######## factorial_sched ########
File: src/rtl/factorial_sched.sv
// Request scheduler in front of a factorial core: queues operands in a FIFO,
// runs one job at a time through the core and returns each result on a valid/ready port.
module factorial_sched #(
  parameter int SIZE    = 8,
  parameter int DEPTH   = 4,
  parameter int MAX_N   = 5,
  parameter int TIMEOUT = 255
) (
  input  logic                     clk,
  input  logic                     rst_n,
  input  logic                     req_valid,
  output logic                     req_ready,
  input  logic [SIZE-1:0]          req_n,
  output logic                     rsp_valid,
  input  logic                     rsp_ready,
  output logic [SIZE-1:0]          rsp_result,
  output logic                     rsp_err,
  output logic                     fact_go,
  output logic [SIZE-1:0]          fact_n,
  input  logic                     fact_done,
  input  logic [SIZE-1:0]          fact_result,
  output logic                     busy,
  output logic [$clog2(DEPTH):0]   count
);

  localparam int PTR_W = $clog2(DEPTH);
  localparam int CNT_W = PTR_W + 1;
  localparam int TMO_W = $clog2(TIMEOUT + 1);

  typedef enum logic [1:0] {ST_IDLE, ST_LAUNCH, ST_WAIT, ST_RESP} state_e;

  state_e           state_q, state_d;
  logic [PTR_W-1:0] wr_ptr_q, wr_ptr_d, rd_ptr_q, rd_ptr_d;
  logic [CNT_W-1:0] count_q, count_d;
  logic [TMO_W-1:0] tmo_q, tmo_d;
  logic [SIZE-1:0]  fact_n_q, fact_n_d, rsp_result_q, rsp_result_d;
  logic             rsp_err_q, rsp_err_d, rsp_valid_q, rsp_valid_d;
  logic             fact_go_q, fact_go_d, busy_q, busy_d;
  logic             push, pop;
  logic [SIZE-1:0]  mem_q [DEPTH];
  logic [SIZE-1:0]  head;

  assign req_ready = (count_q < CNT_W'(DEPTH));
  assign push      = req_valid & req_ready;
  assign head      = mem_q[rd_ptr_q];

  // NOTE: the storage array has no reset; count_q alone says which entries are valid,
  // so resetting the data would only cost flops and buy nothing.
  always_ff @(posedge clk) begin
    if (push) mem_q[wr_ptr_q] <= req_n;
  end

  always_comb begin
    wr_ptr_d = wr_ptr_q;
    rd_ptr_d = rd_ptr_q;
    count_d  = count_q;
    if (push) wr_ptr_d = wr_ptr_q + PTR_W'(1);
    if (pop)  rd_ptr_d = rd_ptr_q + PTR_W'(1);
    case ({push, pop})
      2'b10:   count_d = count_q + CNT_W'(1);
      2'b01:   count_d = count_q - CNT_W'(1);
      default: count_d = count_q;
    endcase
  end

  // NOTE: every signal written here gets a default first, so no path leaves it
  // unassigned and no latch is inferred.
  always_comb begin
    state_d      = state_q;
    pop          = 1'b0;
    tmo_d        = tmo_q;
    fact_n_d     = fact_n_q;
    rsp_result_d = rsp_result_q;
    rsp_err_d    = rsp_err_q;
    case (state_q)
      ST_IDLE: begin
        if (count_q != '0) begin
          pop = 1'b1;
          if (head > SIZE'(MAX_N)) begin
            rsp_result_d = '0;
            rsp_err_d    = 1'b1;
            state_d      = ST_RESP;
          end else begin
            fact_n_d = head;
            state_d  = ST_LAUNCH;
          end
        end
      end
      ST_LAUNCH: begin
        tmo_d   = '0;
        state_d = ST_WAIT;
      end
      ST_WAIT: begin
        tmo_d = tmo_q + TMO_W'(1);
        // tmo_q == 0 is the first WAIT cycle: a done seen there belongs to the previous job.
        if (fact_done && tmo_q != '0) begin
          rsp_result_d = fact_result;
          rsp_err_d    = 1'b0;
          state_d      = ST_RESP;
        end else if (tmo_q == TMO_W'(TIMEOUT - 1)) begin
          rsp_result_d = '0;
          rsp_err_d    = 1'b1;
          state_d      = ST_RESP;
        end
      end
      ST_RESP: begin
        if (rsp_ready) state_d = ST_IDLE;
      end
      default: state_d = ST_IDLE;
    endcase
    fact_go_d   = (state_d == ST_LAUNCH);
    rsp_valid_d = (state_d == ST_RESP);
    busy_d      = (state_d != ST_IDLE);
  end

  // NOTE: state uses non-blocking assignments so every flop samples pre-edge values.
  always_ff @(posedge clk or negedge rst_n) begin
    if (!rst_n) begin
      state_q      <= ST_IDLE;
      wr_ptr_q     <= '0;
      rd_ptr_q     <= '0;
      count_q      <= '0;
      tmo_q        <= '0;
      fact_n_q     <= '0;
      rsp_result_q <= '0;
      rsp_err_q    <= 1'b0;
      rsp_valid_q  <= 1'b0;
      fact_go_q    <= 1'b0;
      busy_q       <= 1'b0;
    end else begin
      state_q      <= state_d;
      wr_ptr_q     <= wr_ptr_d;
      rd_ptr_q     <= rd_ptr_d;
      count_q      <= count_d;
      tmo_q        <= tmo_d;
      fact_n_q     <= fact_n_d;
      rsp_result_q <= rsp_result_d;
      rsp_err_q    <= rsp_err_d;
      rsp_valid_q  <= rsp_valid_d;
      fact_go_q    <= fact_go_d;
      busy_q       <= busy_d;
    end
  end

  assign rsp_valid  = rsp_valid_q;
  assign rsp_result = rsp_result_q;
  assign rsp_err    = rsp_err_q;
  assign fact_go    = fact_go_q;
  assign fact_n     = fact_n_q;
  assign busy       = busy_q;
  assign count      = count_q;

endmodule
File: config.mk
export PLATFORM = sky130hd
export DESIGN_NAME = factorial_sched
export DESIGN_NICKNAME = d
export VERILOG_FILES = /design/src/rtl/factorial_sched.sv
export SDC_FILE = /design/constraint.sdc
export NUM_CORES = 1
export LEC_CHECK = 0
export ABC_AREA = 1
export CORE_ASPECT_RATIO = 1.25
export CORE_MARGIN = 2
export CORE_UTILIZATION = 30
export CTS_BUF_LIST = sky130_fd_sc_hd__clkbuf_4 sky130_fd_sc_hd__clkbuf_8 sky130_fd_sc_hd__clkbuf_16
export CTS_CLUSTER_DIAMETER = 30
export DETAILED_ROUTE_END_ITERATION = 16
export PLACE_DENSITY = 0.49
export SYNTH_ARGS = -nofsm -noshare
export SYNTH_HDL_FRONTEND = slang
export SYNTH_SLANG_ARGS = --single-unit
File: constraint.sdc
create_clock -name clk -period 2.3 [get_ports clk]
set_input_delay 0.23 -clock clk [delete_from_list [all_inputs] [get_ports clk]]
set_output_delay 0.23 -clock clk [all_outputs]
set_load 0.02 [all_outputs]
######## viterbi_acs_stage_flat ########
==> src/rtl/viterbi_acs_stage_if.sv <==
// Bundle of the f_ (first trellis step) and s_ (later steps) datapath signals
// of the 4-state add-compare-select stage. Arrays are indexed by state {a,c}
// and, for candidate metrics, by input branch / predecessor select b.
interface viterbi_acs_stage_if #(
    parameter int MW = 4,
    parameter int PW = 8
);
    // first-step datapath
    logic          f_valid_i;
    logic [MW-1:0] f_bm_i     [4][2];
    logic [MW-1:0] f_new_bm_o [4];
    logic [2:0]    f_sel_o    [4];
    logic          f_valid_o;

    // later-step datapath
    logic          s_valid_i;
    logic [MW-1:0] s_bm_i       [4][2];
    logic [PW-1:0] s_path_i     [4];
    logic [MW-1:0] s_new_bm_o   [4];
    logic [PW-1:0] s_new_path_o [4];
    logic          s_valid_o;

    // producer side: branch-metric unit / testbench
    modport master (
        output f_valid_i, f_bm_i, s_valid_i, s_bm_i, s_path_i,
        input  f_new_bm_o, f_sel_o, f_valid_o, s_new_bm_o, s_new_path_o, s_valid_o
    );

    // consumer side: the ACS stage itself
    modport slave (
        input  f_valid_i, f_bm_i, s_valid_i, s_bm_i, s_path_i,
        output f_new_bm_o, f_sel_o, f_valid_o, s_new_bm_o, s_new_path_o, s_valid_o
    );
endinterface

==> src/rtl/viterbi_acs_stage.sv <==
// Add-compare-select stage for a K=3 rate-1/2 register-exchange Viterbi
// decoder. Two independent datapaths share clk/rst:
//   f_ : first trellis step, emits a 3-bit survivor label {state, b}.
//   s_ : later steps, extends PW-bit register-exchange survivor paths.
// State encoding is {a,c} with c the newest decoded bit; the predecessor for
// select b is state {b,a}. All outputs are registered, latency one cycle.
module viterbi_acs_stage #(
    parameter int MW = 4,
    parameter int PW = 8
) (
    input  logic                 clk,
    input  logic                 rst,
    viterbi_acs_stage_if.slave   bus
);

    // Branch 1 wins only when strictly smaller, so ties resolve to branch 0.
    function automatic logic acs_pick(input logic [MW-1:0] bm0, input logic [MW-1:0] bm1);
        return (bm1 < bm0);
    endfunction

    // combinational candidates
    logic          f_pick_s [4];
    logic [MW-1:0] f_min_s  [4];
    logic [2:0]    f_lab_s  [4];
    logic          s_pick_s [4];
    logic [MW-1:0] s_min_s  [4];
    logic [1:0]    s_pred_s [4];
    logic [PW-1:0] s_path_s [4];

    // registered state and its next value
    logic          f_valid_q, f_valid_d;
    logic [MW-1:0] f_bm_q   [4];
    logic [MW-1:0] f_bm_d   [4];
    logic [2:0]    f_sel_q  [4];
    logic [2:0]    f_sel_d  [4];
    logic          s_valid_q, s_valid_d;
    logic [MW-1:0] s_bm_q   [4];
    logic [MW-1:0] s_bm_d   [4];
    logic [PW-1:0] s_path_q [4];
    logic [PW-1:0] s_path_d [4];

    genvar g;
    generate
        for (g = 0; g < 4; g++) begin : g_state
            localparam logic [1:0] SS = 2'(g);

            assign f_pick_s[g] = acs_pick(bus.f_bm_i[g][0], bus.f_bm_i[g][1]);
            assign f_min_s[g]  = f_pick_s[g] ? bus.f_bm_i[g][1] : bus.f_bm_i[g][0];
            assign f_lab_s[g]  = {SS, f_pick_s[g]};

            assign s_pick_s[g] = acs_pick(bus.s_bm_i[g][0], bus.s_bm_i[g][1]);
            assign s_min_s[g]  = s_pick_s[g] ? bus.s_bm_i[g][1] : bus.s_bm_i[g][0];
            // predecessor of {a,c} under select b is {b,a}
            assign s_pred_s[g] = {s_pick_s[g], SS[1]};
            // shift survivor left, drop its MSB, append this state's own bit c
            assign s_path_s[g] = {bus.s_path_i[s_pred_s[g]][PW-2:0], SS[0]};

            assign bus.f_new_bm_o[g]   = f_bm_q[g];
            assign bus.f_sel_o[g]      = f_sel_q[g];
            assign bus.s_new_bm_o[g]   = s_bm_q[g];
            assign bus.s_new_path_o[g] = s_path_q[g];
        end
    endgenerate

    assign bus.f_valid_o = f_valid_q;
    assign bus.s_valid_o = s_valid_q;

    // Next-state: each datapath loads fresh results on its own valid, else holds.
    always_comb begin
        f_valid_d = bus.f_valid_i;
        s_valid_d = bus.s_valid_i;
        f_bm_d    = f_bm_q;
        f_sel_d   = f_sel_q;
        s_bm_d    = s_bm_q;
        s_path_d  = s_path_q;
        if (bus.f_valid_i) begin
            f_bm_d  = f_min_s;
            f_sel_d = f_lab_s;
        end else begin
            f_bm_d  = f_bm_q;
            f_sel_d = f_sel_q;
        end
        if (bus.s_valid_i) begin
            s_bm_d   = s_min_s;
            s_path_d = s_path_s;
        end else begin
            s_bm_d   = s_bm_q;
            s_path_d = s_path_q;
        end
    end

    // Output registers with synchronous reset taking priority over valid.
    always_ff @(posedge clk) begin
        if (rst) begin
            f_valid_q <= 1'b0;
            s_valid_q <= 1'b0;
            for (int i = 0; i < 4; i++) begin
                f_bm_q[i]   <= {MW{1'b0}};
                f_sel_q[i]  <= 3'b000;
                s_bm_q[i]   <= {MW{1'b0}};
                s_path_q[i] <= {PW{1'b0}};
            end
        end else begin
            f_valid_q <= f_valid_d;
            s_valid_q <= s_valid_d;
            for (int i = 0; i < 4; i++) begin
                f_bm_q[i]   <= f_bm_d[i];
                f_sel_q[i]  <= f_sel_d[i];
                s_bm_q[i]   <= s_bm_d[i];
                s_path_q[i] <= s_path_d[i];
            end
        end
    end

endmodule

==> src/flat_wrapper.sv <==
// flat-port wrapper written by rule: the top's interface ports become plain ports
module viterbi_acs_stage_flat 
#(
    parameter int MW = 4,
    parameter int PW = 8
)
  (clk, rst, bus_f_valid_i, bus_f_bm_i, bus_s_valid_i, bus_s_bm_i, bus_s_path_i, bus_f_new_bm_o, bus_f_sel_o, bus_f_valid_o, bus_s_new_bm_o, bus_s_new_path_o, bus_s_valid_o);
  viterbi_acs_stage_if #(.MW(MW), .PW(PW)) bus_i ();
  input  logic clk;
  input  logic rst;
  input wire logic [$bits(bus_i.f_valid_i)-1:0] bus_f_valid_i;
  input wire logic [$bits(bus_i.f_bm_i)-1:0] bus_f_bm_i;
  input wire logic [$bits(bus_i.s_valid_i)-1:0] bus_s_valid_i;
  input wire logic [$bits(bus_i.s_bm_i)-1:0] bus_s_bm_i;
  input wire logic [$bits(bus_i.s_path_i)-1:0] bus_s_path_i;
  output wire logic [$bits(bus_i.f_new_bm_o)-1:0] bus_f_new_bm_o;
  output wire logic [$bits(bus_i.f_sel_o)-1:0] bus_f_sel_o;
  output wire logic [$bits(bus_i.f_valid_o)-1:0] bus_f_valid_o;
  output wire logic [$bits(bus_i.s_new_bm_o)-1:0] bus_s_new_bm_o;
  output wire logic [$bits(bus_i.s_new_path_o)-1:0] bus_s_new_path_o;
  output wire logic [$bits(bus_i.s_valid_o)-1:0] bus_s_valid_o;
  assign bus_i.f_valid_i = bus_f_valid_i;
  assign bus_i.f_bm_i = {>>{bus_f_bm_i}};
  assign bus_i.s_valid_i = bus_s_valid_i;
  assign bus_i.s_bm_i = {>>{bus_s_bm_i}};
  assign bus_i.s_path_i = {>>{bus_s_path_i}};
  assign bus_f_new_bm_o = {>>{bus_i.f_new_bm_o}};
  assign bus_f_sel_o = {>>{bus_i.f_sel_o}};
  assign bus_f_valid_o = bus_i.f_valid_o;
  assign bus_s_new_bm_o = {>>{bus_i.s_new_bm_o}};
  assign bus_s_new_path_o = {>>{bus_i.s_new_path_o}};
  assign bus_s_valid_o = bus_i.s_valid_o;
  viterbi_acs_stage #(.MW(MW), .PW(PW)) u_core (.clk(clk), .rst(rst), .bus(bus_i));
endmodule
==> config.mk <==
export PLATFORM = sky130hd
export DESIGN_NAME = viterbi_acs_stage_flat
export DESIGN_NICKNAME = d
export VERILOG_FILES = /design/src/rtl/viterbi_acs_stage_if.sv /design/src/rtl/viterbi_acs_stage.sv /design/src/flat_wrapper.sv
export SDC_FILE = /design/constraint.sdc
export NUM_CORES = 1
export LEC_CHECK = 0
export ABC_CLOCK_PERIOD_IN_PS = 1730
export CORE_UTILIZATION = 40
export CTS_CLUSTER_SIZE = 30
export DETAILED_ROUTE_END_ITERATION = 10
export GPL_TIMING_DRIVEN = 0
export PLACE_DENSITY = 0.78
export SYNTH_ARGS = -nofsm -noshare
export SYNTH_HDL_FRONTEND = slang
export SYNTH_SLANG_ARGS = --single-unit
==> constraint.sdc <==
create_clock -name clk -period 1.73 [get_ports clk]
set_clock_uncertainty 0.1 [all_clocks]
set_input_delay 0.4325 -clock clk [delete_from_list [all_inputs] [get_ports clk]]
set_output_delay 0.4325 -clock clk [all_outputs]
set_load 0.1 [all_outputs]
### Clock distribution, viterbi_acs_stage_flat

Drawn at 3 px/µm.
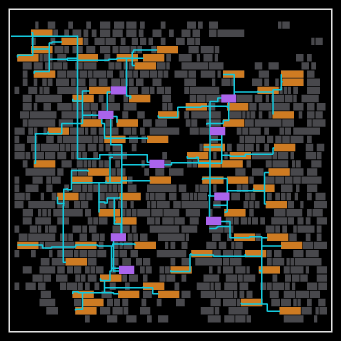
clock drivers -> purple  # count 9
flip-flops -> orange  # count 68
clock wires -> cyan  # length 975 µm
flops lie = widely spread
Clk power: 1280 µW
clock share of power: 0.224
Clk Latency, worst-skew pair: 330 ps

==> ci_impl_report.md, viterbi_acs_stage_flat <==
### Metrics collected by this job

| Metric | Value |
|---|---|
| Max Clock Freq | `about 580 MHz` |
| Count of inserted antenna diode cells | `1` |
| Transition time at the pin with the least slew margin | `733 ps` |
| Ratio of cells with drive above 1 in the final layout | `0.329` |
| Sequential share of cell area | `0.196` |
| Power Sequential | `1790 µW` |
| Area of the multi-input gates | `3260 µm²` |
| Final estimated routing congestion in global placement | `about 0.86` |
| EDFF count, synth | `0` |
| Final hold viol count | `0` |
| Power per Cell Area | `roughly 820 nW/µm²` |
| Filler Cell Count | `900` |
| Reg-to-reg slack, setup | `between 800 and 900 ps` |
| Commonest flop | `dfxtp_1` |
| Residual overflow from global routing | `0` |
| Worst setup path category | `in2reg` |
| Placed Cells | `828` |
| Worst-case setup slack after placement | `-863 ps` |
| OpenROAD warnings | `32` |
| Power share of the combinational group | `0.464` |
| # nets final | `852` |
| Capturing instance or port of the critical path | `u_core.bus.f_new_bm_o[4]` |
| Clk cell area share | `0.0271` |
| Run status | `finished clean` |
| Highest cell delay on the worst timing path | `slightly below 500 ps` |
==> viterbi_acs_stage_flat: worst min-delay path, stage by stage <==
cell and delay (ps):
clkbuf_2 150, a2111oi_4 60, nor3_1 110
==> viterbi_acs_stage_flat: routing by layer <==
layer,wire length (µm),part of all wire,global-route usage
met1,6680,0.39,0.347
met2,8450,0.49,0.521
met4,505,0.029,0.131
met5,13,0.00075,0
met3,1590,0.092,0.0535
==> viterbi_acs_stage_flat: repair_timing <==
item                                    in CTS  in global routing
pin swaps                                   37                 26
endpoints found under the setup margin     136                 52
buffers inserted                            14                  0
gates cloned                                11                  1
resized                                    462                 65
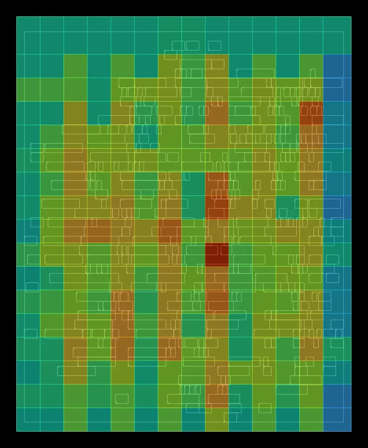
*Congestion heat map, factorial_sched*
total routing usage reported by global routing: 0.114
final core occ: 0.398
met3 Track Usage GR: 0.0265
DR WL/cell: 12.1 µm

==> ci_impl_report.md, factorial_sched <==
### Metrics collected by this job

| Metric | Value |
|---|---|
| Number of input and output port buffers inserted | `44` |
| Clock tree root buffer cell | `clkbuf_16` |
| Most flops, register | `mem_q` |
| Ratio of cells with drive above 1 in the final layout | `0.155` |
| Cells along the critical path | `inv_1 -> ha_1 -> inv_1 -> nor2_1 -> ha_1 -> inv_1 -> fa_1 -> a21oi_1 -> o21ai_0 -> xor2_1` |
| Worst-case setup slack after placement | `255 ps` |
| Placed Cells | `510` |
| Transition time at the pin with the least slew margin | `860 ps` |
| Final min period | `2050 ps` |
| Pin count of the biggest net entering global routing | `38` |
| Routed metal-1 wire length | `approximately 2900 µm` |
| Run status | `finished clean` |
| Final cycle utilization of the critical path | `0.893` |
| Die Height | `121 µm` |
| Most instantiated logic cells after routing | `nand2_1 (74), inv_1 (49), clkdlybuf4s50_1 (43)` |
| Combinational share of cell area | `0.277` |
| Post-synthesis cell type with the largest combined area | `edfxtp_1` |
| Clk cell area share | `0.0740` |
| Starting DRT DRC Count | `59` |
| Routed wl met2 | `3100 µm` |
| Final setup violation count | `0` |
| Buffers & Inverters on Critical Path | `3` |
| MaxCap Viol Count | `0` |
| Post-CTS setup buffers | `0` |
| Horizontal die dimension | `97.9 µm` |
| FP Util | `0.310` |
| Clk power | `about 1500 µW` |
| Number of antenna violations at the first check in global routing | `0` |
| Flip-flop and latch count | `69` |
## factorial_sched: worst paths after layout
kind / start / end / slack, ps / depth (start not counted)
worst max-delay path: state_q[0] / count[2] / 250 / 10
worst min-delay path: rst_n / rsp_err / 2 / 1
worst max register to register: state_q[0] / count[2] / 250 / 10
worst min register to register: fact_n[3] / fact_n[3] / 470 / 2
max in group asynchronous: rst_n / wr_ptr_q[1] / 1740 / 1
min in group clk: fact_n[3] / fact_n[3] / 470 / 2
## factorial_sched: logic make-up after synthesis
family,synth area share
simple gates,0.260
compound gates,0.0310
buf+inv,0.0741
xor+xnor,0.0132
fa+ha+maj,0.0514
flops,0.570

######## spi_master ########
### Supply network, spi_master

Drawn at 4 px/µm. Pins as bars on the die edge. Tap cells in grey.
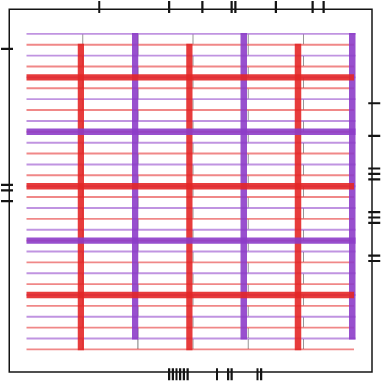

==> src/rtl/spi_master_pkg.sv <==
// Shared constants for the SPI master: FSM state encodings and frame layout.
package spi_master_pkg;

  localparam logic [2:0] ST_IDLE  = 3'd0;
  localparam logic [2:0] ST_SETUP = 3'd1;
  localparam logic [2:0] ST_SHIFT = 3'd2;
  localparam logic [2:0] ST_HOLD  = 3'd3;
  localparam logic [2:0] ST_GAP   = 3'd4;

  localparam int         FRAME_BITS = 16;
  localparam logic [3:0] FRAME_LAST = 4'd15;
  localparam logic [3:0] DATA_START = 4'd8;

  localparam logic RW_READ  = 1'b1;
  localparam logic RW_WRITE = 1'b0;

endpackage

==> src/rtl/spi_half_timer.sv <==
// Free-running half-period counter: wraps 0..HALF-1 while run is high, ticks on HALF-1.
module spi_half_timer #(
  parameter int HALF = 50
) (
  input  logic clk,
  input  logic rst_n,
  input  logic run,
  output logic tick
);

  localparam int CW = (HALF > 1) ? $clog2(HALF) : 1;
  localparam logic [CW-1:0] LAST = CW'(HALF - 1);

  logic [CW-1:0] cnt_reg;

  always_ff @(posedge clk or negedge rst_n) begin
    if (!rst_n) begin
      cnt_reg <= '0;
    end else if (!run || cnt_reg == LAST) begin
      cnt_reg <= '0;
    end else begin
      cnt_reg <= cnt_reg + CW'(1);
    end
  end

  assign tick = run && (cnt_reg == LAST);

endmodule

==> src/rtl/spi_master.sv <==
// SPI master issuing one {addr, rw, data} frame per accepted request and
// returning the read byte (or 0 for writes) on a single-cycle response strobe.
module spi_master
  import spi_master_pkg::*;
#(
  parameter int HALF   = 50,
  parameter int ADDR_W = 7,
  parameter int DATA_W = 8
) (
  input  logic              clk,
  input  logic              rst_n,
  input  logic              req_valid,
  output logic              req_ready,
  input  logic              req_rw,
  input  logic [ADDR_W-1:0] req_addr,
  input  logic [DATA_W-1:0] req_wdata,
  output logic              rsp_valid,
  output logic [DATA_W-1:0] rsp_rdata,
  output logic              sclk_pin,
  output logic              cs_pin,
  output logic              mosi_pin,
  input  logic              miso_pin
);

  logic [2:0]            state_reg;
  logic                  phase_reg;   // 0 = sclk low phase, 1 = sclk high phase
  logic [3:0]            bit_reg;
  logic [FRAME_BITS-1:0] tx_reg;
  logic [DATA_W-1:0]     rx_reg;
  logic                  rw_reg;
  logic                  miso_meta_reg;
  logic                  miso_sync_reg;
  logic                  cs_reg;
  logic                  sclk_reg;
  logic                  mosi_reg;
  logic                  ready_reg;
  logic                  rsp_valid_reg;
  logic [DATA_W-1:0]     rsp_rdata_reg;
  logic                  tick;

  spi_half_timer #(.HALF(HALF)) u_timer (
    .clk   (clk),
    .rst_n (rst_n),
    .run   (state_reg != ST_IDLE),
    .tick  (tick)
  );

  always_ff @(posedge clk or negedge rst_n) begin
    if (!rst_n) begin
      miso_meta_reg <= 1'b0;
      miso_sync_reg <= 1'b0;
    end else begin
      miso_meta_reg <= miso_pin;
      miso_sync_reg <= miso_meta_reg;
    end
  end

  always_ff @(posedge clk or negedge rst_n) begin
    if (!rst_n) begin
      state_reg     <= ST_IDLE;
      phase_reg     <= 1'b0;
      bit_reg       <= '0;
      tx_reg        <= '0;
      rx_reg        <= '0;
      rw_reg        <= RW_WRITE;
      cs_reg        <= 1'b1;
      sclk_reg      <= 1'b1;
      mosi_reg      <= 1'b0;
      ready_reg     <= 1'b0;
      rsp_valid_reg <= 1'b0;
      rsp_rdata_reg <= '0;
    end else begin
      rsp_valid_reg <= 1'b0;
      case (state_reg)
        ST_IDLE: begin
          ready_reg <= 1'b1;
          if (req_valid && ready_reg) begin
            state_reg <= ST_SETUP;
            ready_reg <= 1'b0;
            cs_reg    <= 1'b0;
            rw_reg    <= req_rw;
            bit_reg   <= '0;
            phase_reg <= 1'b0;
            rx_reg    <= '0;
            // Read frames clock zeros out during the data half.
            tx_reg    <= {req_addr, req_rw, (req_rw == RW_READ) ? '0 : req_wdata};
          end
        end
        ST_SETUP: begin
          if (tick) begin
            state_reg <= ST_SHIFT;
            sclk_reg  <= 1'b0;
            mosi_reg  <= tx_reg[FRAME_BITS-1];
            tx_reg    <= {tx_reg[FRAME_BITS-2:0], 1'b0};
          end
        end
        ST_SHIFT: begin
          if (tick) begin
            if (!phase_reg) begin
              // End of low phase: the slave has had the whole phase to drive miso.
              sclk_reg  <= 1'b1;
              phase_reg <= 1'b1;
              if (bit_reg >= DATA_START) begin
                rx_reg <= {rx_reg[DATA_W-2:0], miso_sync_reg};
              end
            end else if (bit_reg == FRAME_LAST) begin
              state_reg <= ST_HOLD;
            end else begin
              bit_reg   <= bit_reg + 4'd1;
              phase_reg <= 1'b0;
              sclk_reg  <= 1'b0;
              mosi_reg  <= tx_reg[FRAME_BITS-1];
              tx_reg    <= {tx_reg[FRAME_BITS-2:0], 1'b0};
            end
          end
        end
        ST_HOLD: begin
          if (tick) begin
            state_reg     <= ST_GAP;
            cs_reg        <= 1'b1;
            mosi_reg      <= 1'b0;
            rsp_valid_reg <= 1'b1;
            rsp_rdata_reg <= (rw_reg == RW_READ) ? rx_reg : '0;
          end
        end
        ST_GAP: begin
          if (tick) begin
            state_reg <= ST_IDLE;
            ready_reg <= 1'b1;
          end
        end
        default: begin
          state_reg <= ST_IDLE;
        end
      endcase
    end
  end

  assign req_ready = ready_reg;
  assign rsp_valid = rsp_valid_reg;
  assign rsp_rdata = rsp_rdata_reg;
  assign sclk_pin  = sclk_reg;
  assign cs_pin    = cs_reg;
  assign mosi_pin  = mosi_reg;

endmodule
==> config.mk <==
export PLATFORM = sky130hd
export DESIGN_NAME = spi_master
export DESIGN_NICKNAME = d
export VERILOG_FILES = /design/src/rtl/spi_master_pkg.sv /design/src/rtl/spi_half_timer.sv /design/src/rtl/spi_master.sv
export SDC_FILE = /design/constraint.sdc
export NUM_CORES = 1
export LEC_CHECK = 0
export CORE_MARGIN = 4
export CORE_UTILIZATION = 40
export DETAILED_ROUTE_END_ITERATION = 7
export PLACE_DENSITY = 0.57
export RECOVER_POWER = 100
export SYNTH_ARGS = -nofsm -noshare
export SYNTH_HDL_FRONTEND = slang
export SYNTH_SLANG_ARGS = --single-unit
==> constraint.sdc <==
create_clock -name clk -period 2.6 [get_ports clk]
set_input_delay 0.52 -clock clk [delete_from_list [all_inputs] [get_ports clk]]
set_output_delay 0.52 -clock clk [all_outputs]
set_load 0.05 [all_outputs]
######## tdc_output_arbiter ########
<file path="config.mk">
export PLATFORM = sky130hd
export DESIGN_NAME = tdc_output_arbiter
export DESIGN_NICKNAME = d
export VERILOG_FILES = /design/src/rtl/tdc_output_arbiter.sv
export SDC_FILE = /design/constraint.sdc
export NUM_CORES = 1
export LEC_CHECK = 0
export CORE_UTILIZATION = 40
export CTS_CLUSTER_SIZE = 24
export DETAILED_ROUTE_END_ITERATION = 10
export PLACE_DENSITY = 0.72
export SLEW_MARGIN = 25
export SYNTH_ARGS = -nofsm -noshare
export SYNTH_HDL_FRONTEND = slang
export SYNTH_SLANG_ARGS = --single-unit
</file>
<file path="constraint.sdc">
create_clock -name clk -period 17.3 [get_ports clk]
set_clock_uncertainty 0.15 [all_clocks]
set_input_delay 3.46 -clock clk [delete_from_list [all_inputs] [get_ports clk]]
set_output_delay 3.46 -clock clk [all_outputs]
set_load 0.02 [all_outputs]
</file>
<file path="src/rtl/tdc_output_arbiter.sv">
// -----------------------------------------------------------------------------
// tdc_output_arbiter
//   Collects TDC events from NUM_CHANNELS channels into small per-channel skid
//   buffers and drains them round-robin into a shared event FIFO. Every word
//   written is tagged with its channel ID. Events that arrive while a channel
//   buffer is full and not being drained are dropped and counted (saturating).
//
// Ports
//   clk          in   system clock
//   reset        in   synchronous, active-high reset
//   ch_valid     in   per-channel event strobe, one cycle per event
//   ch_data      in   channel i payload at [i*DATA_WIDTH +: DATA_WIDTH]
//   enable_mask  in   1 = channel captures events
//   clear_counts in   synchronous clear of all drop counters
//   fifo_full    in   downstream event FIFO full; blocks the grant
//   ch_ready     out  channel buffer not full
//   fifo_write   out  write strobe to the event FIFO
//   fifo_wdata   out  {channel_id, payload}; holds last value when idle
//   sel_onehot   out  one-hot granted channel, valid with fifo_write
//   drop_count   out  per-channel dropped-event counters, CNT_WIDTH each
// -----------------------------------------------------------------------------
module tdc_output_arbiter #(
    parameter int NUM_CHANNELS = 4,
    parameter int DATA_WIDTH   = 64,
    parameter int ID_WIDTH     = 4,
    parameter int SKID_DEPTH   = 2,
    parameter int CNT_WIDTH    = 32
) (
    input  logic                               clk,
    input  logic                               reset,
    input  logic [NUM_CHANNELS-1:0]            ch_valid,
    input  logic [NUM_CHANNELS*DATA_WIDTH-1:0] ch_data,
    input  logic [NUM_CHANNELS-1:0]            enable_mask,
    input  logic                               clear_counts,
    input  logic                               fifo_full,
    output logic [NUM_CHANNELS-1:0]            ch_ready,
    output logic                               fifo_write,
    output logic [ID_WIDTH+DATA_WIDTH-1:0]     fifo_wdata,
    output logic [NUM_CHANNELS-1:0]            sel_onehot,
    output logic [NUM_CHANNELS*CNT_WIDTH-1:0]  drop_count
);

    localparam int OUT_WIDTH = ID_WIDTH + DATA_WIDTH;
    localparam int PTR_W     = $clog2(NUM_CHANNELS);
    localparam int AW        = $clog2(SKID_DEPTH);
    localparam int OCC_W     = AW + 1;
    localparam logic [OCC_W-1:0]     OCC_FULL = OCC_W'(SKID_DEPTH);
    localparam logic [CNT_WIDTH-1:0] CNT_MAX  = '1;

    // Channel index base+k, wrapped modulo NUM_CHANNELS (need not be a power of 2).
    function automatic logic [PTR_W-1:0] rr_offset(input logic [PTR_W-1:0] base, input int k);
        int s;
        s = int'(base) + k;
        if (s >= NUM_CHANNELS) s = s - NUM_CHANNELS;
        return PTR_W'(s);
    endfunction

    logic [DATA_WIDTH-1:0] mem_q    [NUM_CHANNELS][SKID_DEPTH];
    logic [AW-1:0]         wr_ptr_q [NUM_CHANNELS];
    logic [AW-1:0]         wr_ptr_d [NUM_CHANNELS];
    logic [AW-1:0]         rd_ptr_q [NUM_CHANNELS];
    logic [AW-1:0]         rd_ptr_d [NUM_CHANNELS];
    logic [OCC_W-1:0]      occ_q    [NUM_CHANNELS];
    logic [OCC_W-1:0]      occ_d    [NUM_CHANNELS];
    logic [CNT_WIDTH-1:0]  drop_q   [NUM_CHANNELS];
    logic [CNT_WIDTH-1:0]  drop_d   [NUM_CHANNELS];
    logic [PTR_W-1:0]      rr_ptr_q, rr_ptr_d;
    logic [OUT_WIDTH-1:0]  wdata_q,  wdata_d;

    logic [NUM_CHANNELS-1:0] nonempty, full, push, pop, drop;
    logic                    grant_found, grant;
    logic [PTR_W-1:0]        grant_idx;

    // Buffer status, purely from registered occupancy.
    always_comb begin
        nonempty = '0;
        full     = '0;
        for (int i = 0; i < NUM_CHANNELS; i++) begin
            nonempty[i] = (occ_q[i] != '0);
            full[i]     = (occ_q[i] == OCC_FULL);
        end
    end

    assign ch_ready = ~full;

    // Round-robin search: first non-empty channel starting at rr_ptr.
    // NOTE: every variable written in an always_comb gets a default first, so
    // no path can leave it unassigned and infer a latch.
    always_comb begin
        grant_found = 1'b0;
        grant_idx   = '0;
        for (int k = 0; k < NUM_CHANNELS; k++) begin
            if (!grant_found && nonempty[rr_offset(rr_ptr_q, k)]) begin
                grant_found = 1'b1;
                grant_idx   = rr_offset(rr_ptr_q, k);
            end
        end
    end

    // Gating with reset keeps a buffered word from escaping in the reset cycle.
    assign grant = grant_found && !fifo_full && !reset;

    always_comb begin
        pop = '0;
        if (grant) pop[grant_idx] = 1'b1;
    end

    assign sel_onehot = pop;
    assign fifo_write = grant;

    always_comb begin
        wdata_d  = wdata_q;
        rr_ptr_d = rr_ptr_q;
        if (grant) begin
            wdata_d  = {ID_WIDTH'(grant_idx), mem_q[grant_idx][rd_ptr_q[grant_idx]]};
            rr_ptr_d = rr_offset(grant_idx, 1);
        end
    end

    assign fifo_wdata = wdata_d;

    // Per-channel capture, drop detection and pointer/occupancy update.
    // A full buffer that is popped this cycle still accepts the push.
    always_comb begin
        push = '0;
        drop = '0;
        for (int i = 0; i < NUM_CHANNELS; i++) begin
            push[i]     = ch_valid[i] && enable_mask[i] && (!full[i] || pop[i]);
            drop[i]     = ch_valid[i] && enable_mask[i] && full[i] && !pop[i];
            wr_ptr_d[i] = wr_ptr_q[i] + AW'(push[i]);
            rd_ptr_d[i] = rd_ptr_q[i] + AW'(pop[i]);
            occ_d[i]    = occ_q[i] + OCC_W'(push[i]) - OCC_W'(pop[i]);
            // Clear has priority over a simultaneous drop; counters saturate.
            if (clear_counts)                          drop_d[i] = '0;
            else if (drop[i] && drop_q[i] != CNT_MAX)  drop_d[i] = drop_q[i] + 1'b1;
            else                                       drop_d[i] = drop_q[i];
        end
    end

    always_comb begin
        drop_count = '0;
        for (int i = 0; i < NUM_CHANNELS; i++) begin
            drop_count[i*CNT_WIDTH +: CNT_WIDTH] = drop_q[i];
        end
    end

    // NOTE: sequential state uses non-blocking assignments so every register
    // samples the pre-edge values regardless of statement order.
    always_ff @(posedge clk) begin
        if (reset) begin
            for (int i = 0; i < NUM_CHANNELS; i++) begin
                wr_ptr_q[i] <= '0;
                rd_ptr_q[i] <= '0;
                occ_q[i]    <= '0;
                drop_q[i]   <= '0;
            end
            rr_ptr_q <= '0;
            wdata_q  <= '0;
        end else begin
            for (int i = 0; i < NUM_CHANNELS; i++) begin
                wr_ptr_q[i] <= wr_ptr_d[i];
                rd_ptr_q[i] <= rd_ptr_d[i];
                occ_q[i]    <= occ_d[i];
                drop_q[i]   <= drop_d[i];
            end
            rr_ptr_q <= rr_ptr_d;
            wdata_q  <= wdata_d;
        end
    end

    // NOTE: buffer storage is deliberately not reset; occupancy decides what is
    // valid, and leaving the array reset-free lets it map to plain storage.
    always_ff @(posedge clk) begin
        for (int i = 0; i < NUM_CHANNELS; i++) begin
            if (push[i]) mem_q[i][wr_ptr_q[i]] <= ch_data[i*DATA_WIDTH +: DATA_WIDTH];
        end
    end

endmodule

</file>
######## divider_nbit ########
===== src/rtl/divider_nbit_pkg.sv =====
// Shared definitions for the iterative restoring divider: FSM state encoding
// and a helper that sizes the bit counter from the operand width.
package divider_nbit_pkg;

    typedef enum logic [1:0] {
        ST_IDLE = 2'd0,
        ST_CALC = 2'd1,
        ST_FIX  = 2'd2,
        ST_DONE = 2'd3
    } state_t;

    // Bits needed to count down from w-1 to 0 (at least one bit).
    function automatic int cnt_bits(input int w);
        return (w <= 2) ? 1 : $clog2(w);
    endfunction

endpackage


===== src/rtl/divider_nbit.sv =====
// Parametrised radix-2 restoring divider producing one quotient bit per clock.
// Supports a runtime signed mode (truncation toward zero, remainder takes the
// dividend's sign), flags divide-by-zero and signed overflow, and pulses done
// for one cycle when the result registers update.
module divider_nbit
    import divider_nbit_pkg::*;
#(
    parameter int WIDTH     = 16,
    parameter bit SIGNED_EN = 1'b1
) (
    input  logic             clk,
    input  logic             rst_n,
    input  logic             strt,
    input  logic             signed_mode,
    input  logic [WIDTH-1:0] dividend,
    input  logic [WIDTH-1:0] divisor,
    output logic [WIDTH-1:0] quotient,
    output logic [WIDTH-1:0] remainder,
    output logic             not_valid,
    output logic             idle,
    output logic             done
);

    localparam int               CW      = cnt_bits(WIDTH);
    localparam logic [WIDTH-1:0] MIN_NEG = {1'b1, {(WIDTH-1){1'b0}}};
    localparam logic [CW-1:0]    CNT_TOP = CW'(WIDTH - 1);

    state_t           state_reg, state_next;
    logic [CW-1:0]    cnt_reg;
    logic [WIDTH-1:0] dvd_reg;        // dividend magnitude, shifts out MSB-first; quotient shifts in at LSB
    logic [WIDTH-1:0] dvs_reg;        // divisor magnitude
    logic [WIDTH-1:0] rem_reg;        // partial remainder, always < divisor so WIDTH bits suffice
    logic             neg_q_reg;
    logic             neg_r_reg;
    logic [WIDTH-1:0] quotient_reg;
    logic [WIDTH-1:0] remainder_reg;
    logic             not_valid_reg;

    // Operand decode at the accept edge.
    logic             sgn;
    logic             dvd_neg;
    logic             dvs_neg;
    logic             div_zero;
    logic             overflow;
    logic [WIDTH-1:0] dvd_mag;
    logic [WIDTH-1:0] dvs_mag;

    assign sgn      = SIGNED_EN && signed_mode;
    assign dvd_neg  = sgn && dividend[WIDTH-1];
    assign dvs_neg  = sgn && divisor[WIDTH-1];
    assign div_zero = (divisor == '0);
    assign overflow = sgn && (dividend == MIN_NEG) && (divisor == '1);
    // MIN_NEG negates to itself, which read as unsigned is exactly its magnitude.
    assign dvd_mag  = dvd_neg ? ('0 - dividend) : dividend;
    assign dvs_mag  = dvs_neg ? ('0 - divisor)  : divisor;

    // Trial subtraction: shift in next dividend bit, subtract divisor with one
    // guard bit; the guard bit set means the difference went negative.
    logic [WIDTH:0]   shifted;
    logic [WIDTH:0]   diff;
    logic             q_bit;

    assign shifted = {rem_reg, dvd_reg[WIDTH-1]};
    assign diff    = shifted - {1'b0, dvs_reg};
    assign q_bit   = ~diff[WIDTH];

    // Sign correction applied in the FIX step.
    logic [WIDTH-1:0] q_fix;
    logic [WIDTH-1:0] r_fix;

    assign q_fix = neg_q_reg ? ('0 - dvd_reg) : dvd_reg;
    assign r_fix = neg_r_reg ? ('0 - rem_reg) : rem_reg;

    // State register.
    always_ff @(posedge clk or negedge rst_n) begin
        if (!rst_n) begin
            state_reg <= ST_IDLE;
        end else begin
            state_reg <= state_next;
        end
    end

    // Next-state and status outputs.
    always_comb begin
        state_next = state_reg;
        idle       = 1'b0;
        done       = 1'b0;
        case (state_reg)
            ST_IDLE: begin
                idle = 1'b1;
                if (strt) begin
                    state_next = (div_zero || overflow) ? ST_DONE : ST_CALC;
                end
            end
            ST_CALC: begin
                if (cnt_reg == '0) begin
                    state_next = ST_FIX;
                end
            end
            ST_FIX: begin
                state_next = ST_DONE;
            end
            ST_DONE: begin
                done       = 1'b1;
                state_next = ST_IDLE;
            end
            default: begin
                state_next = ST_IDLE;
            end
        endcase
    end

    // Datapath: operand capture, iteration, and result registers that load on entry to DONE.
    always_ff @(posedge clk or negedge rst_n) begin
        if (!rst_n) begin
            cnt_reg       <= '0;
            dvd_reg       <= '0;
            dvs_reg       <= '0;
            rem_reg       <= '0;
            neg_q_reg     <= 1'b0;
            neg_r_reg     <= 1'b0;
            quotient_reg  <= '0;
            remainder_reg <= '0;
            not_valid_reg <= 1'b0;
        end else begin
            case (state_reg)
                ST_IDLE: begin
                    if (strt) begin
                        if (div_zero) begin
                            quotient_reg  <= '1;
                            remainder_reg <= dividend;
                            not_valid_reg <= 1'b1;
                        end else if (overflow) begin
                            quotient_reg  <= MIN_NEG;
                            remainder_reg <= '0;
                            not_valid_reg <= 1'b1;
                        end else begin
                            dvd_reg   <= dvd_mag;
                            dvs_reg   <= dvs_mag;
                            rem_reg   <= '0;
                            cnt_reg   <= CNT_TOP;
                            neg_q_reg <= dvd_neg ^ dvs_neg;
                            neg_r_reg <= dvd_neg;
                        end
                    end
                end
                ST_CALC: begin
                    rem_reg <= q_bit ? diff[WIDTH-1:0] : {rem_reg[WIDTH-2:0], dvd_reg[WIDTH-1]};
                    dvd_reg <= {dvd_reg[WIDTH-2:0], q_bit};
                    cnt_reg <= cnt_reg - 1'b1;
                end
                ST_FIX: begin
                    quotient_reg  <= q_fix;
                    remainder_reg <= r_fix;
                    not_valid_reg <= 1'b0;
                end
                default: begin
                end
            endcase
        end
    end

    assign quotient  = quotient_reg;
    assign remainder = remainder_reg;
    assign not_valid = not_valid_reg;

endmodule


===== config.mk =====
export PLATFORM = sky130hd
export DESIGN_NAME = divider_nbit
export DESIGN_NICKNAME = d
export VERILOG_FILES = /design/src/rtl/divider_nbit_pkg.sv /design/src/rtl/divider_nbit.sv
export SDC_FILE = /design/constraint.sdc
export NUM_CORES = 1
export LEC_CHECK = 0
export CORE_MARGIN = 1.5
export CORE_UTILIZATION = 57
export CTS_CLUSTER_DIAMETER = 150
export CTS_CLUSTER_SIZE = 16
export DETAILED_ROUTE_END_ITERATION = 10
export PLACE_DENSITY = 0.81
export SLEW_MARGIN = 20
export SYNTH_ARGS = -nofsm -noshare
export SYNTH_HDL_FRONTEND = slang
export SYNTH_SLANG_ARGS = --single-unit

===== constraint.sdc =====
create_clock -name clk -period 3.3 [get_ports clk]
set_input_delay 0.825 -clock clk [delete_from_list [all_inputs] [get_ports clk]]
set_output_delay 0.825 -clock clk [all_outputs]
set_load 0.005 [all_outputs]

### Placed cells, one colour a class, divider_nbit

Drawn at 4 px/µm. Fill, decap, tap and diode cells in grey.
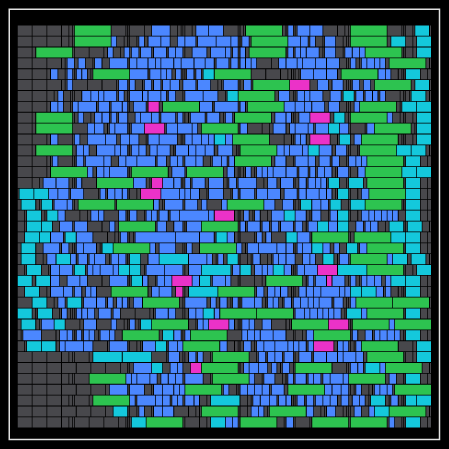
flops -> green  # cells 89, share of their area 30%
combinational and other logic -> blue  # cells 628, share of their area 51%
other buffers and delay cells -> cyan  # cells 120, share of their area 16%
clock drivers and dummy loads -> magenta  # cells 16, share of their area 2.5%
sequential share of cell area: 0.297
final core occ: 0.720
number of rows in the core area: 37

==> ci_impl_report.md, divider_nbit <==
### Metrics collected by this job

| Metric | Value |
|---|---|
| Instance tally after logic synthesis | `around 760` |
| Cell at the slowest stage of the critical path | `or4_4` |
| Yosys cell types | `around 64` |
| Post-route DRC | `0` |
| Net count after synthesis | `818` |
| # nets final | `911` |
| Clk_skew | `between 10 and 15 ps` |
| EDFF count, synth | `0` |
| Post-synthesis cell type with the largest combined area | `dfrtp_1` |
| Placed wire-length estimate after detailed placement | `13000 µm` |
| Run status | `finished clean` |
| Clk power | `718 µW` |
| Number of buffers added by the clock tree synthesis step | `9` |
| Vias/cell | `6.09` |
| Count of inserted antenna diode cells | `0` |
| Worst Path Max Fanout | `14` |
| Data-path buffer share of cell area in the final layout | `0.155` |
| Post-CTS resize count | `0` |
| Post-DRT Antenna Nets | `0` |
| CTS clk-pin slew, worst paths | `~90 ps` |
| H-tree lvl count | `3` |
| CTS tree | `done` |
| Total routing usage reported by global routing | `0.306` |
| Placeable Area | `10400 µm²` |
| FP Util | `0.594` |
| Top power group | `combinational logic` |
-- divider_nbit: worst paths after layout --
kind                                  start      endpoint  slack, ps
worst min register to register  dvs_reg[12]   dvs_reg[12]        500
max in group asynchronous             rst_n    rem_reg[4]       2140
worst min-delay path                  rst_n  quotient[11]        490
worst max-delay path             divisor[7]   quotient[5]        270
worst max register to register  dvd_reg[15]   rem_reg[10]        400
min in group clk                dvs_reg[12]   dvs_reg[12]        500
-- divider_nbit: routing by layer --
layer	GRT usage	share of wire
met2	0.507	0.47
met3	0.0492	0.076
met1	0.401	0.42
met4	0.122	0.030
met5	0	0
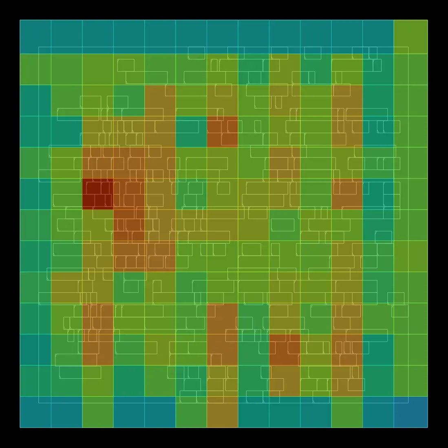
*Congestion heat map, spi_master*
total routing usage reported by global routing: 0.132
GRT met1 Usage: 0.185
layer with the highest usage after global routing: met2
DR WL/cell: 14.3 µm
final core occ: 0.487

Notes on 'Supply network' of spi_master above:
VSS -> red
VDD -> purple
met5 straps = 5
rows = 29
Worst IR Drop VDD: 0.000381 V
horizontal die dimension: 90.3 µm
Placeable Area: 6460 µm²
Die Height: 90.3 µm

==> ci_impl_report.md, spi_master <==
### Metrics collected by this job

| Metric | Value |
|---|---|
| Run status | `finished clean` |
| Final estimated routing congestion in global placement | `between 0.7 and 0.8` |
| Final setup violation count | `0` |
| Sequential fraction of design power | `0.480` |
| Routed Wire Length | `4920 µm` |
| Count of pins over their slew limit | `0` |
| Adder share | `0.0185` |
| Number of input and output port buffers inserted | `32` |
| HP Start | `miso_meta_reg` |
| Basic Gates by Area | `0.133` |
| Clock tree root buffer cell | `clkbuf_8` |
| FP Util | `0.419` |
| Number of rows in the core area | `29` |
| Reg2Reg Launch Point | `u_timer.cnt_reg[1]` |
| Top power group | `registers` |
| Clock share of power | `0.178` |
| Net count after synthesis | `~250` |
| # nets final | `slightly below 300` |
| Synth warnings | `0` |
| Worst hold stages | `0` |
| Area of the mapped netlist | `2710 µm²` |
| H-tree lvl count | `2` |
| Net Switching | `about 900 µW` |
| CTS tree | `done` |
| Worst hold path type | `reg2reg` |
| Post-CTS setup buffers | `0` |
| Internal power component | `around 1700 µW` |
| Chip Area | `about 8000 µm²` |
-- spi_master: metal layers --
layer / vias up / wire length (µm) / global-route usage / part of all wire
li1: 877 / - / - / -
met1: 843 / 2410 / 0.185 / 0.49
met3: 5 / 168 / 0.0292 / 0.034
met2: 25 / 2290 / 0.206 / 0.47
met4: 0 / 49 / 0.0408 / 0.010
met5: - / 0 / 0 / 0
-- spi_master: final cells by class --
cell class / instances / area (µm²)
timing repair buffer: 39 / 362
inverter: 19 / 71.3
clock buffer: 5 / 68.8
tap: 77 / 96.3
multi-input combinational: 146 / 1170
fill: 614 / 3320
sequential: 54 / 1350
clock inverter: 3 / 21.3
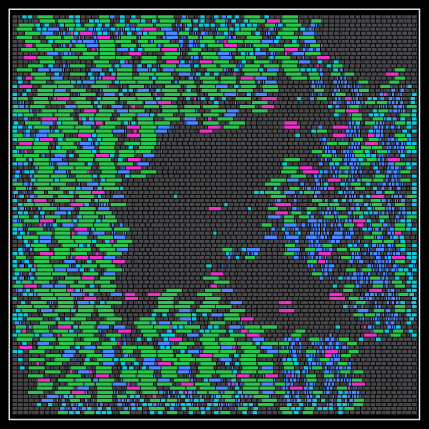
*Placed cells, one colour a class, tdc_output_arbiter*
Drawn at 1.5 px/µm. Fill, decap, tap and diode cells in grey.
combinational and other logic -> blue  # cells 1241, share of their area 25%
flops -> green  # cells 726, share of their area 54%
clock drivers and dummy loads -> magenta  # cells 143, share of their area 7.3%
other buffers and delay cells -> cyan  # cells 495, share of their area 13%
number of rows in the core area: 98
final core occ: 0.523
summed area of non-filler cells in the final layout: 37700 µm²
sequential share of cell area: 0.522

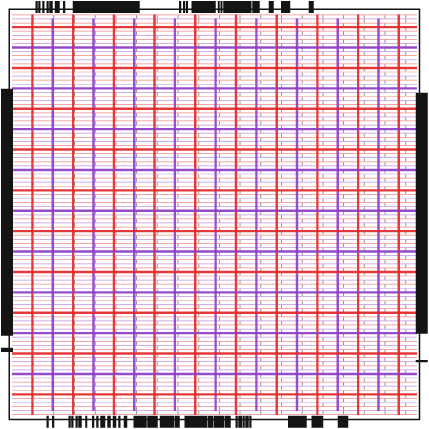
*Supply network, tdc_output_arbiter*
Drawn at 1.5 px/µm. Pins as bars on the die edge. Tap cells in grey.
VDD -> purple
VSS -> red
tap cells = 950
signal pins = 473
rows = 98
horizontal die dimension: 273 µm
Placeable Area: 72000 µm²
Die Height: 273 µm

==> ci_impl_report.md, tdc_output_arbiter <==
### Metrics collected by this job

| Metric | Value |
|---|---|
| Category of cells accounting for the largest share of critical-path delay | `buffers and inverters` |
| CTS clk-pin slew, worst paths | `50 ps` |
| Post-synthesis mux area share | `0.101` |
| Yosys cell types | `between 60 and 70` |
| Highest cell delay on the worst timing path | `~750 ps` |
| Leak | `around 0.012 µW` |
| Share of flip-flops with an asynchronous set or reset after synthesis | `0` |
| Cell at the slowest stage of the critical path | `clkdlybuf4s50_1` |
| Run status | `finished clean` |
| Max-area cell share | `0.525` |
| Synth top cells by count | `edfxtp_1 (512), nor2_1 (261), dfxtp_1 (214)` |
| Data arrival time of the critical path | `6700 ps` |
| Most frequent logic cell in the layout | `edfxtp_1` |
| Clock tree root buffer cell | `clkbuf_16` |
| FP Util | `0.407` |
| Largest cell class by area | `registers` |
| Reg-to-reg slack, setup | `12290 ps` |
| Clock net sink count | `about 730` |
[tdc_output_arbiter: layer usage]
metal	up-vias	global-route usage	wire length, µm
li1	8675	-	-
met1	9663	0.257	31000
met2	745	0.375	41500
met3	179	0.0612	6490
met4	32	0.0819	2530
met5	-	0	208
[tdc_output_arbiter: flip-flops by register name, summed over array words and instances (netlist names)]
signal    flops
mem_q       512
drop_q      128
wdata_q      68
occ_q         8
rd_ptr_q      4
wr_ptr_q      4
rr_ptr_q      2

######## logicnet_input_quantizer ########
### Congestion heat map, logicnet_input_quantizer

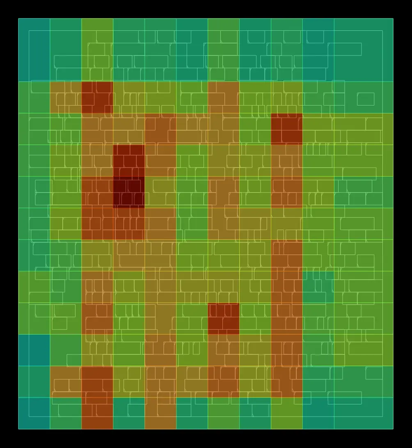

## src/rtl/logicnet_pkg.sv

```systemverilog
`default_nettype none
// ============================================================================
// Module   : logicnet_pkg
// Purpose  : Shared defaults, threshold-count helper and FSM encoding for the
//            LogicNet input quantizer.
// Revision : 1.0
// ============================================================================
package logicnet_pkg;

    localparam int DEF_NUM_FEATURES = 16;
    localparam int DEF_FEAT_W       = 8;
    localparam int DEF_IN_BITS      = 2;

    function automatic int NUM_THR(input int in_bits);
        return (1 << in_bits) - 1;
    endfunction

    typedef enum logic [0:0] {
        COLLECT = 1'b0,
        HOLD    = 1'b1
    } state_e;

endpackage : logicnet_pkg
`default_nettype wire

```

## src/rtl/logicnet_input_quantizer_feature_threshold_cmp.sv

```systemverilog
`default_nettype none
// ============================================================================
// Module   : feature_threshold_cmp
// Purpose  : Thermometer-to-count quantizer; code is the number of thresholds
//            the feature meets or exceeds (unsigned compare).
// Revision : 1.0
// ============================================================================
module feature_threshold_cmp
    import logicnet_pkg::*;
#(
    parameter int FEAT_W  = DEF_FEAT_W,
    parameter int IN_BITS = DEF_IN_BITS,
    localparam int NTHR   = NUM_THR(IN_BITS)
) (
    input  logic [FEAT_W-1:0]      feature,
    input  logic [NTHR*FEAT_W-1:0] thresholds,
    output logic [IN_BITS-1:0]     code
);

    always_comb begin
        code = '0;
        for (int j = 0; j < NTHR; j++) begin
            if (feature >= thresholds[j*FEAT_W +: FEAT_W]) begin
                code = code + IN_BITS'(1);
            end
        end
    end

endmodule : feature_threshold_cmp
`default_nettype wire

```

## src/rtl/logicnet_input_quantizer.sv

```systemverilog
`default_nettype none
// ============================================================================
// Module   : logicnet_input_quantizer
// Purpose  : Streams raw feature words, quantizes them against per-feature
//            thresholds and presents the assembled layer-0 bus on a
//            registered valid/ready slot.
// Revision : 1.0
// ============================================================================
module logicnet_input_quantizer
    import logicnet_pkg::*;
#(
    parameter int NUM_FEATURES = DEF_NUM_FEATURES,
    parameter int FEAT_W       = DEF_FEAT_W,
    parameter int IN_BITS      = DEF_IN_BITS,
    parameter logic [NUM_FEATURES*NUM_THR(IN_BITS)*FEAT_W-1:0] THRESH = '0,
    parameter int CNT_W        = $clog2(NUM_FEATURES)
) (
    input  logic                            clk,
    input  logic                            rst,
    input  logic                            s_valid,
    output logic                            s_ready,
    input  logic [FEAT_W-1:0]               s_data,
    input  logic                            s_last,
    output logic                            m_valid,
    input  logic                            m_ready,
    output logic [NUM_FEATURES*IN_BITS-1:0] m_data,
    output logic                            err_pulse
);

    localparam int NTHR    = NUM_THR(IN_BITS);
    localparam int SLICE_W = NTHR * FEAT_W;
    localparam int BUS_W   = NUM_FEATURES * IN_BITS;

    state_e                 r_state;
    logic [CNT_W-1:0]       r_idx;
    logic [BUS_W-1:0]       r_asm;

    logic [SLICE_W-1:0]     w_thr_sel;
    logic [IN_BITS-1:0]     w_code;
    logic [BUS_W-1:0]       w_asm_full;
    logic                   w_accept;
    logic                   w_is_last_idx;
    logic                   w_err;
    logic                   w_complete;
    logic                   w_slot_free;

    // s_ready depends on state only, keeping m_ready off the input path.
    assign s_ready       = (r_state == COLLECT);
    assign w_accept      = s_valid & s_ready;
    assign w_is_last_idx = (r_idx == CNT_W'(NUM_FEATURES - 1));
    assign w_err         = w_accept & (s_last ^ w_is_last_idx);
    assign w_complete    = w_accept & s_last & w_is_last_idx;
    assign w_slot_free   = ~m_valid | m_ready;

    always_comb begin
        w_thr_sel = '0;
        for (int i = 0; i < NUM_FEATURES; i++) begin
            if (r_idx == CNT_W'(i)) begin
                w_thr_sel = THRESH[i*SLICE_W +: SLICE_W];
            end
        end
    end

    feature_threshold_cmp #(
        .FEAT_W  (FEAT_W),
        .IN_BITS (IN_BITS)
    ) u_cmp (
        .feature    (s_data),
        .thresholds (w_thr_sel),
        .code       (w_code)
    );

    always_comb begin
        w_asm_full = r_asm;
        for (int i = 0; i < NUM_FEATURES; i++) begin
            if (r_idx == CNT_W'(i)) begin
                w_asm_full[i*IN_BITS +: IN_BITS] = w_code;
            end
        end
    end

    always_ff @(posedge clk) begin
        if (rst) begin
            r_state   <= COLLECT;
            r_idx     <= '0;
            r_asm     <= '0;
            m_valid   <= 1'b0;
            m_data    <= '0;
            err_pulse <= 1'b0;
        end else begin
            err_pulse <= w_err;

            if (m_valid && m_ready) begin
                m_valid <= 1'b0;
            end

            case (r_state)
                COLLECT: begin
                    if (w_accept) begin
                        if (w_err) begin
                            r_idx <= '0;
                            r_asm <= '0;
                        end else if (w_complete) begin
                            r_idx <= '0;
                            if (w_slot_free) begin
                                m_data  <= w_asm_full;
                                m_valid <= 1'b1;
                                r_asm   <= '0;
                            end else begin
                                r_asm   <= w_asm_full;
                                r_state <= HOLD;
                            end
                        end else begin
                            r_asm <= w_asm_full;
                            r_idx <= r_idx + CNT_W'(1);
                        end
                    end
                end
                HOLD: begin
                    if (m_valid && m_ready) begin
                        m_data  <= r_asm;
                        m_valid <= 1'b1;
                        r_asm   <= '0;
                        r_idx   <= '0;
                        r_state <= COLLECT;
                    end
                end
                default: begin
                    r_state <= COLLECT;
                end
            endcase
        end
    end

endmodule : logicnet_input_quantizer
`default_nettype wire

```

## config.mk

```make
export PLATFORM = sky130hd
export DESIGN_NAME = logicnet_input_quantizer
export DESIGN_NICKNAME = d
export VERILOG_FILES = /design/src/rtl/logicnet_pkg.sv /design/src/rtl/logicnet_input_quantizer_feature_threshold_cmp.sv /design/src/rtl/logicnet_input_quantizer.sv
export SDC_FILE = /design/constraint.sdc
export NUM_CORES = 1
export LEC_CHECK = 0
export CORE_ASPECT_RATIO = 1.1
export CORE_MARGIN = 2
export CORE_UTILIZATION = 49
export CTS_BUF_LIST = sky130_fd_sc_hd__clkbuf_4 sky130_fd_sc_hd__clkbuf_8 sky130_fd_sc_hd__clkbuf_16
export DETAILED_ROUTE_END_ITERATION = 10
export GPL_ROUTABILITY_DRIVEN = 0
export GPL_TIMING_DRIVEN = 1
export PLACE_DENSITY_LB_ADDON = 0.08
export REMOVE_ABC_BUFFERS = 1
export SYNTH_ARGS = -nofsm -noshare
export SYNTH_HDL_FRONTEND = slang
export SYNTH_SLANG_ARGS = --single-unit
```

## constraint.sdc

```tcl
create_clock -name clk -period 1.77 [get_ports clk]
set_clock_uncertainty 0.1 [all_clocks]
set_input_delay 0.177 -clock clk [delete_from_list [all_inputs] [get_ports clk]]
set_output_delay 0.177 -clock clk [all_outputs]
set_load 0.01 [all_outputs]
```

######## cp0_exc_ctrl ########
File: src/rtl/cp0_exc_ctrl_pkg.sv
// Shared CP0 constants: register numbers, exception codes, SR/Cause field positions.
// Imported by cp0_req_gen and cp0_exc_ctrl.
package cp0_exc_ctrl_pkg;

  localparam logic [4:0] CP0_REG_SR    = 5'd12;
  localparam logic [4:0] CP0_REG_CAUSE = 5'd13;
  localparam logic [4:0] CP0_REG_EPC   = 5'd14;
  localparam logic [4:0] CP0_REG_PRID  = 5'd15;

  typedef enum logic [4:0] {
    EXC_INT  = 5'd0,
    EXC_ADEL = 5'd4,
    EXC_ADES = 5'd5,
    EXC_RI   = 5'd10,
    EXC_OV   = 5'd12
  } exc_code_e;

  localparam int SR_IE_BIT     = 0;
  localparam int SR_EXL_BIT    = 1;
  localparam int SR_IM_LSB     = 10;
  localparam int SR_IM_MSB     = 15;
  localparam int CAUSE_EXC_LSB = 2;
  localparam int CAUSE_EXC_MSB = 6;
  localparam int CAUSE_IP_LSB  = 10;
  localparam int CAUSE_IP_MSB  = 15;
  localparam int CAUSE_BD_BIT  = 31;

  localparam logic [31:0] HANDLER_ADDR = 32'h0000_4180;
  localparam logic [31:0] WORD_MASK    = 32'hFFFF_FFFC;

  // EPC always holds a word-aligned address.
  function automatic logic [31:0] word_align(input logic [31:0] addr);
    return addr & WORD_MASK;
  endfunction

endpackage

File: src/rtl/cp0_req_gen.sv
// Combinational interrupt/exception request generation and cause priority.
// An interrupt outranks a simultaneous exception; EXL masks everything.
module cp0_req_gen
  import cp0_exc_ctrl_pkg::*;
(
  input  logic       reset,
  input  logic [5:0] hw_int,
  input  logic [5:0] im,
  input  logic       ie,
  input  logic       exl,
  input  logic [4:0] exc_code,
  output logic       req,
  output logic [4:0] exc_code_sel
);

  logic [5:0] pending;
  logic       int_req;
  logic       exc_req;

  genvar gi;
  generate
    for (gi = 0; gi < 6; gi++) begin : g_mask
      assign pending[gi] = hw_int[gi] & im[gi];
    end
  endgenerate

  // Reset gates the request so a stale ExcCode cannot redirect while in reset.
  assign int_req      = ~reset & (|pending) & ie & ~exl;
  assign exc_req      = ~reset & (exc_code != EXC_INT) & ~exl;
  assign req          = int_req | exc_req;
  assign exc_code_sel = int_req ? EXC_INT : exc_code;

endmodule

File: src/rtl/cp0_exc_ctrl.sv
// Coprocessor-0 exception controller (M stage): SR, Cause, EPC, PRId, redirect request.
// Optional macro CP0_EPC_BYPASS_EN forwards an mtc0 EPC write straight onto EPC_out.
module cp0_exc_ctrl
  import cp0_exc_ctrl_pkg::*;
#(
  parameter logic [31:0] PRID    = 32'h2020_0707,
  parameter logic [31:0] HANDLER = HANDLER_ADDR
) (
  input  logic        clk,
  input  logic        reset,
  input  logic [4:0]  A1,
  input  logic [4:0]  A2,
  input  logic [31:0] DIn,
  input  logic        WE,
  input  logic [31:0] PC_M,
  input  logic        BD_M,
  input  logic [4:0]  ExcCode_M,
  input  logic [5:0]  HWInt,
  input  logic        EXLClr,
  output logic        Req,
  output logic [31:0] EPC_out,
  output logic [31:0] DOut
);

  logic [5:0]  im_reg;
  logic        exl_reg;
  logic        ie_reg;
  logic        bd_reg;
  logic [5:0]  ip_reg;
  logic [4:0]  exc_code_reg;
  logic [31:0] epc_reg;

  logic [4:0]  exc_code_next;
  logic [31:0] epc_trap;
  logic        wr_sr;
  logic        wr_epc;

  cp0_req_gen u_req_gen (
    .reset        (reset),
    .hw_int       (HWInt),
    .im           (im_reg),
    .ie           (ie_reg),
    .exl          (exl_reg),
    .exc_code     (ExcCode_M),
    .req          (Req),
    .exc_code_sel (exc_code_next)
  );

  // A delay-slot fault restarts at the branch; subtraction wraps modulo 2^32.
  assign epc_trap = word_align(BD_M ? (PC_M - 32'd4) : PC_M);
  assign wr_sr    = WE & ~Req & (A2 == CP0_REG_SR);
  assign wr_epc   = WE & ~Req & (A2 == CP0_REG_EPC);

  always_ff @(posedge clk or posedge reset) begin
    if (reset) begin
      im_reg       <= '0;
      exl_reg      <= 1'b0;
      ie_reg       <= 1'b0;
      bd_reg       <= 1'b0;
      ip_reg       <= '0;
      exc_code_reg <= '0;
      epc_reg      <= '0;
    end else begin
      ip_reg <= HWInt;
      if (Req) begin
        exl_reg      <= 1'b1;
        exc_code_reg <= exc_code_next;
        bd_reg       <= BD_M;
        epc_reg      <= epc_trap;
      end else begin
        if (wr_sr) begin
          im_reg  <= DIn[SR_IM_MSB:SR_IM_LSB];
          ie_reg  <= DIn[SR_IE_BIT];
          exl_reg <= DIn[SR_EXL_BIT] & ~EXLClr;
        end else if (EXLClr) begin
          exl_reg <= 1'b0;
        end
        if (wr_epc) begin
          epc_reg <= word_align(DIn);
        end
      end
    end
  end

  always_comb begin
    DOut = '0;
    case (A1)
      CP0_REG_SR:    DOut = {16'd0, im_reg, 8'd0, exl_reg, ie_reg};
      CP0_REG_CAUSE: DOut = {bd_reg, 15'd0, ip_reg, 3'd0, exc_code_reg, 2'd0};
      CP0_REG_EPC:   DOut = epc_reg;
      CP0_REG_PRID:  DOut = PRID;
      default:       DOut = '0;
    endcase
  end

`ifdef CP0_EPC_BYPASS_EN
  assign EPC_out = (WE && !Req && !reset && (A2 == CP0_REG_EPC)) ? word_align(DIn) : epc_reg;
`else
  assign EPC_out = epc_reg;
`endif

endmodule

File: config.mk
export PLATFORM = sky130hd
export DESIGN_NAME = cp0_exc_ctrl
export DESIGN_NICKNAME = d
export VERILOG_FILES = /design/src/rtl/cp0_exc_ctrl_pkg.sv /design/src/rtl/cp0_req_gen.sv /design/src/rtl/cp0_exc_ctrl.sv
export SDC_FILE = /design/constraint.sdc
export NUM_CORES = 1
export LEC_CHECK = 0
export ABC_CLOCK_PERIOD_IN_PS = 2800
export CAP_MARGIN = 20
export CORE_MARGIN = 4
export CORE_UTILIZATION = 44
export CTS_CLUSTER_DIAMETER = 100
export DETAILED_ROUTE_END_ITERATION = 10
export PLACE_DENSITY_LB_ADDON = 0.08
export REMOVE_ABC_BUFFERS = 1
export SLEW_MARGIN = 30
export SYNTH_ARGS = -nofsm -noshare
export SYNTH_HDL_FRONTEND = slang
export SYNTH_SLANG_ARGS = --single-unit
File: constraint.sdc
create_clock -name clk -period 2.8 [get_ports clk]
set_input_delay 0.42 -clock clk [delete_from_list [all_inputs] [get_ports clk]]
set_output_delay 0.42 -clock clk [all_outputs]
set_load 0.005 [all_outputs]
######## clock_set_ctrl_flat ########
`src/rtl/clock_set_ctrl_if.sv`:
```
// ---------------------------------------------------------------------------
// clock_set_ctrl_if
// Bundles the signals exchanged between the clock-setting controller and its
// surroundings (prescaler, buttons, time counter, display).
//
//   seconds_pulse_i      1 Hz level from the prescaler, rising edge = 1 s
//   mode/up/down_btn_i   debounced button levels, rising edge = one press
//   cur_*_i              live time from the time counter
//   tick_o               one-cycle second strobe to the time counter
//   load_o               one-cycle strobe, counter takes load_*_o
//   load_*_o             shadow time being edited
//   state_o              controller state encoding
//   blink_o              display blink enable for the field being edited
//
// Modports: slave  = the controller (consumes the *_i, drives the *_o)
//           master = the environment around the controller
// ---------------------------------------------------------------------------
interface clock_set_ctrl_if;
    logic       seconds_pulse_i;
    logic       mode_btn_i;
    logic       up_btn_i;
    logic       down_btn_i;
    logic [5:0] cur_seconds_i;
    logic [5:0] cur_minutes_i;
    logic [4:0] cur_hours_i;
    logic       tick_o;
    logic       load_o;
    logic [5:0] load_seconds_o;
    logic [5:0] load_minutes_o;
    logic [4:0] load_hours_o;
    logic [2:0] state_o;
    logic       blink_o;

    modport slave (
        input  seconds_pulse_i, mode_btn_i, up_btn_i, down_btn_i,
        input  cur_seconds_i, cur_minutes_i, cur_hours_i,
        output tick_o, load_o, load_seconds_o, load_minutes_o, load_hours_o,
        output state_o, blink_o
    );

    modport master (
        output seconds_pulse_i, mode_btn_i, up_btn_i, down_btn_i,
        output cur_seconds_i, cur_minutes_i, cur_hours_i,
        input  tick_o, load_o, load_seconds_o, load_minutes_o, load_hours_o,
        input  state_o, blink_o
    );
endinterface

```
`src/rtl/clock_set_ctrl.sv`:
```
// ---------------------------------------------------------------------------
// clock_set_ctrl
// Time-setting controller for a digital clock. In RUN it forwards each
// seconds edge to the time counter as a one-cycle tick. A mode press copies
// the live time into shadow registers and walks hours -> minutes -> seconds
// editing with up/down; the final mode press loads the shadow time into the
// counter. An edit left untouched for AUTO_EXIT_SECS seconds is abandoned.
//
// Ports:
//   clk_100MHz_i  system clock, all state changes on its rising edge
//   reset_i       asynchronous, active-high reset
//   bus           clock_set_ctrl_if.slave (see interface file for signals)
//
// Parameters:
//   AUTO_EXIT_SECS  seconds without any button edge before an edit aborts
// ---------------------------------------------------------------------------
module clock_set_ctrl #(
    parameter int AUTO_EXIT_SECS = 30
) (
    input  logic                   clk_100MHz_i,
    input  logic                   reset_i,
    clock_set_ctrl_if.slave        bus
);

    localparam logic [2:0] S_RUN    = 3'd0;
    localparam logic [2:0] S_EDIT_H = 3'd1;
    localparam logic [2:0] S_EDIT_M = 3'd2;
    localparam logic [2:0] S_EDIT_S = 3'd3;
    localparam logic [2:0] S_COMMIT = 3'd4;

    localparam int IDLE_W = (AUTO_EXIT_SECS < 1) ? 1 : $clog2(AUTO_EXIT_SECS + 1);
    localparam logic [IDLE_W-1:0] IDLE_LAST = IDLE_W'(AUTO_EXIT_SECS - 1);

    // Increment / decrement with wrap inside [0, maxv]. Anything already
    // above maxv is pulled back into range so the shadows can never escape.
    function automatic logic [5:0] wrap_inc(input logic [5:0] v, input logic [5:0] maxv);
        return (v >= maxv) ? 6'd0 : v + 6'd1;
    endfunction

    function automatic logic [5:0] wrap_dec(input logic [5:0] v, input logic [5:0] maxv);
        return ((v == 6'd0) || (v > maxv)) ? maxv : v - 6'd1;
    endfunction

    // A live value that is out of range (counter glitch) is captured as 0.
    function automatic logic [5:0] sanitize(input logic [5:0] v, input logic [5:0] maxv);
        return (v > maxv) ? 6'd0 : v;
    endfunction

    logic [2:0]        state_q, state_d;
    logic [4:0]        hrs_q, hrs_d;
    logic [5:0]        min_q, min_d;
    logic [5:0]        sec_q, sec_d;
    logic [IDLE_W-1:0] idle_q, idle_d;
    logic              blink_q, blink_d;
    logic              tick_q, tick_d;
    logic              sec_prev_q, mode_prev_q, up_prev_q, down_prev_q;

    logic sec_edge, mode_edge, up_edge, down_edge;
    logic any_btn, step_up, step_dn, in_edit, idle_expire;

    // Edge registers reset to 1 so a level already high at reset release
    // is not mistaken for a fresh press or second.
    assign sec_edge  = bus.seconds_pulse_i & ~sec_prev_q;
    assign mode_edge = bus.mode_btn_i      & ~mode_prev_q;
    assign up_edge   = bus.up_btn_i        & ~up_prev_q;
    assign down_edge = bus.down_btn_i      & ~down_prev_q;

    // Mode beats up/down; simultaneous up and down cancel each other.
    assign step_up = up_edge & ~down_edge & ~mode_edge;
    assign step_dn = down_edge & ~up_edge & ~mode_edge;
    assign any_btn = mode_edge | up_edge | down_edge;

    assign in_edit     = (state_q == S_EDIT_H) || (state_q == S_EDIT_M) ||
                         (state_q == S_EDIT_S);
    // Abort on the second edge that would bring the idle count to the limit.
    assign idle_expire = in_edit && !any_btn && sec_edge && (idle_q == IDLE_LAST);

    always_comb begin
        state_d = state_q;
        hrs_d   = hrs_q;
        min_d   = min_q;
        sec_d   = sec_q;
        idle_d  = idle_q;
        blink_d = blink_q;
        tick_d  = 1'b0;

        case (state_q)
            S_RUN: begin
                tick_d  = sec_edge;
                blink_d = 1'b0;
                idle_d  = '0;
                if (mode_edge) begin
                    hrs_d   = 5'(sanitize({1'b0, bus.cur_hours_i}, 6'd23));
                    min_d   = sanitize(bus.cur_minutes_i, 6'd59);
                    sec_d   = sanitize(bus.cur_seconds_i, 6'd59);
                    state_d = S_EDIT_H;
                    blink_d = 1'b1;
                end
            end

            S_EDIT_H, S_EDIT_M, S_EDIT_S: begin
                if (any_btn) begin
                    idle_d = '0;
                end else if (sec_edge) begin
                    idle_d = idle_q + IDLE_W'(1);
                end
                if (sec_edge) begin
                    blink_d = ~blink_q;
                end

                if (mode_edge) begin
                    case (state_q)
                        S_EDIT_H: state_d = S_EDIT_M;
                        S_EDIT_M: state_d = S_EDIT_S;
                        default: begin
                            state_d = S_COMMIT;
                            blink_d = 1'b0;
                        end
                    endcase
                end else if (idle_expire) begin
                    state_d = S_RUN;
                    idle_d  = '0;
                    blink_d = 1'b0;
                end else begin
                    case (state_q)
                        S_EDIT_H: begin
                            if (step_up) hrs_d = 5'(wrap_inc({1'b0, hrs_q}, 6'd23));
                            if (step_dn) hrs_d = 5'(wrap_dec({1'b0, hrs_q}, 6'd23));
                        end
                        S_EDIT_M: begin
                            if (step_up) min_d = wrap_inc(min_q, 6'd59);
                            if (step_dn) min_d = wrap_dec(min_q, 6'd59);
                        end
                        default: begin
                            if (step_up) sec_d = wrap_inc(sec_q, 6'd59);
                            if (step_dn) sec_d = wrap_dec(sec_q, 6'd59);
                        end
                    endcase
                end
            end

            S_COMMIT: begin
                state_d = S_RUN;
                idle_d  = '0;
                blink_d = 1'b0;
            end

            default: begin
                // Unused encodings fall back to RUN without loading.
                state_d = S_RUN;
                idle_d  = '0;
                blink_d = 1'b0;
            end
        endcase
    end

    always_ff @(posedge clk_100MHz_i or posedge reset_i) begin
        if (reset_i) begin
            state_q     <= S_RUN;
            hrs_q       <= '0;
            min_q       <= '0;
            sec_q       <= '0;
            idle_q      <= '0;
            blink_q     <= 1'b0;
            tick_q      <= 1'b0;
            sec_prev_q  <= 1'b1;
            mode_prev_q <= 1'b1;
            up_prev_q   <= 1'b1;
            down_prev_q <= 1'b1;
        end else begin
            state_q     <= state_d;
            hrs_q       <= hrs_d;
            min_q       <= min_d;
            sec_q       <= sec_d;
            idle_q      <= idle_d;
            blink_q     <= blink_d;
            tick_q      <= tick_d;
            sec_prev_q  <= bus.seconds_pulse_i;
            mode_prev_q <= bus.mode_btn_i;
            up_prev_q   <= bus.up_btn_i;
            down_prev_q <= bus.down_btn_i;
        end
    end

    // COMMIT always lasts exactly one cycle, so load_o is a single strobe.
    assign bus.load_o         = (state_q == S_COMMIT);
    assign bus.tick_o         = tick_q;
    assign bus.load_hours_o   = hrs_q;
    assign bus.load_minutes_o = min_q;
    assign bus.load_seconds_o = sec_q;
    assign bus.state_o        = state_q;
    assign bus.blink_o        = blink_q;

endmodule

```
`src/flat_wrapper.sv`:
```
// flat-port wrapper written by rule: the top's interface ports become plain ports
module clock_set_ctrl_flat 
#(
    parameter int AUTO_EXIT_SECS = 30
)
  (clk_100MHz_i, reset_i, bus_seconds_pulse_i, bus_mode_btn_i, bus_up_btn_i, bus_down_btn_i, bus_cur_seconds_i, bus_cur_minutes_i, bus_cur_hours_i, bus_tick_o, bus_load_o, bus_load_seconds_o, bus_load_minutes_o, bus_load_hours_o, bus_state_o, bus_blink_o);
  clock_set_ctrl_if bus_i ();
  input  logic clk_100MHz_i;
  input  logic reset_i;
  input wire logic [$bits(bus_i.seconds_pulse_i)-1:0] bus_seconds_pulse_i;
  input wire logic [$bits(bus_i.mode_btn_i)-1:0] bus_mode_btn_i;
  input wire logic [$bits(bus_i.up_btn_i)-1:0] bus_up_btn_i;
  input wire logic [$bits(bus_i.down_btn_i)-1:0] bus_down_btn_i;
  input wire logic [$bits(bus_i.cur_seconds_i)-1:0] bus_cur_seconds_i;
  input wire logic [$bits(bus_i.cur_minutes_i)-1:0] bus_cur_minutes_i;
  input wire logic [$bits(bus_i.cur_hours_i)-1:0] bus_cur_hours_i;
  output wire logic [$bits(bus_i.tick_o)-1:0] bus_tick_o;
  output wire logic [$bits(bus_i.load_o)-1:0] bus_load_o;
  output wire logic [$bits(bus_i.load_seconds_o)-1:0] bus_load_seconds_o;
  output wire logic [$bits(bus_i.load_minutes_o)-1:0] bus_load_minutes_o;
  output wire logic [$bits(bus_i.load_hours_o)-1:0] bus_load_hours_o;
  output wire logic [$bits(bus_i.state_o)-1:0] bus_state_o;
  output wire logic [$bits(bus_i.blink_o)-1:0] bus_blink_o;
  assign bus_i.seconds_pulse_i = bus_seconds_pulse_i;
  assign bus_i.mode_btn_i = bus_mode_btn_i;
  assign bus_i.up_btn_i = bus_up_btn_i;
  assign bus_i.down_btn_i = bus_down_btn_i;
  assign bus_i.cur_seconds_i = bus_cur_seconds_i;
  assign bus_i.cur_minutes_i = bus_cur_minutes_i;
  assign bus_i.cur_hours_i = bus_cur_hours_i;
  assign bus_tick_o = bus_i.tick_o;
  assign bus_load_o = bus_i.load_o;
  assign bus_load_seconds_o = bus_i.load_seconds_o;
  assign bus_load_minutes_o = bus_i.load_minutes_o;
  assign bus_load_hours_o = bus_i.load_hours_o;
  assign bus_state_o = bus_i.state_o;
  assign bus_blink_o = bus_i.blink_o;
  clock_set_ctrl #(.AUTO_EXIT_SECS(AUTO_EXIT_SECS)) u_core (.clk_100MHz_i(clk_100MHz_i), .reset_i(reset_i), .bus(bus_i));
endmodule
```
`config.mk`:
```
export PLATFORM = sky130hd
export DESIGN_NAME = clock_set_ctrl_flat
export DESIGN_NICKNAME = d
export VERILOG_FILES = /design/src/rtl/clock_set_ctrl_if.sv /design/src/rtl/clock_set_ctrl.sv /design/src/flat_wrapper.sv
export SDC_FILE = /design/constraint.sdc
export NUM_CORES = 1
export LEC_CHECK = 0
export CAP_MARGIN = 30
export CORE_MARGIN = 8
export CORE_UTILIZATION = 30
export DETAILED_ROUTE_END_ITERATION = 12
export GPL_TIMING_DRIVEN = 0
export HOLD_SLACK_MARGIN = 0.05
export PLACE_DENSITY = 0.5
export SYNTH_ARGS = -nofsm -noshare
export SYNTH_HDL_FRONTEND = slang
export SYNTH_SLANG_ARGS = --single-unit
```
`constraint.sdc`:
```
create_clock -name clk_100MHz_i -period 2.3 [get_ports clk_100MHz_i]
set_input_delay 0.46 -clock clk_100MHz_i [delete_from_list [all_inputs] [get_ports clk_100MHz_i]]
set_output_delay 0.46 -clock clk_100MHz_i [all_outputs]
set_load 0.05 [all_outputs]
```
######## alu_issue ########
--- src/rtl/cpu_pkg.sv ---
// cpu_pkg: shared definitions for the alu_issue slice.
// Holds the issue FSM state type, the ALU opcode constants, the bit positions
// of the instruction fields, and small helpers for sign extension and
// carry-out generation.
package cpu_pkg;

    typedef enum logic [2:0] {
        ST_IDLE  = 3'd0,
        ST_FETCH = 3'd1,
        ST_EXEC  = 3'd2,
        ST_WB    = 3'd3,
        ST_HALT  = 3'd4
    } state_t;

    localparam logic [4:0] OP_ADD   = 5'b10000;
    localparam logic [4:0] OP_ADC   = 5'b10001;
    localparam logic [4:0] OP_SUB   = 5'b10010;
    localparam logic [4:0] OP_LOGIC = 5'b10011;

    localparam int OP_MSB    = 15;
    localparam int OP_LSB    = 11;
    localparam int CLASS_BIT = 15;
    localparam int RA_MSB    = 4;
    localparam int RA_LSB    = 3;
    localparam int RB_MSB    = 1;
    localparam int RB_LSB    = 0;
    localparam int IMM6_SEL  = 5;

    function automatic logic [15:0] sext6(input logic [5:0] v);
        return {{10{v[5]}}, v};
    endfunction

    function automatic logic [15:0] sext8(input logic [7:0] v);
        return {{8{v[7]}}, v};
    endfunction

    // Carry out of a + b + cin, computed as an overflow compare so that no
    // partially-used sum vector is left behind.
    function automatic logic add_carry(input logic [15:0] a, input logic [15:0] b,
                                       input logic cin);
        return ({1'b0, a} + {1'b0, b} + {16'd0, cin}) > 17'h0FFFF;
    endfunction

endpackage

--- src/rtl/alu_issue_regfile.sv ---
// alu_issue_regfile: 4 x 16 architectural register file.
// Ports:
//   clk, rst_n            clock, synchronous active-low clear of all entries
//   i_raddr_a/o_rdata_a   combinational read port A
//   i_raddr_b/o_rdata_b   combinational read port B
//   i_we/i_waddr/i_wdata  synchronous write port
module alu_issue_regfile
    import cpu_pkg::*;
(
    input  logic        clk,
    input  logic        rst_n,
    input  logic [1:0]  i_raddr_a,
    output logic [15:0] o_rdata_a,
    input  logic [1:0]  i_raddr_b,
    output logic [15:0] o_rdata_b,
    input  logic        i_we,
    input  logic [1:0]  i_waddr,
    input  logic [15:0] i_wdata
);

    logic [15:0] r_mem [4];

    always_ff @(posedge clk) begin
        if (!rst_n) begin
            for (int i = 0; i < 4; i++) begin
                r_mem[i] <= '0;
            end
        end else if (i_we) begin
            r_mem[i_waddr] <= i_wdata;
        end
    end

    assign o_rdata_a = r_mem[i_raddr_a];
    assign o_rdata_b = r_mem[i_raddr_b];

endmodule

--- src/rtl/alu_issue.sv ---
// alu_issue: single-issue fetch / execute / writeback sequencer feeding an
// external combinational ALU.
// Ports:
//   clk, rst_n                 clock, synchronous active-low reset
//   run                        start pulse, only looked at in IDLE
//   imem_req/imem_addr         instruction fetch request and address (= pc)
//   imem_ack/imem_rdata        fetch acknowledge and instruction word
//   instruction, regA, regA_imm6, regA_imm8, regB, carry
//                              operand bus to the ALU, live in EXEC, held otherwise
//   result                     ALU result, captured at the end of EXEC
//   pc, halted                 architectural status
//   retired                    retired-instruction counter (only with
//                              ALU_ISSUE_RETIRE_CNT_EN defined)
//
// state | meaning
// IDLE  | waiting for run
// FETCH | imem_req raised, waiting for imem_ack
// EXEC  | operand bus live, result and carry captured at end of cycle
// WB    | register write for ALU class, pc + 1
// HALT  | instruction 0x0000 seen, only reset leaves
module alu_issue
    import cpu_pkg::*;
#(
    parameter logic [15:0] RESET_PC = 16'h0000
) (
    input  logic        clk,
    input  logic        rst_n,
    input  logic        run,
    output logic        imem_req,
    output logic [15:0] imem_addr,
    input  logic        imem_ack,
    input  logic [15:0] imem_rdata,
    output logic [15:0] instruction,
    output logic [15:0] regA,
    output logic [15:0] regA_imm6,
    output logic [15:0] regA_imm8,
    output logic [15:0] regB,
    output logic        carry,
    input  logic [15:0] result,
    output logic [15:0] pc,
`ifdef ALU_ISSUE_RETIRE_CNT_EN
    output logic [15:0] retired,
`endif
    output logic        halted
);

    state_t      r_state;
    state_t      w_next_state;
    logic [15:0] r_pc;
    logic [15:0] r_instr;
    logic [15:0] r_result;
    logic        r_carry;

    logic [15:0] r_op_instr;
    logic [15:0] r_op_ra;
    logic [15:0] r_op_rb;
    logic [15:0] r_op_imm6;
    logic [15:0] r_op_imm8;
    logic        r_op_carry;

    logic [15:0] w_rdata_a;
    logic [15:0] w_rdata_b;
    logic [15:0] w_imm6;
    logic [15:0] w_imm8;
    logic [15:0] w_operand;
    logic [4:0]  w_opcode;
    logic        w_is_add;
    logic        w_is_adc;
    logic        w_in_exec;
    logic        w_rf_we;

    always_comb begin
        w_next_state = r_state;
        imem_req     = 1'b0;
        halted       = 1'b0;
        unique case (r_state)
            ST_IDLE: begin
                if (run) w_next_state = ST_FETCH;
            end
            ST_FETCH: begin
                imem_req = 1'b1;
                if (imem_ack) w_next_state = ST_EXEC;
            end
            ST_EXEC: begin
                w_next_state = (r_instr == 16'h0000) ? ST_HALT : ST_WB;
            end
            ST_WB: begin
                w_next_state = ST_FETCH;
            end
            ST_HALT: begin
                halted = 1'b1;
            end
            default: begin
                w_next_state = ST_IDLE;
            end
        endcase
    end

    assign w_in_exec = (r_state == ST_EXEC);
    assign w_opcode  = r_instr[OP_MSB:OP_LSB];
    assign w_is_add  = (w_opcode == OP_ADD);
    assign w_is_adc  = (w_opcode == OP_ADC);
    assign w_imm6    = sext6(r_instr[5:0]);
    assign w_imm8    = sext8(r_instr[7:0]);
    assign w_operand = r_instr[IMM6_SEL] ? w_imm6 : w_rdata_b;
    assign w_rf_we   = (r_state == ST_WB) && r_instr[CLASS_BIT];

    alu_issue_regfile u_regfile (
        .clk       (clk),
        .rst_n     (rst_n),
        .i_raddr_a (r_instr[RA_MSB:RA_LSB]),
        .o_rdata_a (w_rdata_a),
        .i_raddr_b (r_instr[RB_MSB:RB_LSB]),
        .o_rdata_b (w_rdata_b),
        .i_we      (w_rf_we),
        .i_waddr   (r_instr[RA_MSB:RA_LSB]),
        .i_wdata   (r_result)
    );

    always_ff @(posedge clk) begin
        if (!rst_n) begin
            r_state    <= ST_IDLE;
            r_pc       <= RESET_PC;
            r_instr    <= '0;
            r_result   <= '0;
            r_carry    <= 1'b0;
            r_op_instr <= '0;
            r_op_ra    <= '0;
            r_op_rb    <= '0;
            r_op_imm6  <= '0;
            r_op_imm8  <= '0;
            r_op_carry <= 1'b0;
        end else begin
            r_state <= w_next_state;
            if ((r_state == ST_FETCH) && imem_ack) begin
                r_instr <= imem_rdata;
            end
            if (w_in_exec) begin
                r_result   <= result;
                // Snapshot of the live bus so the outputs hold after EXEC.
                r_op_instr <= r_instr;
                r_op_ra    <= w_rdata_a;
                r_op_rb    <= w_rdata_b;
                r_op_imm6  <= w_imm6;
                r_op_imm8  <= w_imm8;
                r_op_carry <= r_carry;
                if (w_is_add || w_is_adc) begin
                    r_carry <= add_carry(w_rdata_a, w_operand, w_is_adc & r_carry);
                end
            end
            if (r_state == ST_WB) begin
                r_pc <= r_pc + 16'd1;
            end
        end
    end

    assign instruction = w_in_exec ? r_instr   : r_op_instr;
    assign regA        = w_in_exec ? w_rdata_a : r_op_ra;
    assign regB        = w_in_exec ? w_rdata_b : r_op_rb;
    assign regA_imm6   = w_in_exec ? w_imm6    : r_op_imm6;
    assign regA_imm8   = w_in_exec ? w_imm8    : r_op_imm8;
    assign carry       = w_in_exec ? r_carry   : r_op_carry;
    assign imem_addr   = r_pc;
    assign pc          = r_pc;

`ifdef ALU_ISSUE_RETIRE_CNT_EN
    logic [15:0] r_retired;

    always_ff @(posedge clk) begin
        if (!rst_n) begin
            r_retired <= '0;
        end else if (r_state == ST_WB) begin
            r_retired <= r_retired + 16'd1;
        end
    end

    assign retired = r_retired;
`endif

endmodule

--- config.mk ---
export PLATFORM = sky130hd
export DESIGN_NAME = alu_issue
export DESIGN_NICKNAME = d
export VERILOG_FILES = /design/src/rtl/cpu_pkg.sv /design/src/rtl/alu_issue_regfile.sv /design/src/rtl/alu_issue.sv
export SDC_FILE = /design/constraint.sdc
export NUM_CORES = 1
export LEC_CHECK = 0
export CAP_MARGIN = 20
export CELL_PAD_IN_SITES_DETAIL_PLACEMENT = 1
export CELL_PAD_IN_SITES_GLOBAL_PLACEMENT = 2
export CORE_ASPECT_RATIO = 0.5
export CORE_UTILIZATION = 34
export CTS_CLUSTER_SIZE = 8
export DETAILED_ROUTE_END_ITERATION = 10
export PLACE_DENSITY_LB_ADDON = 0.1
export SYNTH_ARGS = -nofsm -noshare
export SYNTH_HDL_FRONTEND = slang
export SYNTH_HIERARCHICAL = 1
export SYNTH_SLANG_ARGS = --single-unit
--- constraint.sdc ---
create_clock -name clk -period 3.35 [get_ports clk]
set_input_delay 0.8375 -clock clk [delete_from_list [all_inputs] [get_ports clk]]
set_output_delay 0.8375 -clock clk [all_outputs]
set_load 0.01 [all_outputs]
### Clock distribution, logicnet_input_quantizer

Drawn at 4 px/µm.
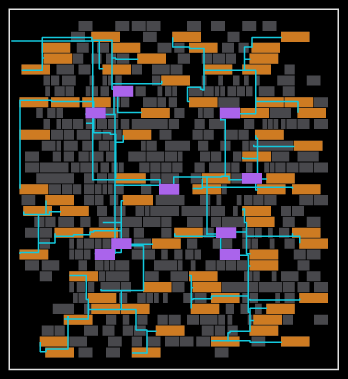
clock wires -> cyan  # length 842 µm
flip-flops -> orange  # count 71
clock drivers -> purple  # count 9
routed clock nets = 10
flops lie = widely spread
Clk power: 1460 µW
clock share of power: 0.448
Clk Latency, worst-skew pair: 330 ps

About 'Congestion heat map' of logicnet_input_quantizer:
GRT met1 Usage: 0.328
final core occ: 0.667
grt met2 use: 0.375
layer with the highest usage after global routing: met2

==> ci_impl_report.md, logicnet_input_quantizer <==
### Metrics collected by this job

| Metric | Value |
|---|---|
| Residual overflow from global routing | `0` |
| Cells along the critical path | `ha_4 -> and3_1 -> a311oi_4 -> buf_6 -> nor3_1` |
| Vias/cell | `6.00` |
| Category of cells accounting for the largest share of critical-path delay | `AND-OR/OR-AND gates` |
| Critical path startpoint category | `flop` |
| Area of the multi-input gates | `1660 µm²` |
| Filler Cell Count | `533` |
| Leak | `0.00147 µW` |
| Start point of the critical path | `r_idx[1]` |
| Sequential Area | `1430 µm²` |
| Final cycle utilization of the critical path | `0.952` |
| Post-detailed-placement cell area | `3960 µm²` |
| Run status | `finished clean` |
| Vias in the first global route | `2674` |
| Number of antenna violations at the first check in global routing | `0` |
-- logicnet_input_quantizer: registers in the layout, summed over array words and instances, names as in the netlist --
signal,cells
err_pulse,1
r_state,1
r_idx,4
m_data,32
r_asm,32
m_valid,1
-- logicnet_input_quantizer: timing repair --
| item | CTS | global route |
|---|---|---|
| resized | 4 | 28 |
| endpoints found under the setup margin | 49 | 56 |
| gates cloned | 0 | 0 |
| pin swaps | 1 | 1 |
-- logicnet_input_quantizer: power by group --
group	switching (µW)	internal, µW	total, µW
sequential	5.25	1600	1610
clock	607	848	1460
combinational	102	85.0	187
total	714	2540	3250
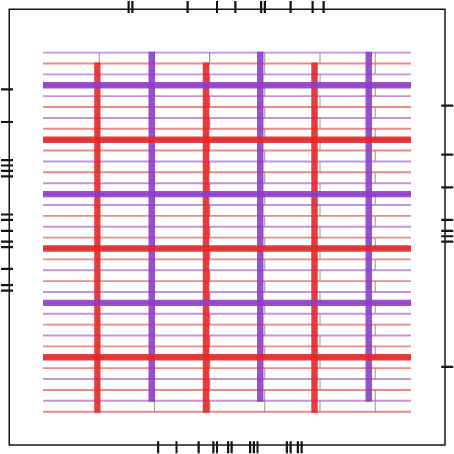
*Supply network, clock_set_ctrl_flat*
Drawn at 4 px/µm. Pins as bars on the die edge. Tap cells in grey.
VSS -> red
VDD -> purple
met1 rails = 34
met4 straps = 6
horizontal die dimension: 109 µm
Worst IR Drop VDD: 0.000428 V
Die Height: 109 µm

==> ci_impl_report.md, clock_set_ctrl_flat <==
### Metrics collected by this job

| Metric | Value |
|---|---|
| Compound-gate portion of the synthesized area | `0.294` |
| Reg-to-reg critical path endpoint | `u_core.bus.load_minutes_o[4]` |
| Number of antenna violations at the first check in global routing | `0` |
| Area of the multi-input gates | `1620 µm²` |
| RSZ-0062 raised after global routing | `no` |
| Worst hold path type | `reg2reg` |
| Number of non-clock inverters in the layout | `14` |
| Total cells reported by yosys after synthesis | `303` |
| HP Start | `u_core.idle_q[3]` |
| Normalized max-slew margin | `0.581` |
| Basic Gates by Area | `0.231` |
| CTS clk-pin slew, worst paths | `80 ps` |
| Reg2Reg Launch Point | `u_core.bus.state_o[0]` |
| Max-area cell share | `0.263` |
| FP Util | `0.311` |
| Hold-fix buffers at CTS | `0` |
| Post-CTS resize count | `1` |
| Worst-case setup slack after placement | `-90.1 ps` |
| H-tree lvl count | `2` |
| Run status | `finished clean` |
## clock_set_ctrl_flat: layer usage
layer,vias to the layer above,global-route usage,routed length [µm]
met3,2,0.0369,550
li1,1248,-,-
met5,-,0,0
met4,0,0.0538,34
met2,75,0.218,3700
met1,1187,0.176,3640
## clock_set_ctrl_flat: where the power goes
part / switching, µW / leakage, µW / total, µW / internal, µW
combinational: 1870 / 0.000864 / 2950 / 1090
sequential: 240 / 0.000375 / 966 / 725
clock: 232 / 0.0000612 / 583 / 351
total: 2340 / 0.00130 / 4500 / 2160
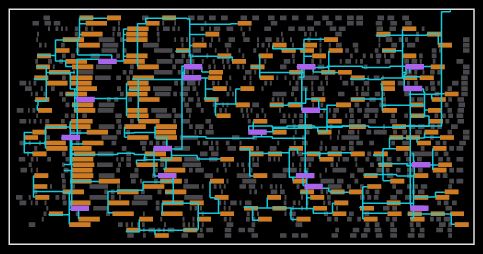
*Clock distribution, alu_issue*
Drawn at 2 px/µm.
clock drivers -> purple  # count 17
clock wires -> cyan  # length 2630 µm
flip-flops -> orange  # count 197
routed clock nets = 18
flops lie = widely spread
Clk Latency, worst-skew pair: 460 ps
clock share of power: 0.401
clk_skew: 12.0 ps
Clk power: 2100 µW

==> ci_impl_report.md, alu_issue <==
### Metrics collected by this job

| Metric | Value |
|---|---|
| Residual overflow from global routing | `0` |
| Run status | `finished clean` |
| Worst Path Max Fanout | `25` |
| FP Util | `0.351` |
| Vias/cell | `4.94` |
| Number of antenna violations at the first check in global routing | `0` |
| Commonest flop | `dfxtp_1` |
| Power Sequential | `2570 µW` |
| Worst hold path type | `reg2reg` |
| Cell mode on critical path | `nand2_1` |
| Leading post-synthesis cells by cell area | `dfxtp_1 (30%), edfxtp_1 (21%), nand2_1 (8.3%)` |
| Routed metal-1 wire length | `about 12000 µm` |
| Most repeated cell in the gate-level netlist after synthesis | `nand2_1` |
| Normalized max-slew margin | `0.529` |
| Number of buffers added by the clock tree synthesis step | `17` |
| MaxCap Viol Count | `0` |
| R2r worst-path depth | `8` |
| Switching part of the total | `0.252` |
| Post-synthesis cell type with the largest combined area | `dfxtp_1` |
| Synth top cells by count | `nand2_1 (198), dfxtp_1 (133), and2_1 (97)` |
| Final core occ | `0.446` |
| Worst hold endpoint | `r_op_instr[11]` |
## alu_issue: cell type report
class | count | area share
tap | 344 | 0.0378
inverter | 9 | 0.00297
timing repair buffer | 178 | 0.159
clock buffer | 19 | 0.0389
clock inverter | 13 | 0.0129
multi-input combinational | 594 | 0.345
sequential | 197 | 0.403
## alu_issue: cell families after synthesis
group / synth area share
adder cells (fa/ha/maj): 0.0254
AND-OR/OR-AND: 0.0983
buffers and inverters: 0.0516
multiplexers: 0.0914
flip-flops: 0.511
AND/OR/NAND/NOR: 0.213
XOR/XNOR: 0.00879
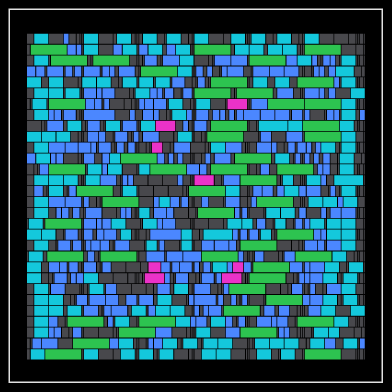
*Placed cells, one colour a class, cp0_exc_ctrl*
Drawn at 4 px/µm. Fill, decap, tap and diode cells in grey.
flops -> green  # cells 50, share of their area 26%
other buffers and delay cells -> cyan  # cells 166, share of their area 34%
clock drivers and dummy loads -> magenta  # cells 8, share of their area 1.9%
combinational and other logic -> blue  # cells 277, share of their area 38%
sequential share of cell area: 0.252
Placeable Area: 6910 µm²
summed area of non-filler cells in the final layout: 4960 µm²

==> ci_impl_report.md, cp0_exc_ctrl <==
### Metrics collected by this job

| Metric | Value |
|---|---|
| Chip Area | `about 8600 µm²` |
| Area of the multi-input gates | `1810 µm²` |
| Grt met2 use | `0.388` |
| Run status | `finished clean` |
| Synth top cells by count | `nor2_1 (56), dfrtp_1 (50), a21oi_1 (28)` |
| Number of non-clock inverters in the layout | `6` |
| Minimum setup slack in the final design | `263 ps` |
| Sequential Area | `1250 µm²` |
| Max-area cell share | `0.395` |
| Number of antenna violations at the first check in global routing | `0` |
| Largest cell class by area | `combinational gates` |
| DR WL/cell | `16.3 µm` |
| HP Start | `bd_reg` |
| Leading post-synthesis cells by cell area | `dfrtp_1 (39%), mux2_2 (9.2%), nor2_1 (6.6%)` |
| Clk_skew | `9.00 ps` |
| R2r worst-path depth | `6` |
| Well tap count | `96` |
| Hold-fix buffers at CTS | `0` |
| Clock tree root buffer cell | `clkbuf_8` |
==> cp0_exc_ctrl: worst max path at each step <==
stage             start         end  slack (ps)
4_1_cts           A1[1]    DOut[25]         100
6_report       HWInt[0]         Req         260
2_1_floorplan  HWInt[1]  EPC_out[3]         360
3_3_place_gp      A1[1]    DOut[26]         150
3_5_place_dp      A1[1]    DOut[25]         130
5_1_grt           A1[0]    DOut[20]         170
==> cp0_exc_ctrl: power by group through the flow <==
stage	clock network [µW]	logic [µW]	registers (µW)
after floorplan	0	311	973
after global placement	0	766	982
after detailed placement	0	782	989
after CTS	463	788	976
after global routing	489	849	998
final	445	780	977


==> screenshots <==
Supply network.
shot_01.png
Drawn at 4 px/µm. Pins as bars on the die edge. Tap cells in grey.
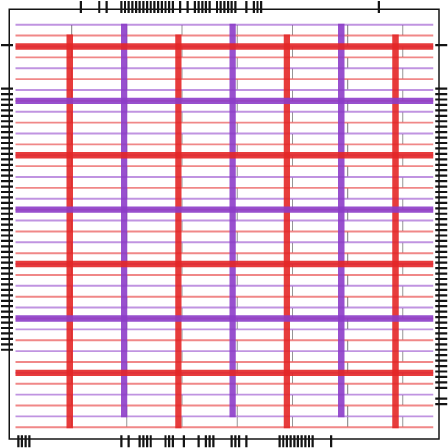
shot_02.png
Drawn at 3 px/µm. Pins as bars on the die edge. Tap cells in grey.
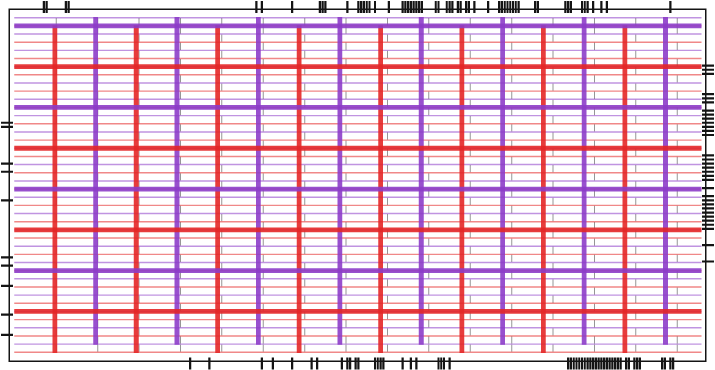
shot_03.png
Drawn at 6 px/µm. Pins as bars on the die edge. Tap cells in grey.
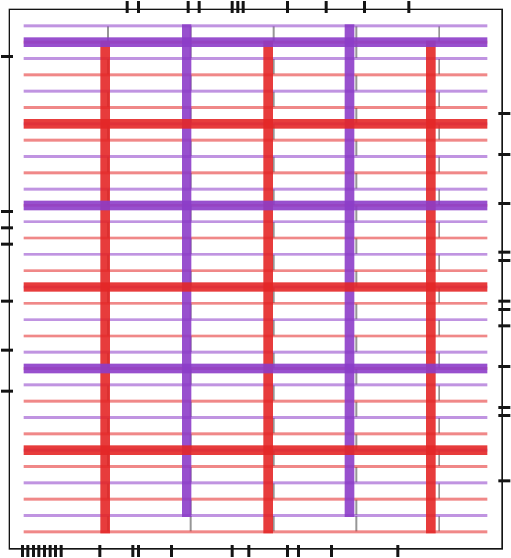
shot_04.png
Drawn at 4 px/µm. Pins as bars on the die edge. Tap cells in grey.
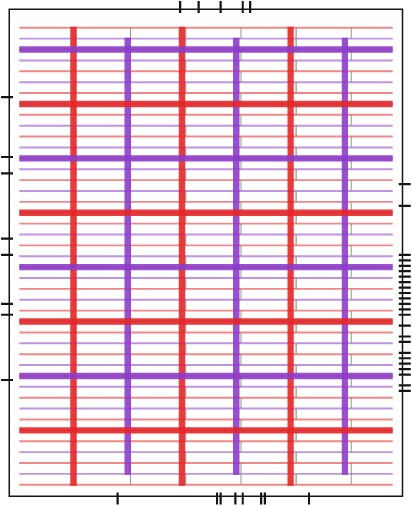
shot_05.png
Drawn at 4 px/µm. Pins as bars on the die edge. Tap cells in grey.
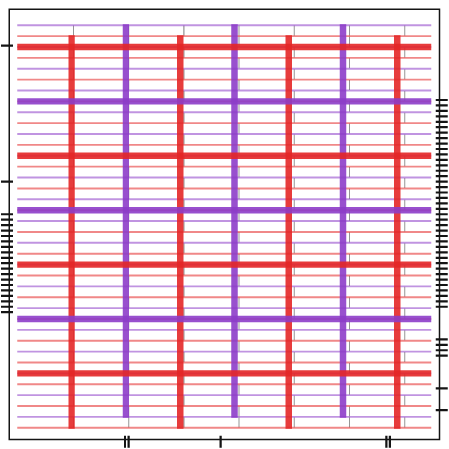
shot_06.png
Drawn at 4 px/µm. Pins as bars on the die edge. Tap cells in grey.
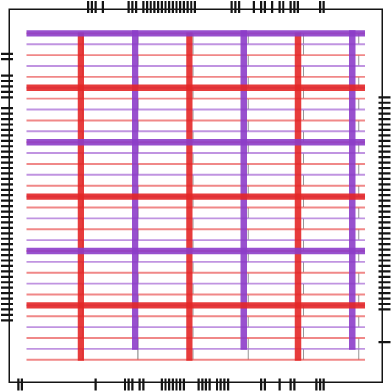
| picture | from |
|---|---|
| shot_02.png | alu_issue |
| shot_04.png | factorial_sched |
| shot_05.png | divider_nbit |
| shot_06.png | cp0_exc_ctrl |
| shot_01.png | viterbi_acs_stage_flat |
| shot_03.png | logicnet_input_quantizer |
Of these, smallest die: shot_03.png
Of these, largest die: shot_02.png


==> gallery <==
Clock distribution.
image #1
Drawn at 3 px/µm.
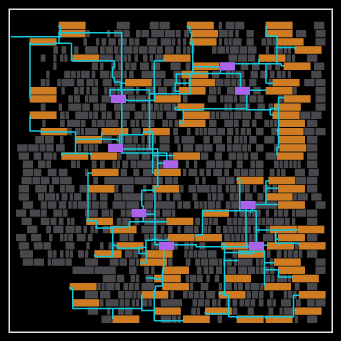
image #2
Drawn at 4 px/µm.
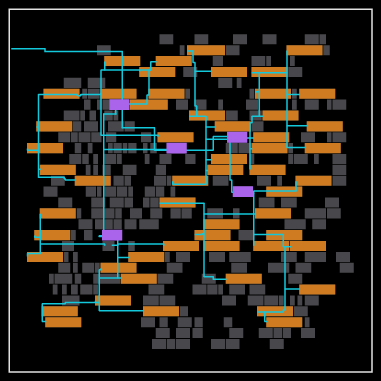
image #3
Drawn at 1.5 px/µm.
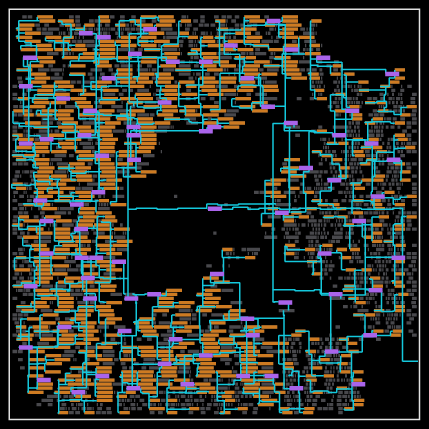
image #4
Drawn at 3 px/µm.
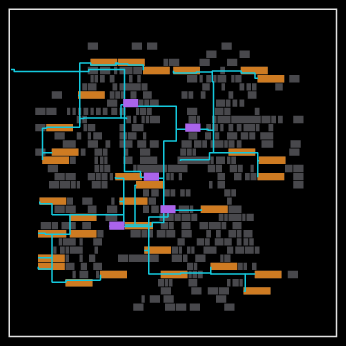
image #5
Drawn at 4 px/µm.
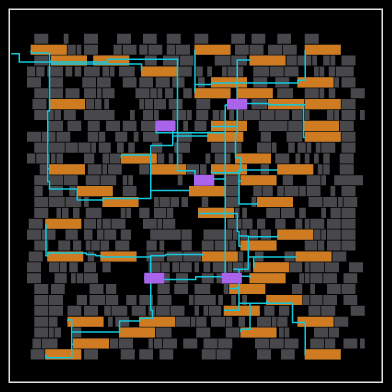
image #6
Drawn at 3 px/µm.
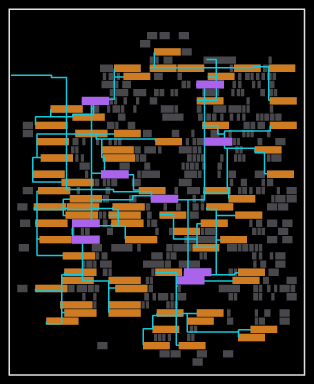
image #1 -> divider_nbit
image #4 -> clock_set_ctrl_flat
image #2 -> spi_master
image #3 -> tdc_output_arbiter
image #5 -> cp0_exc_ctrl
image #6 -> factorial_sched
- fewest sequential cells: image #4

Power is estimated from default activity; no workload was simulated.
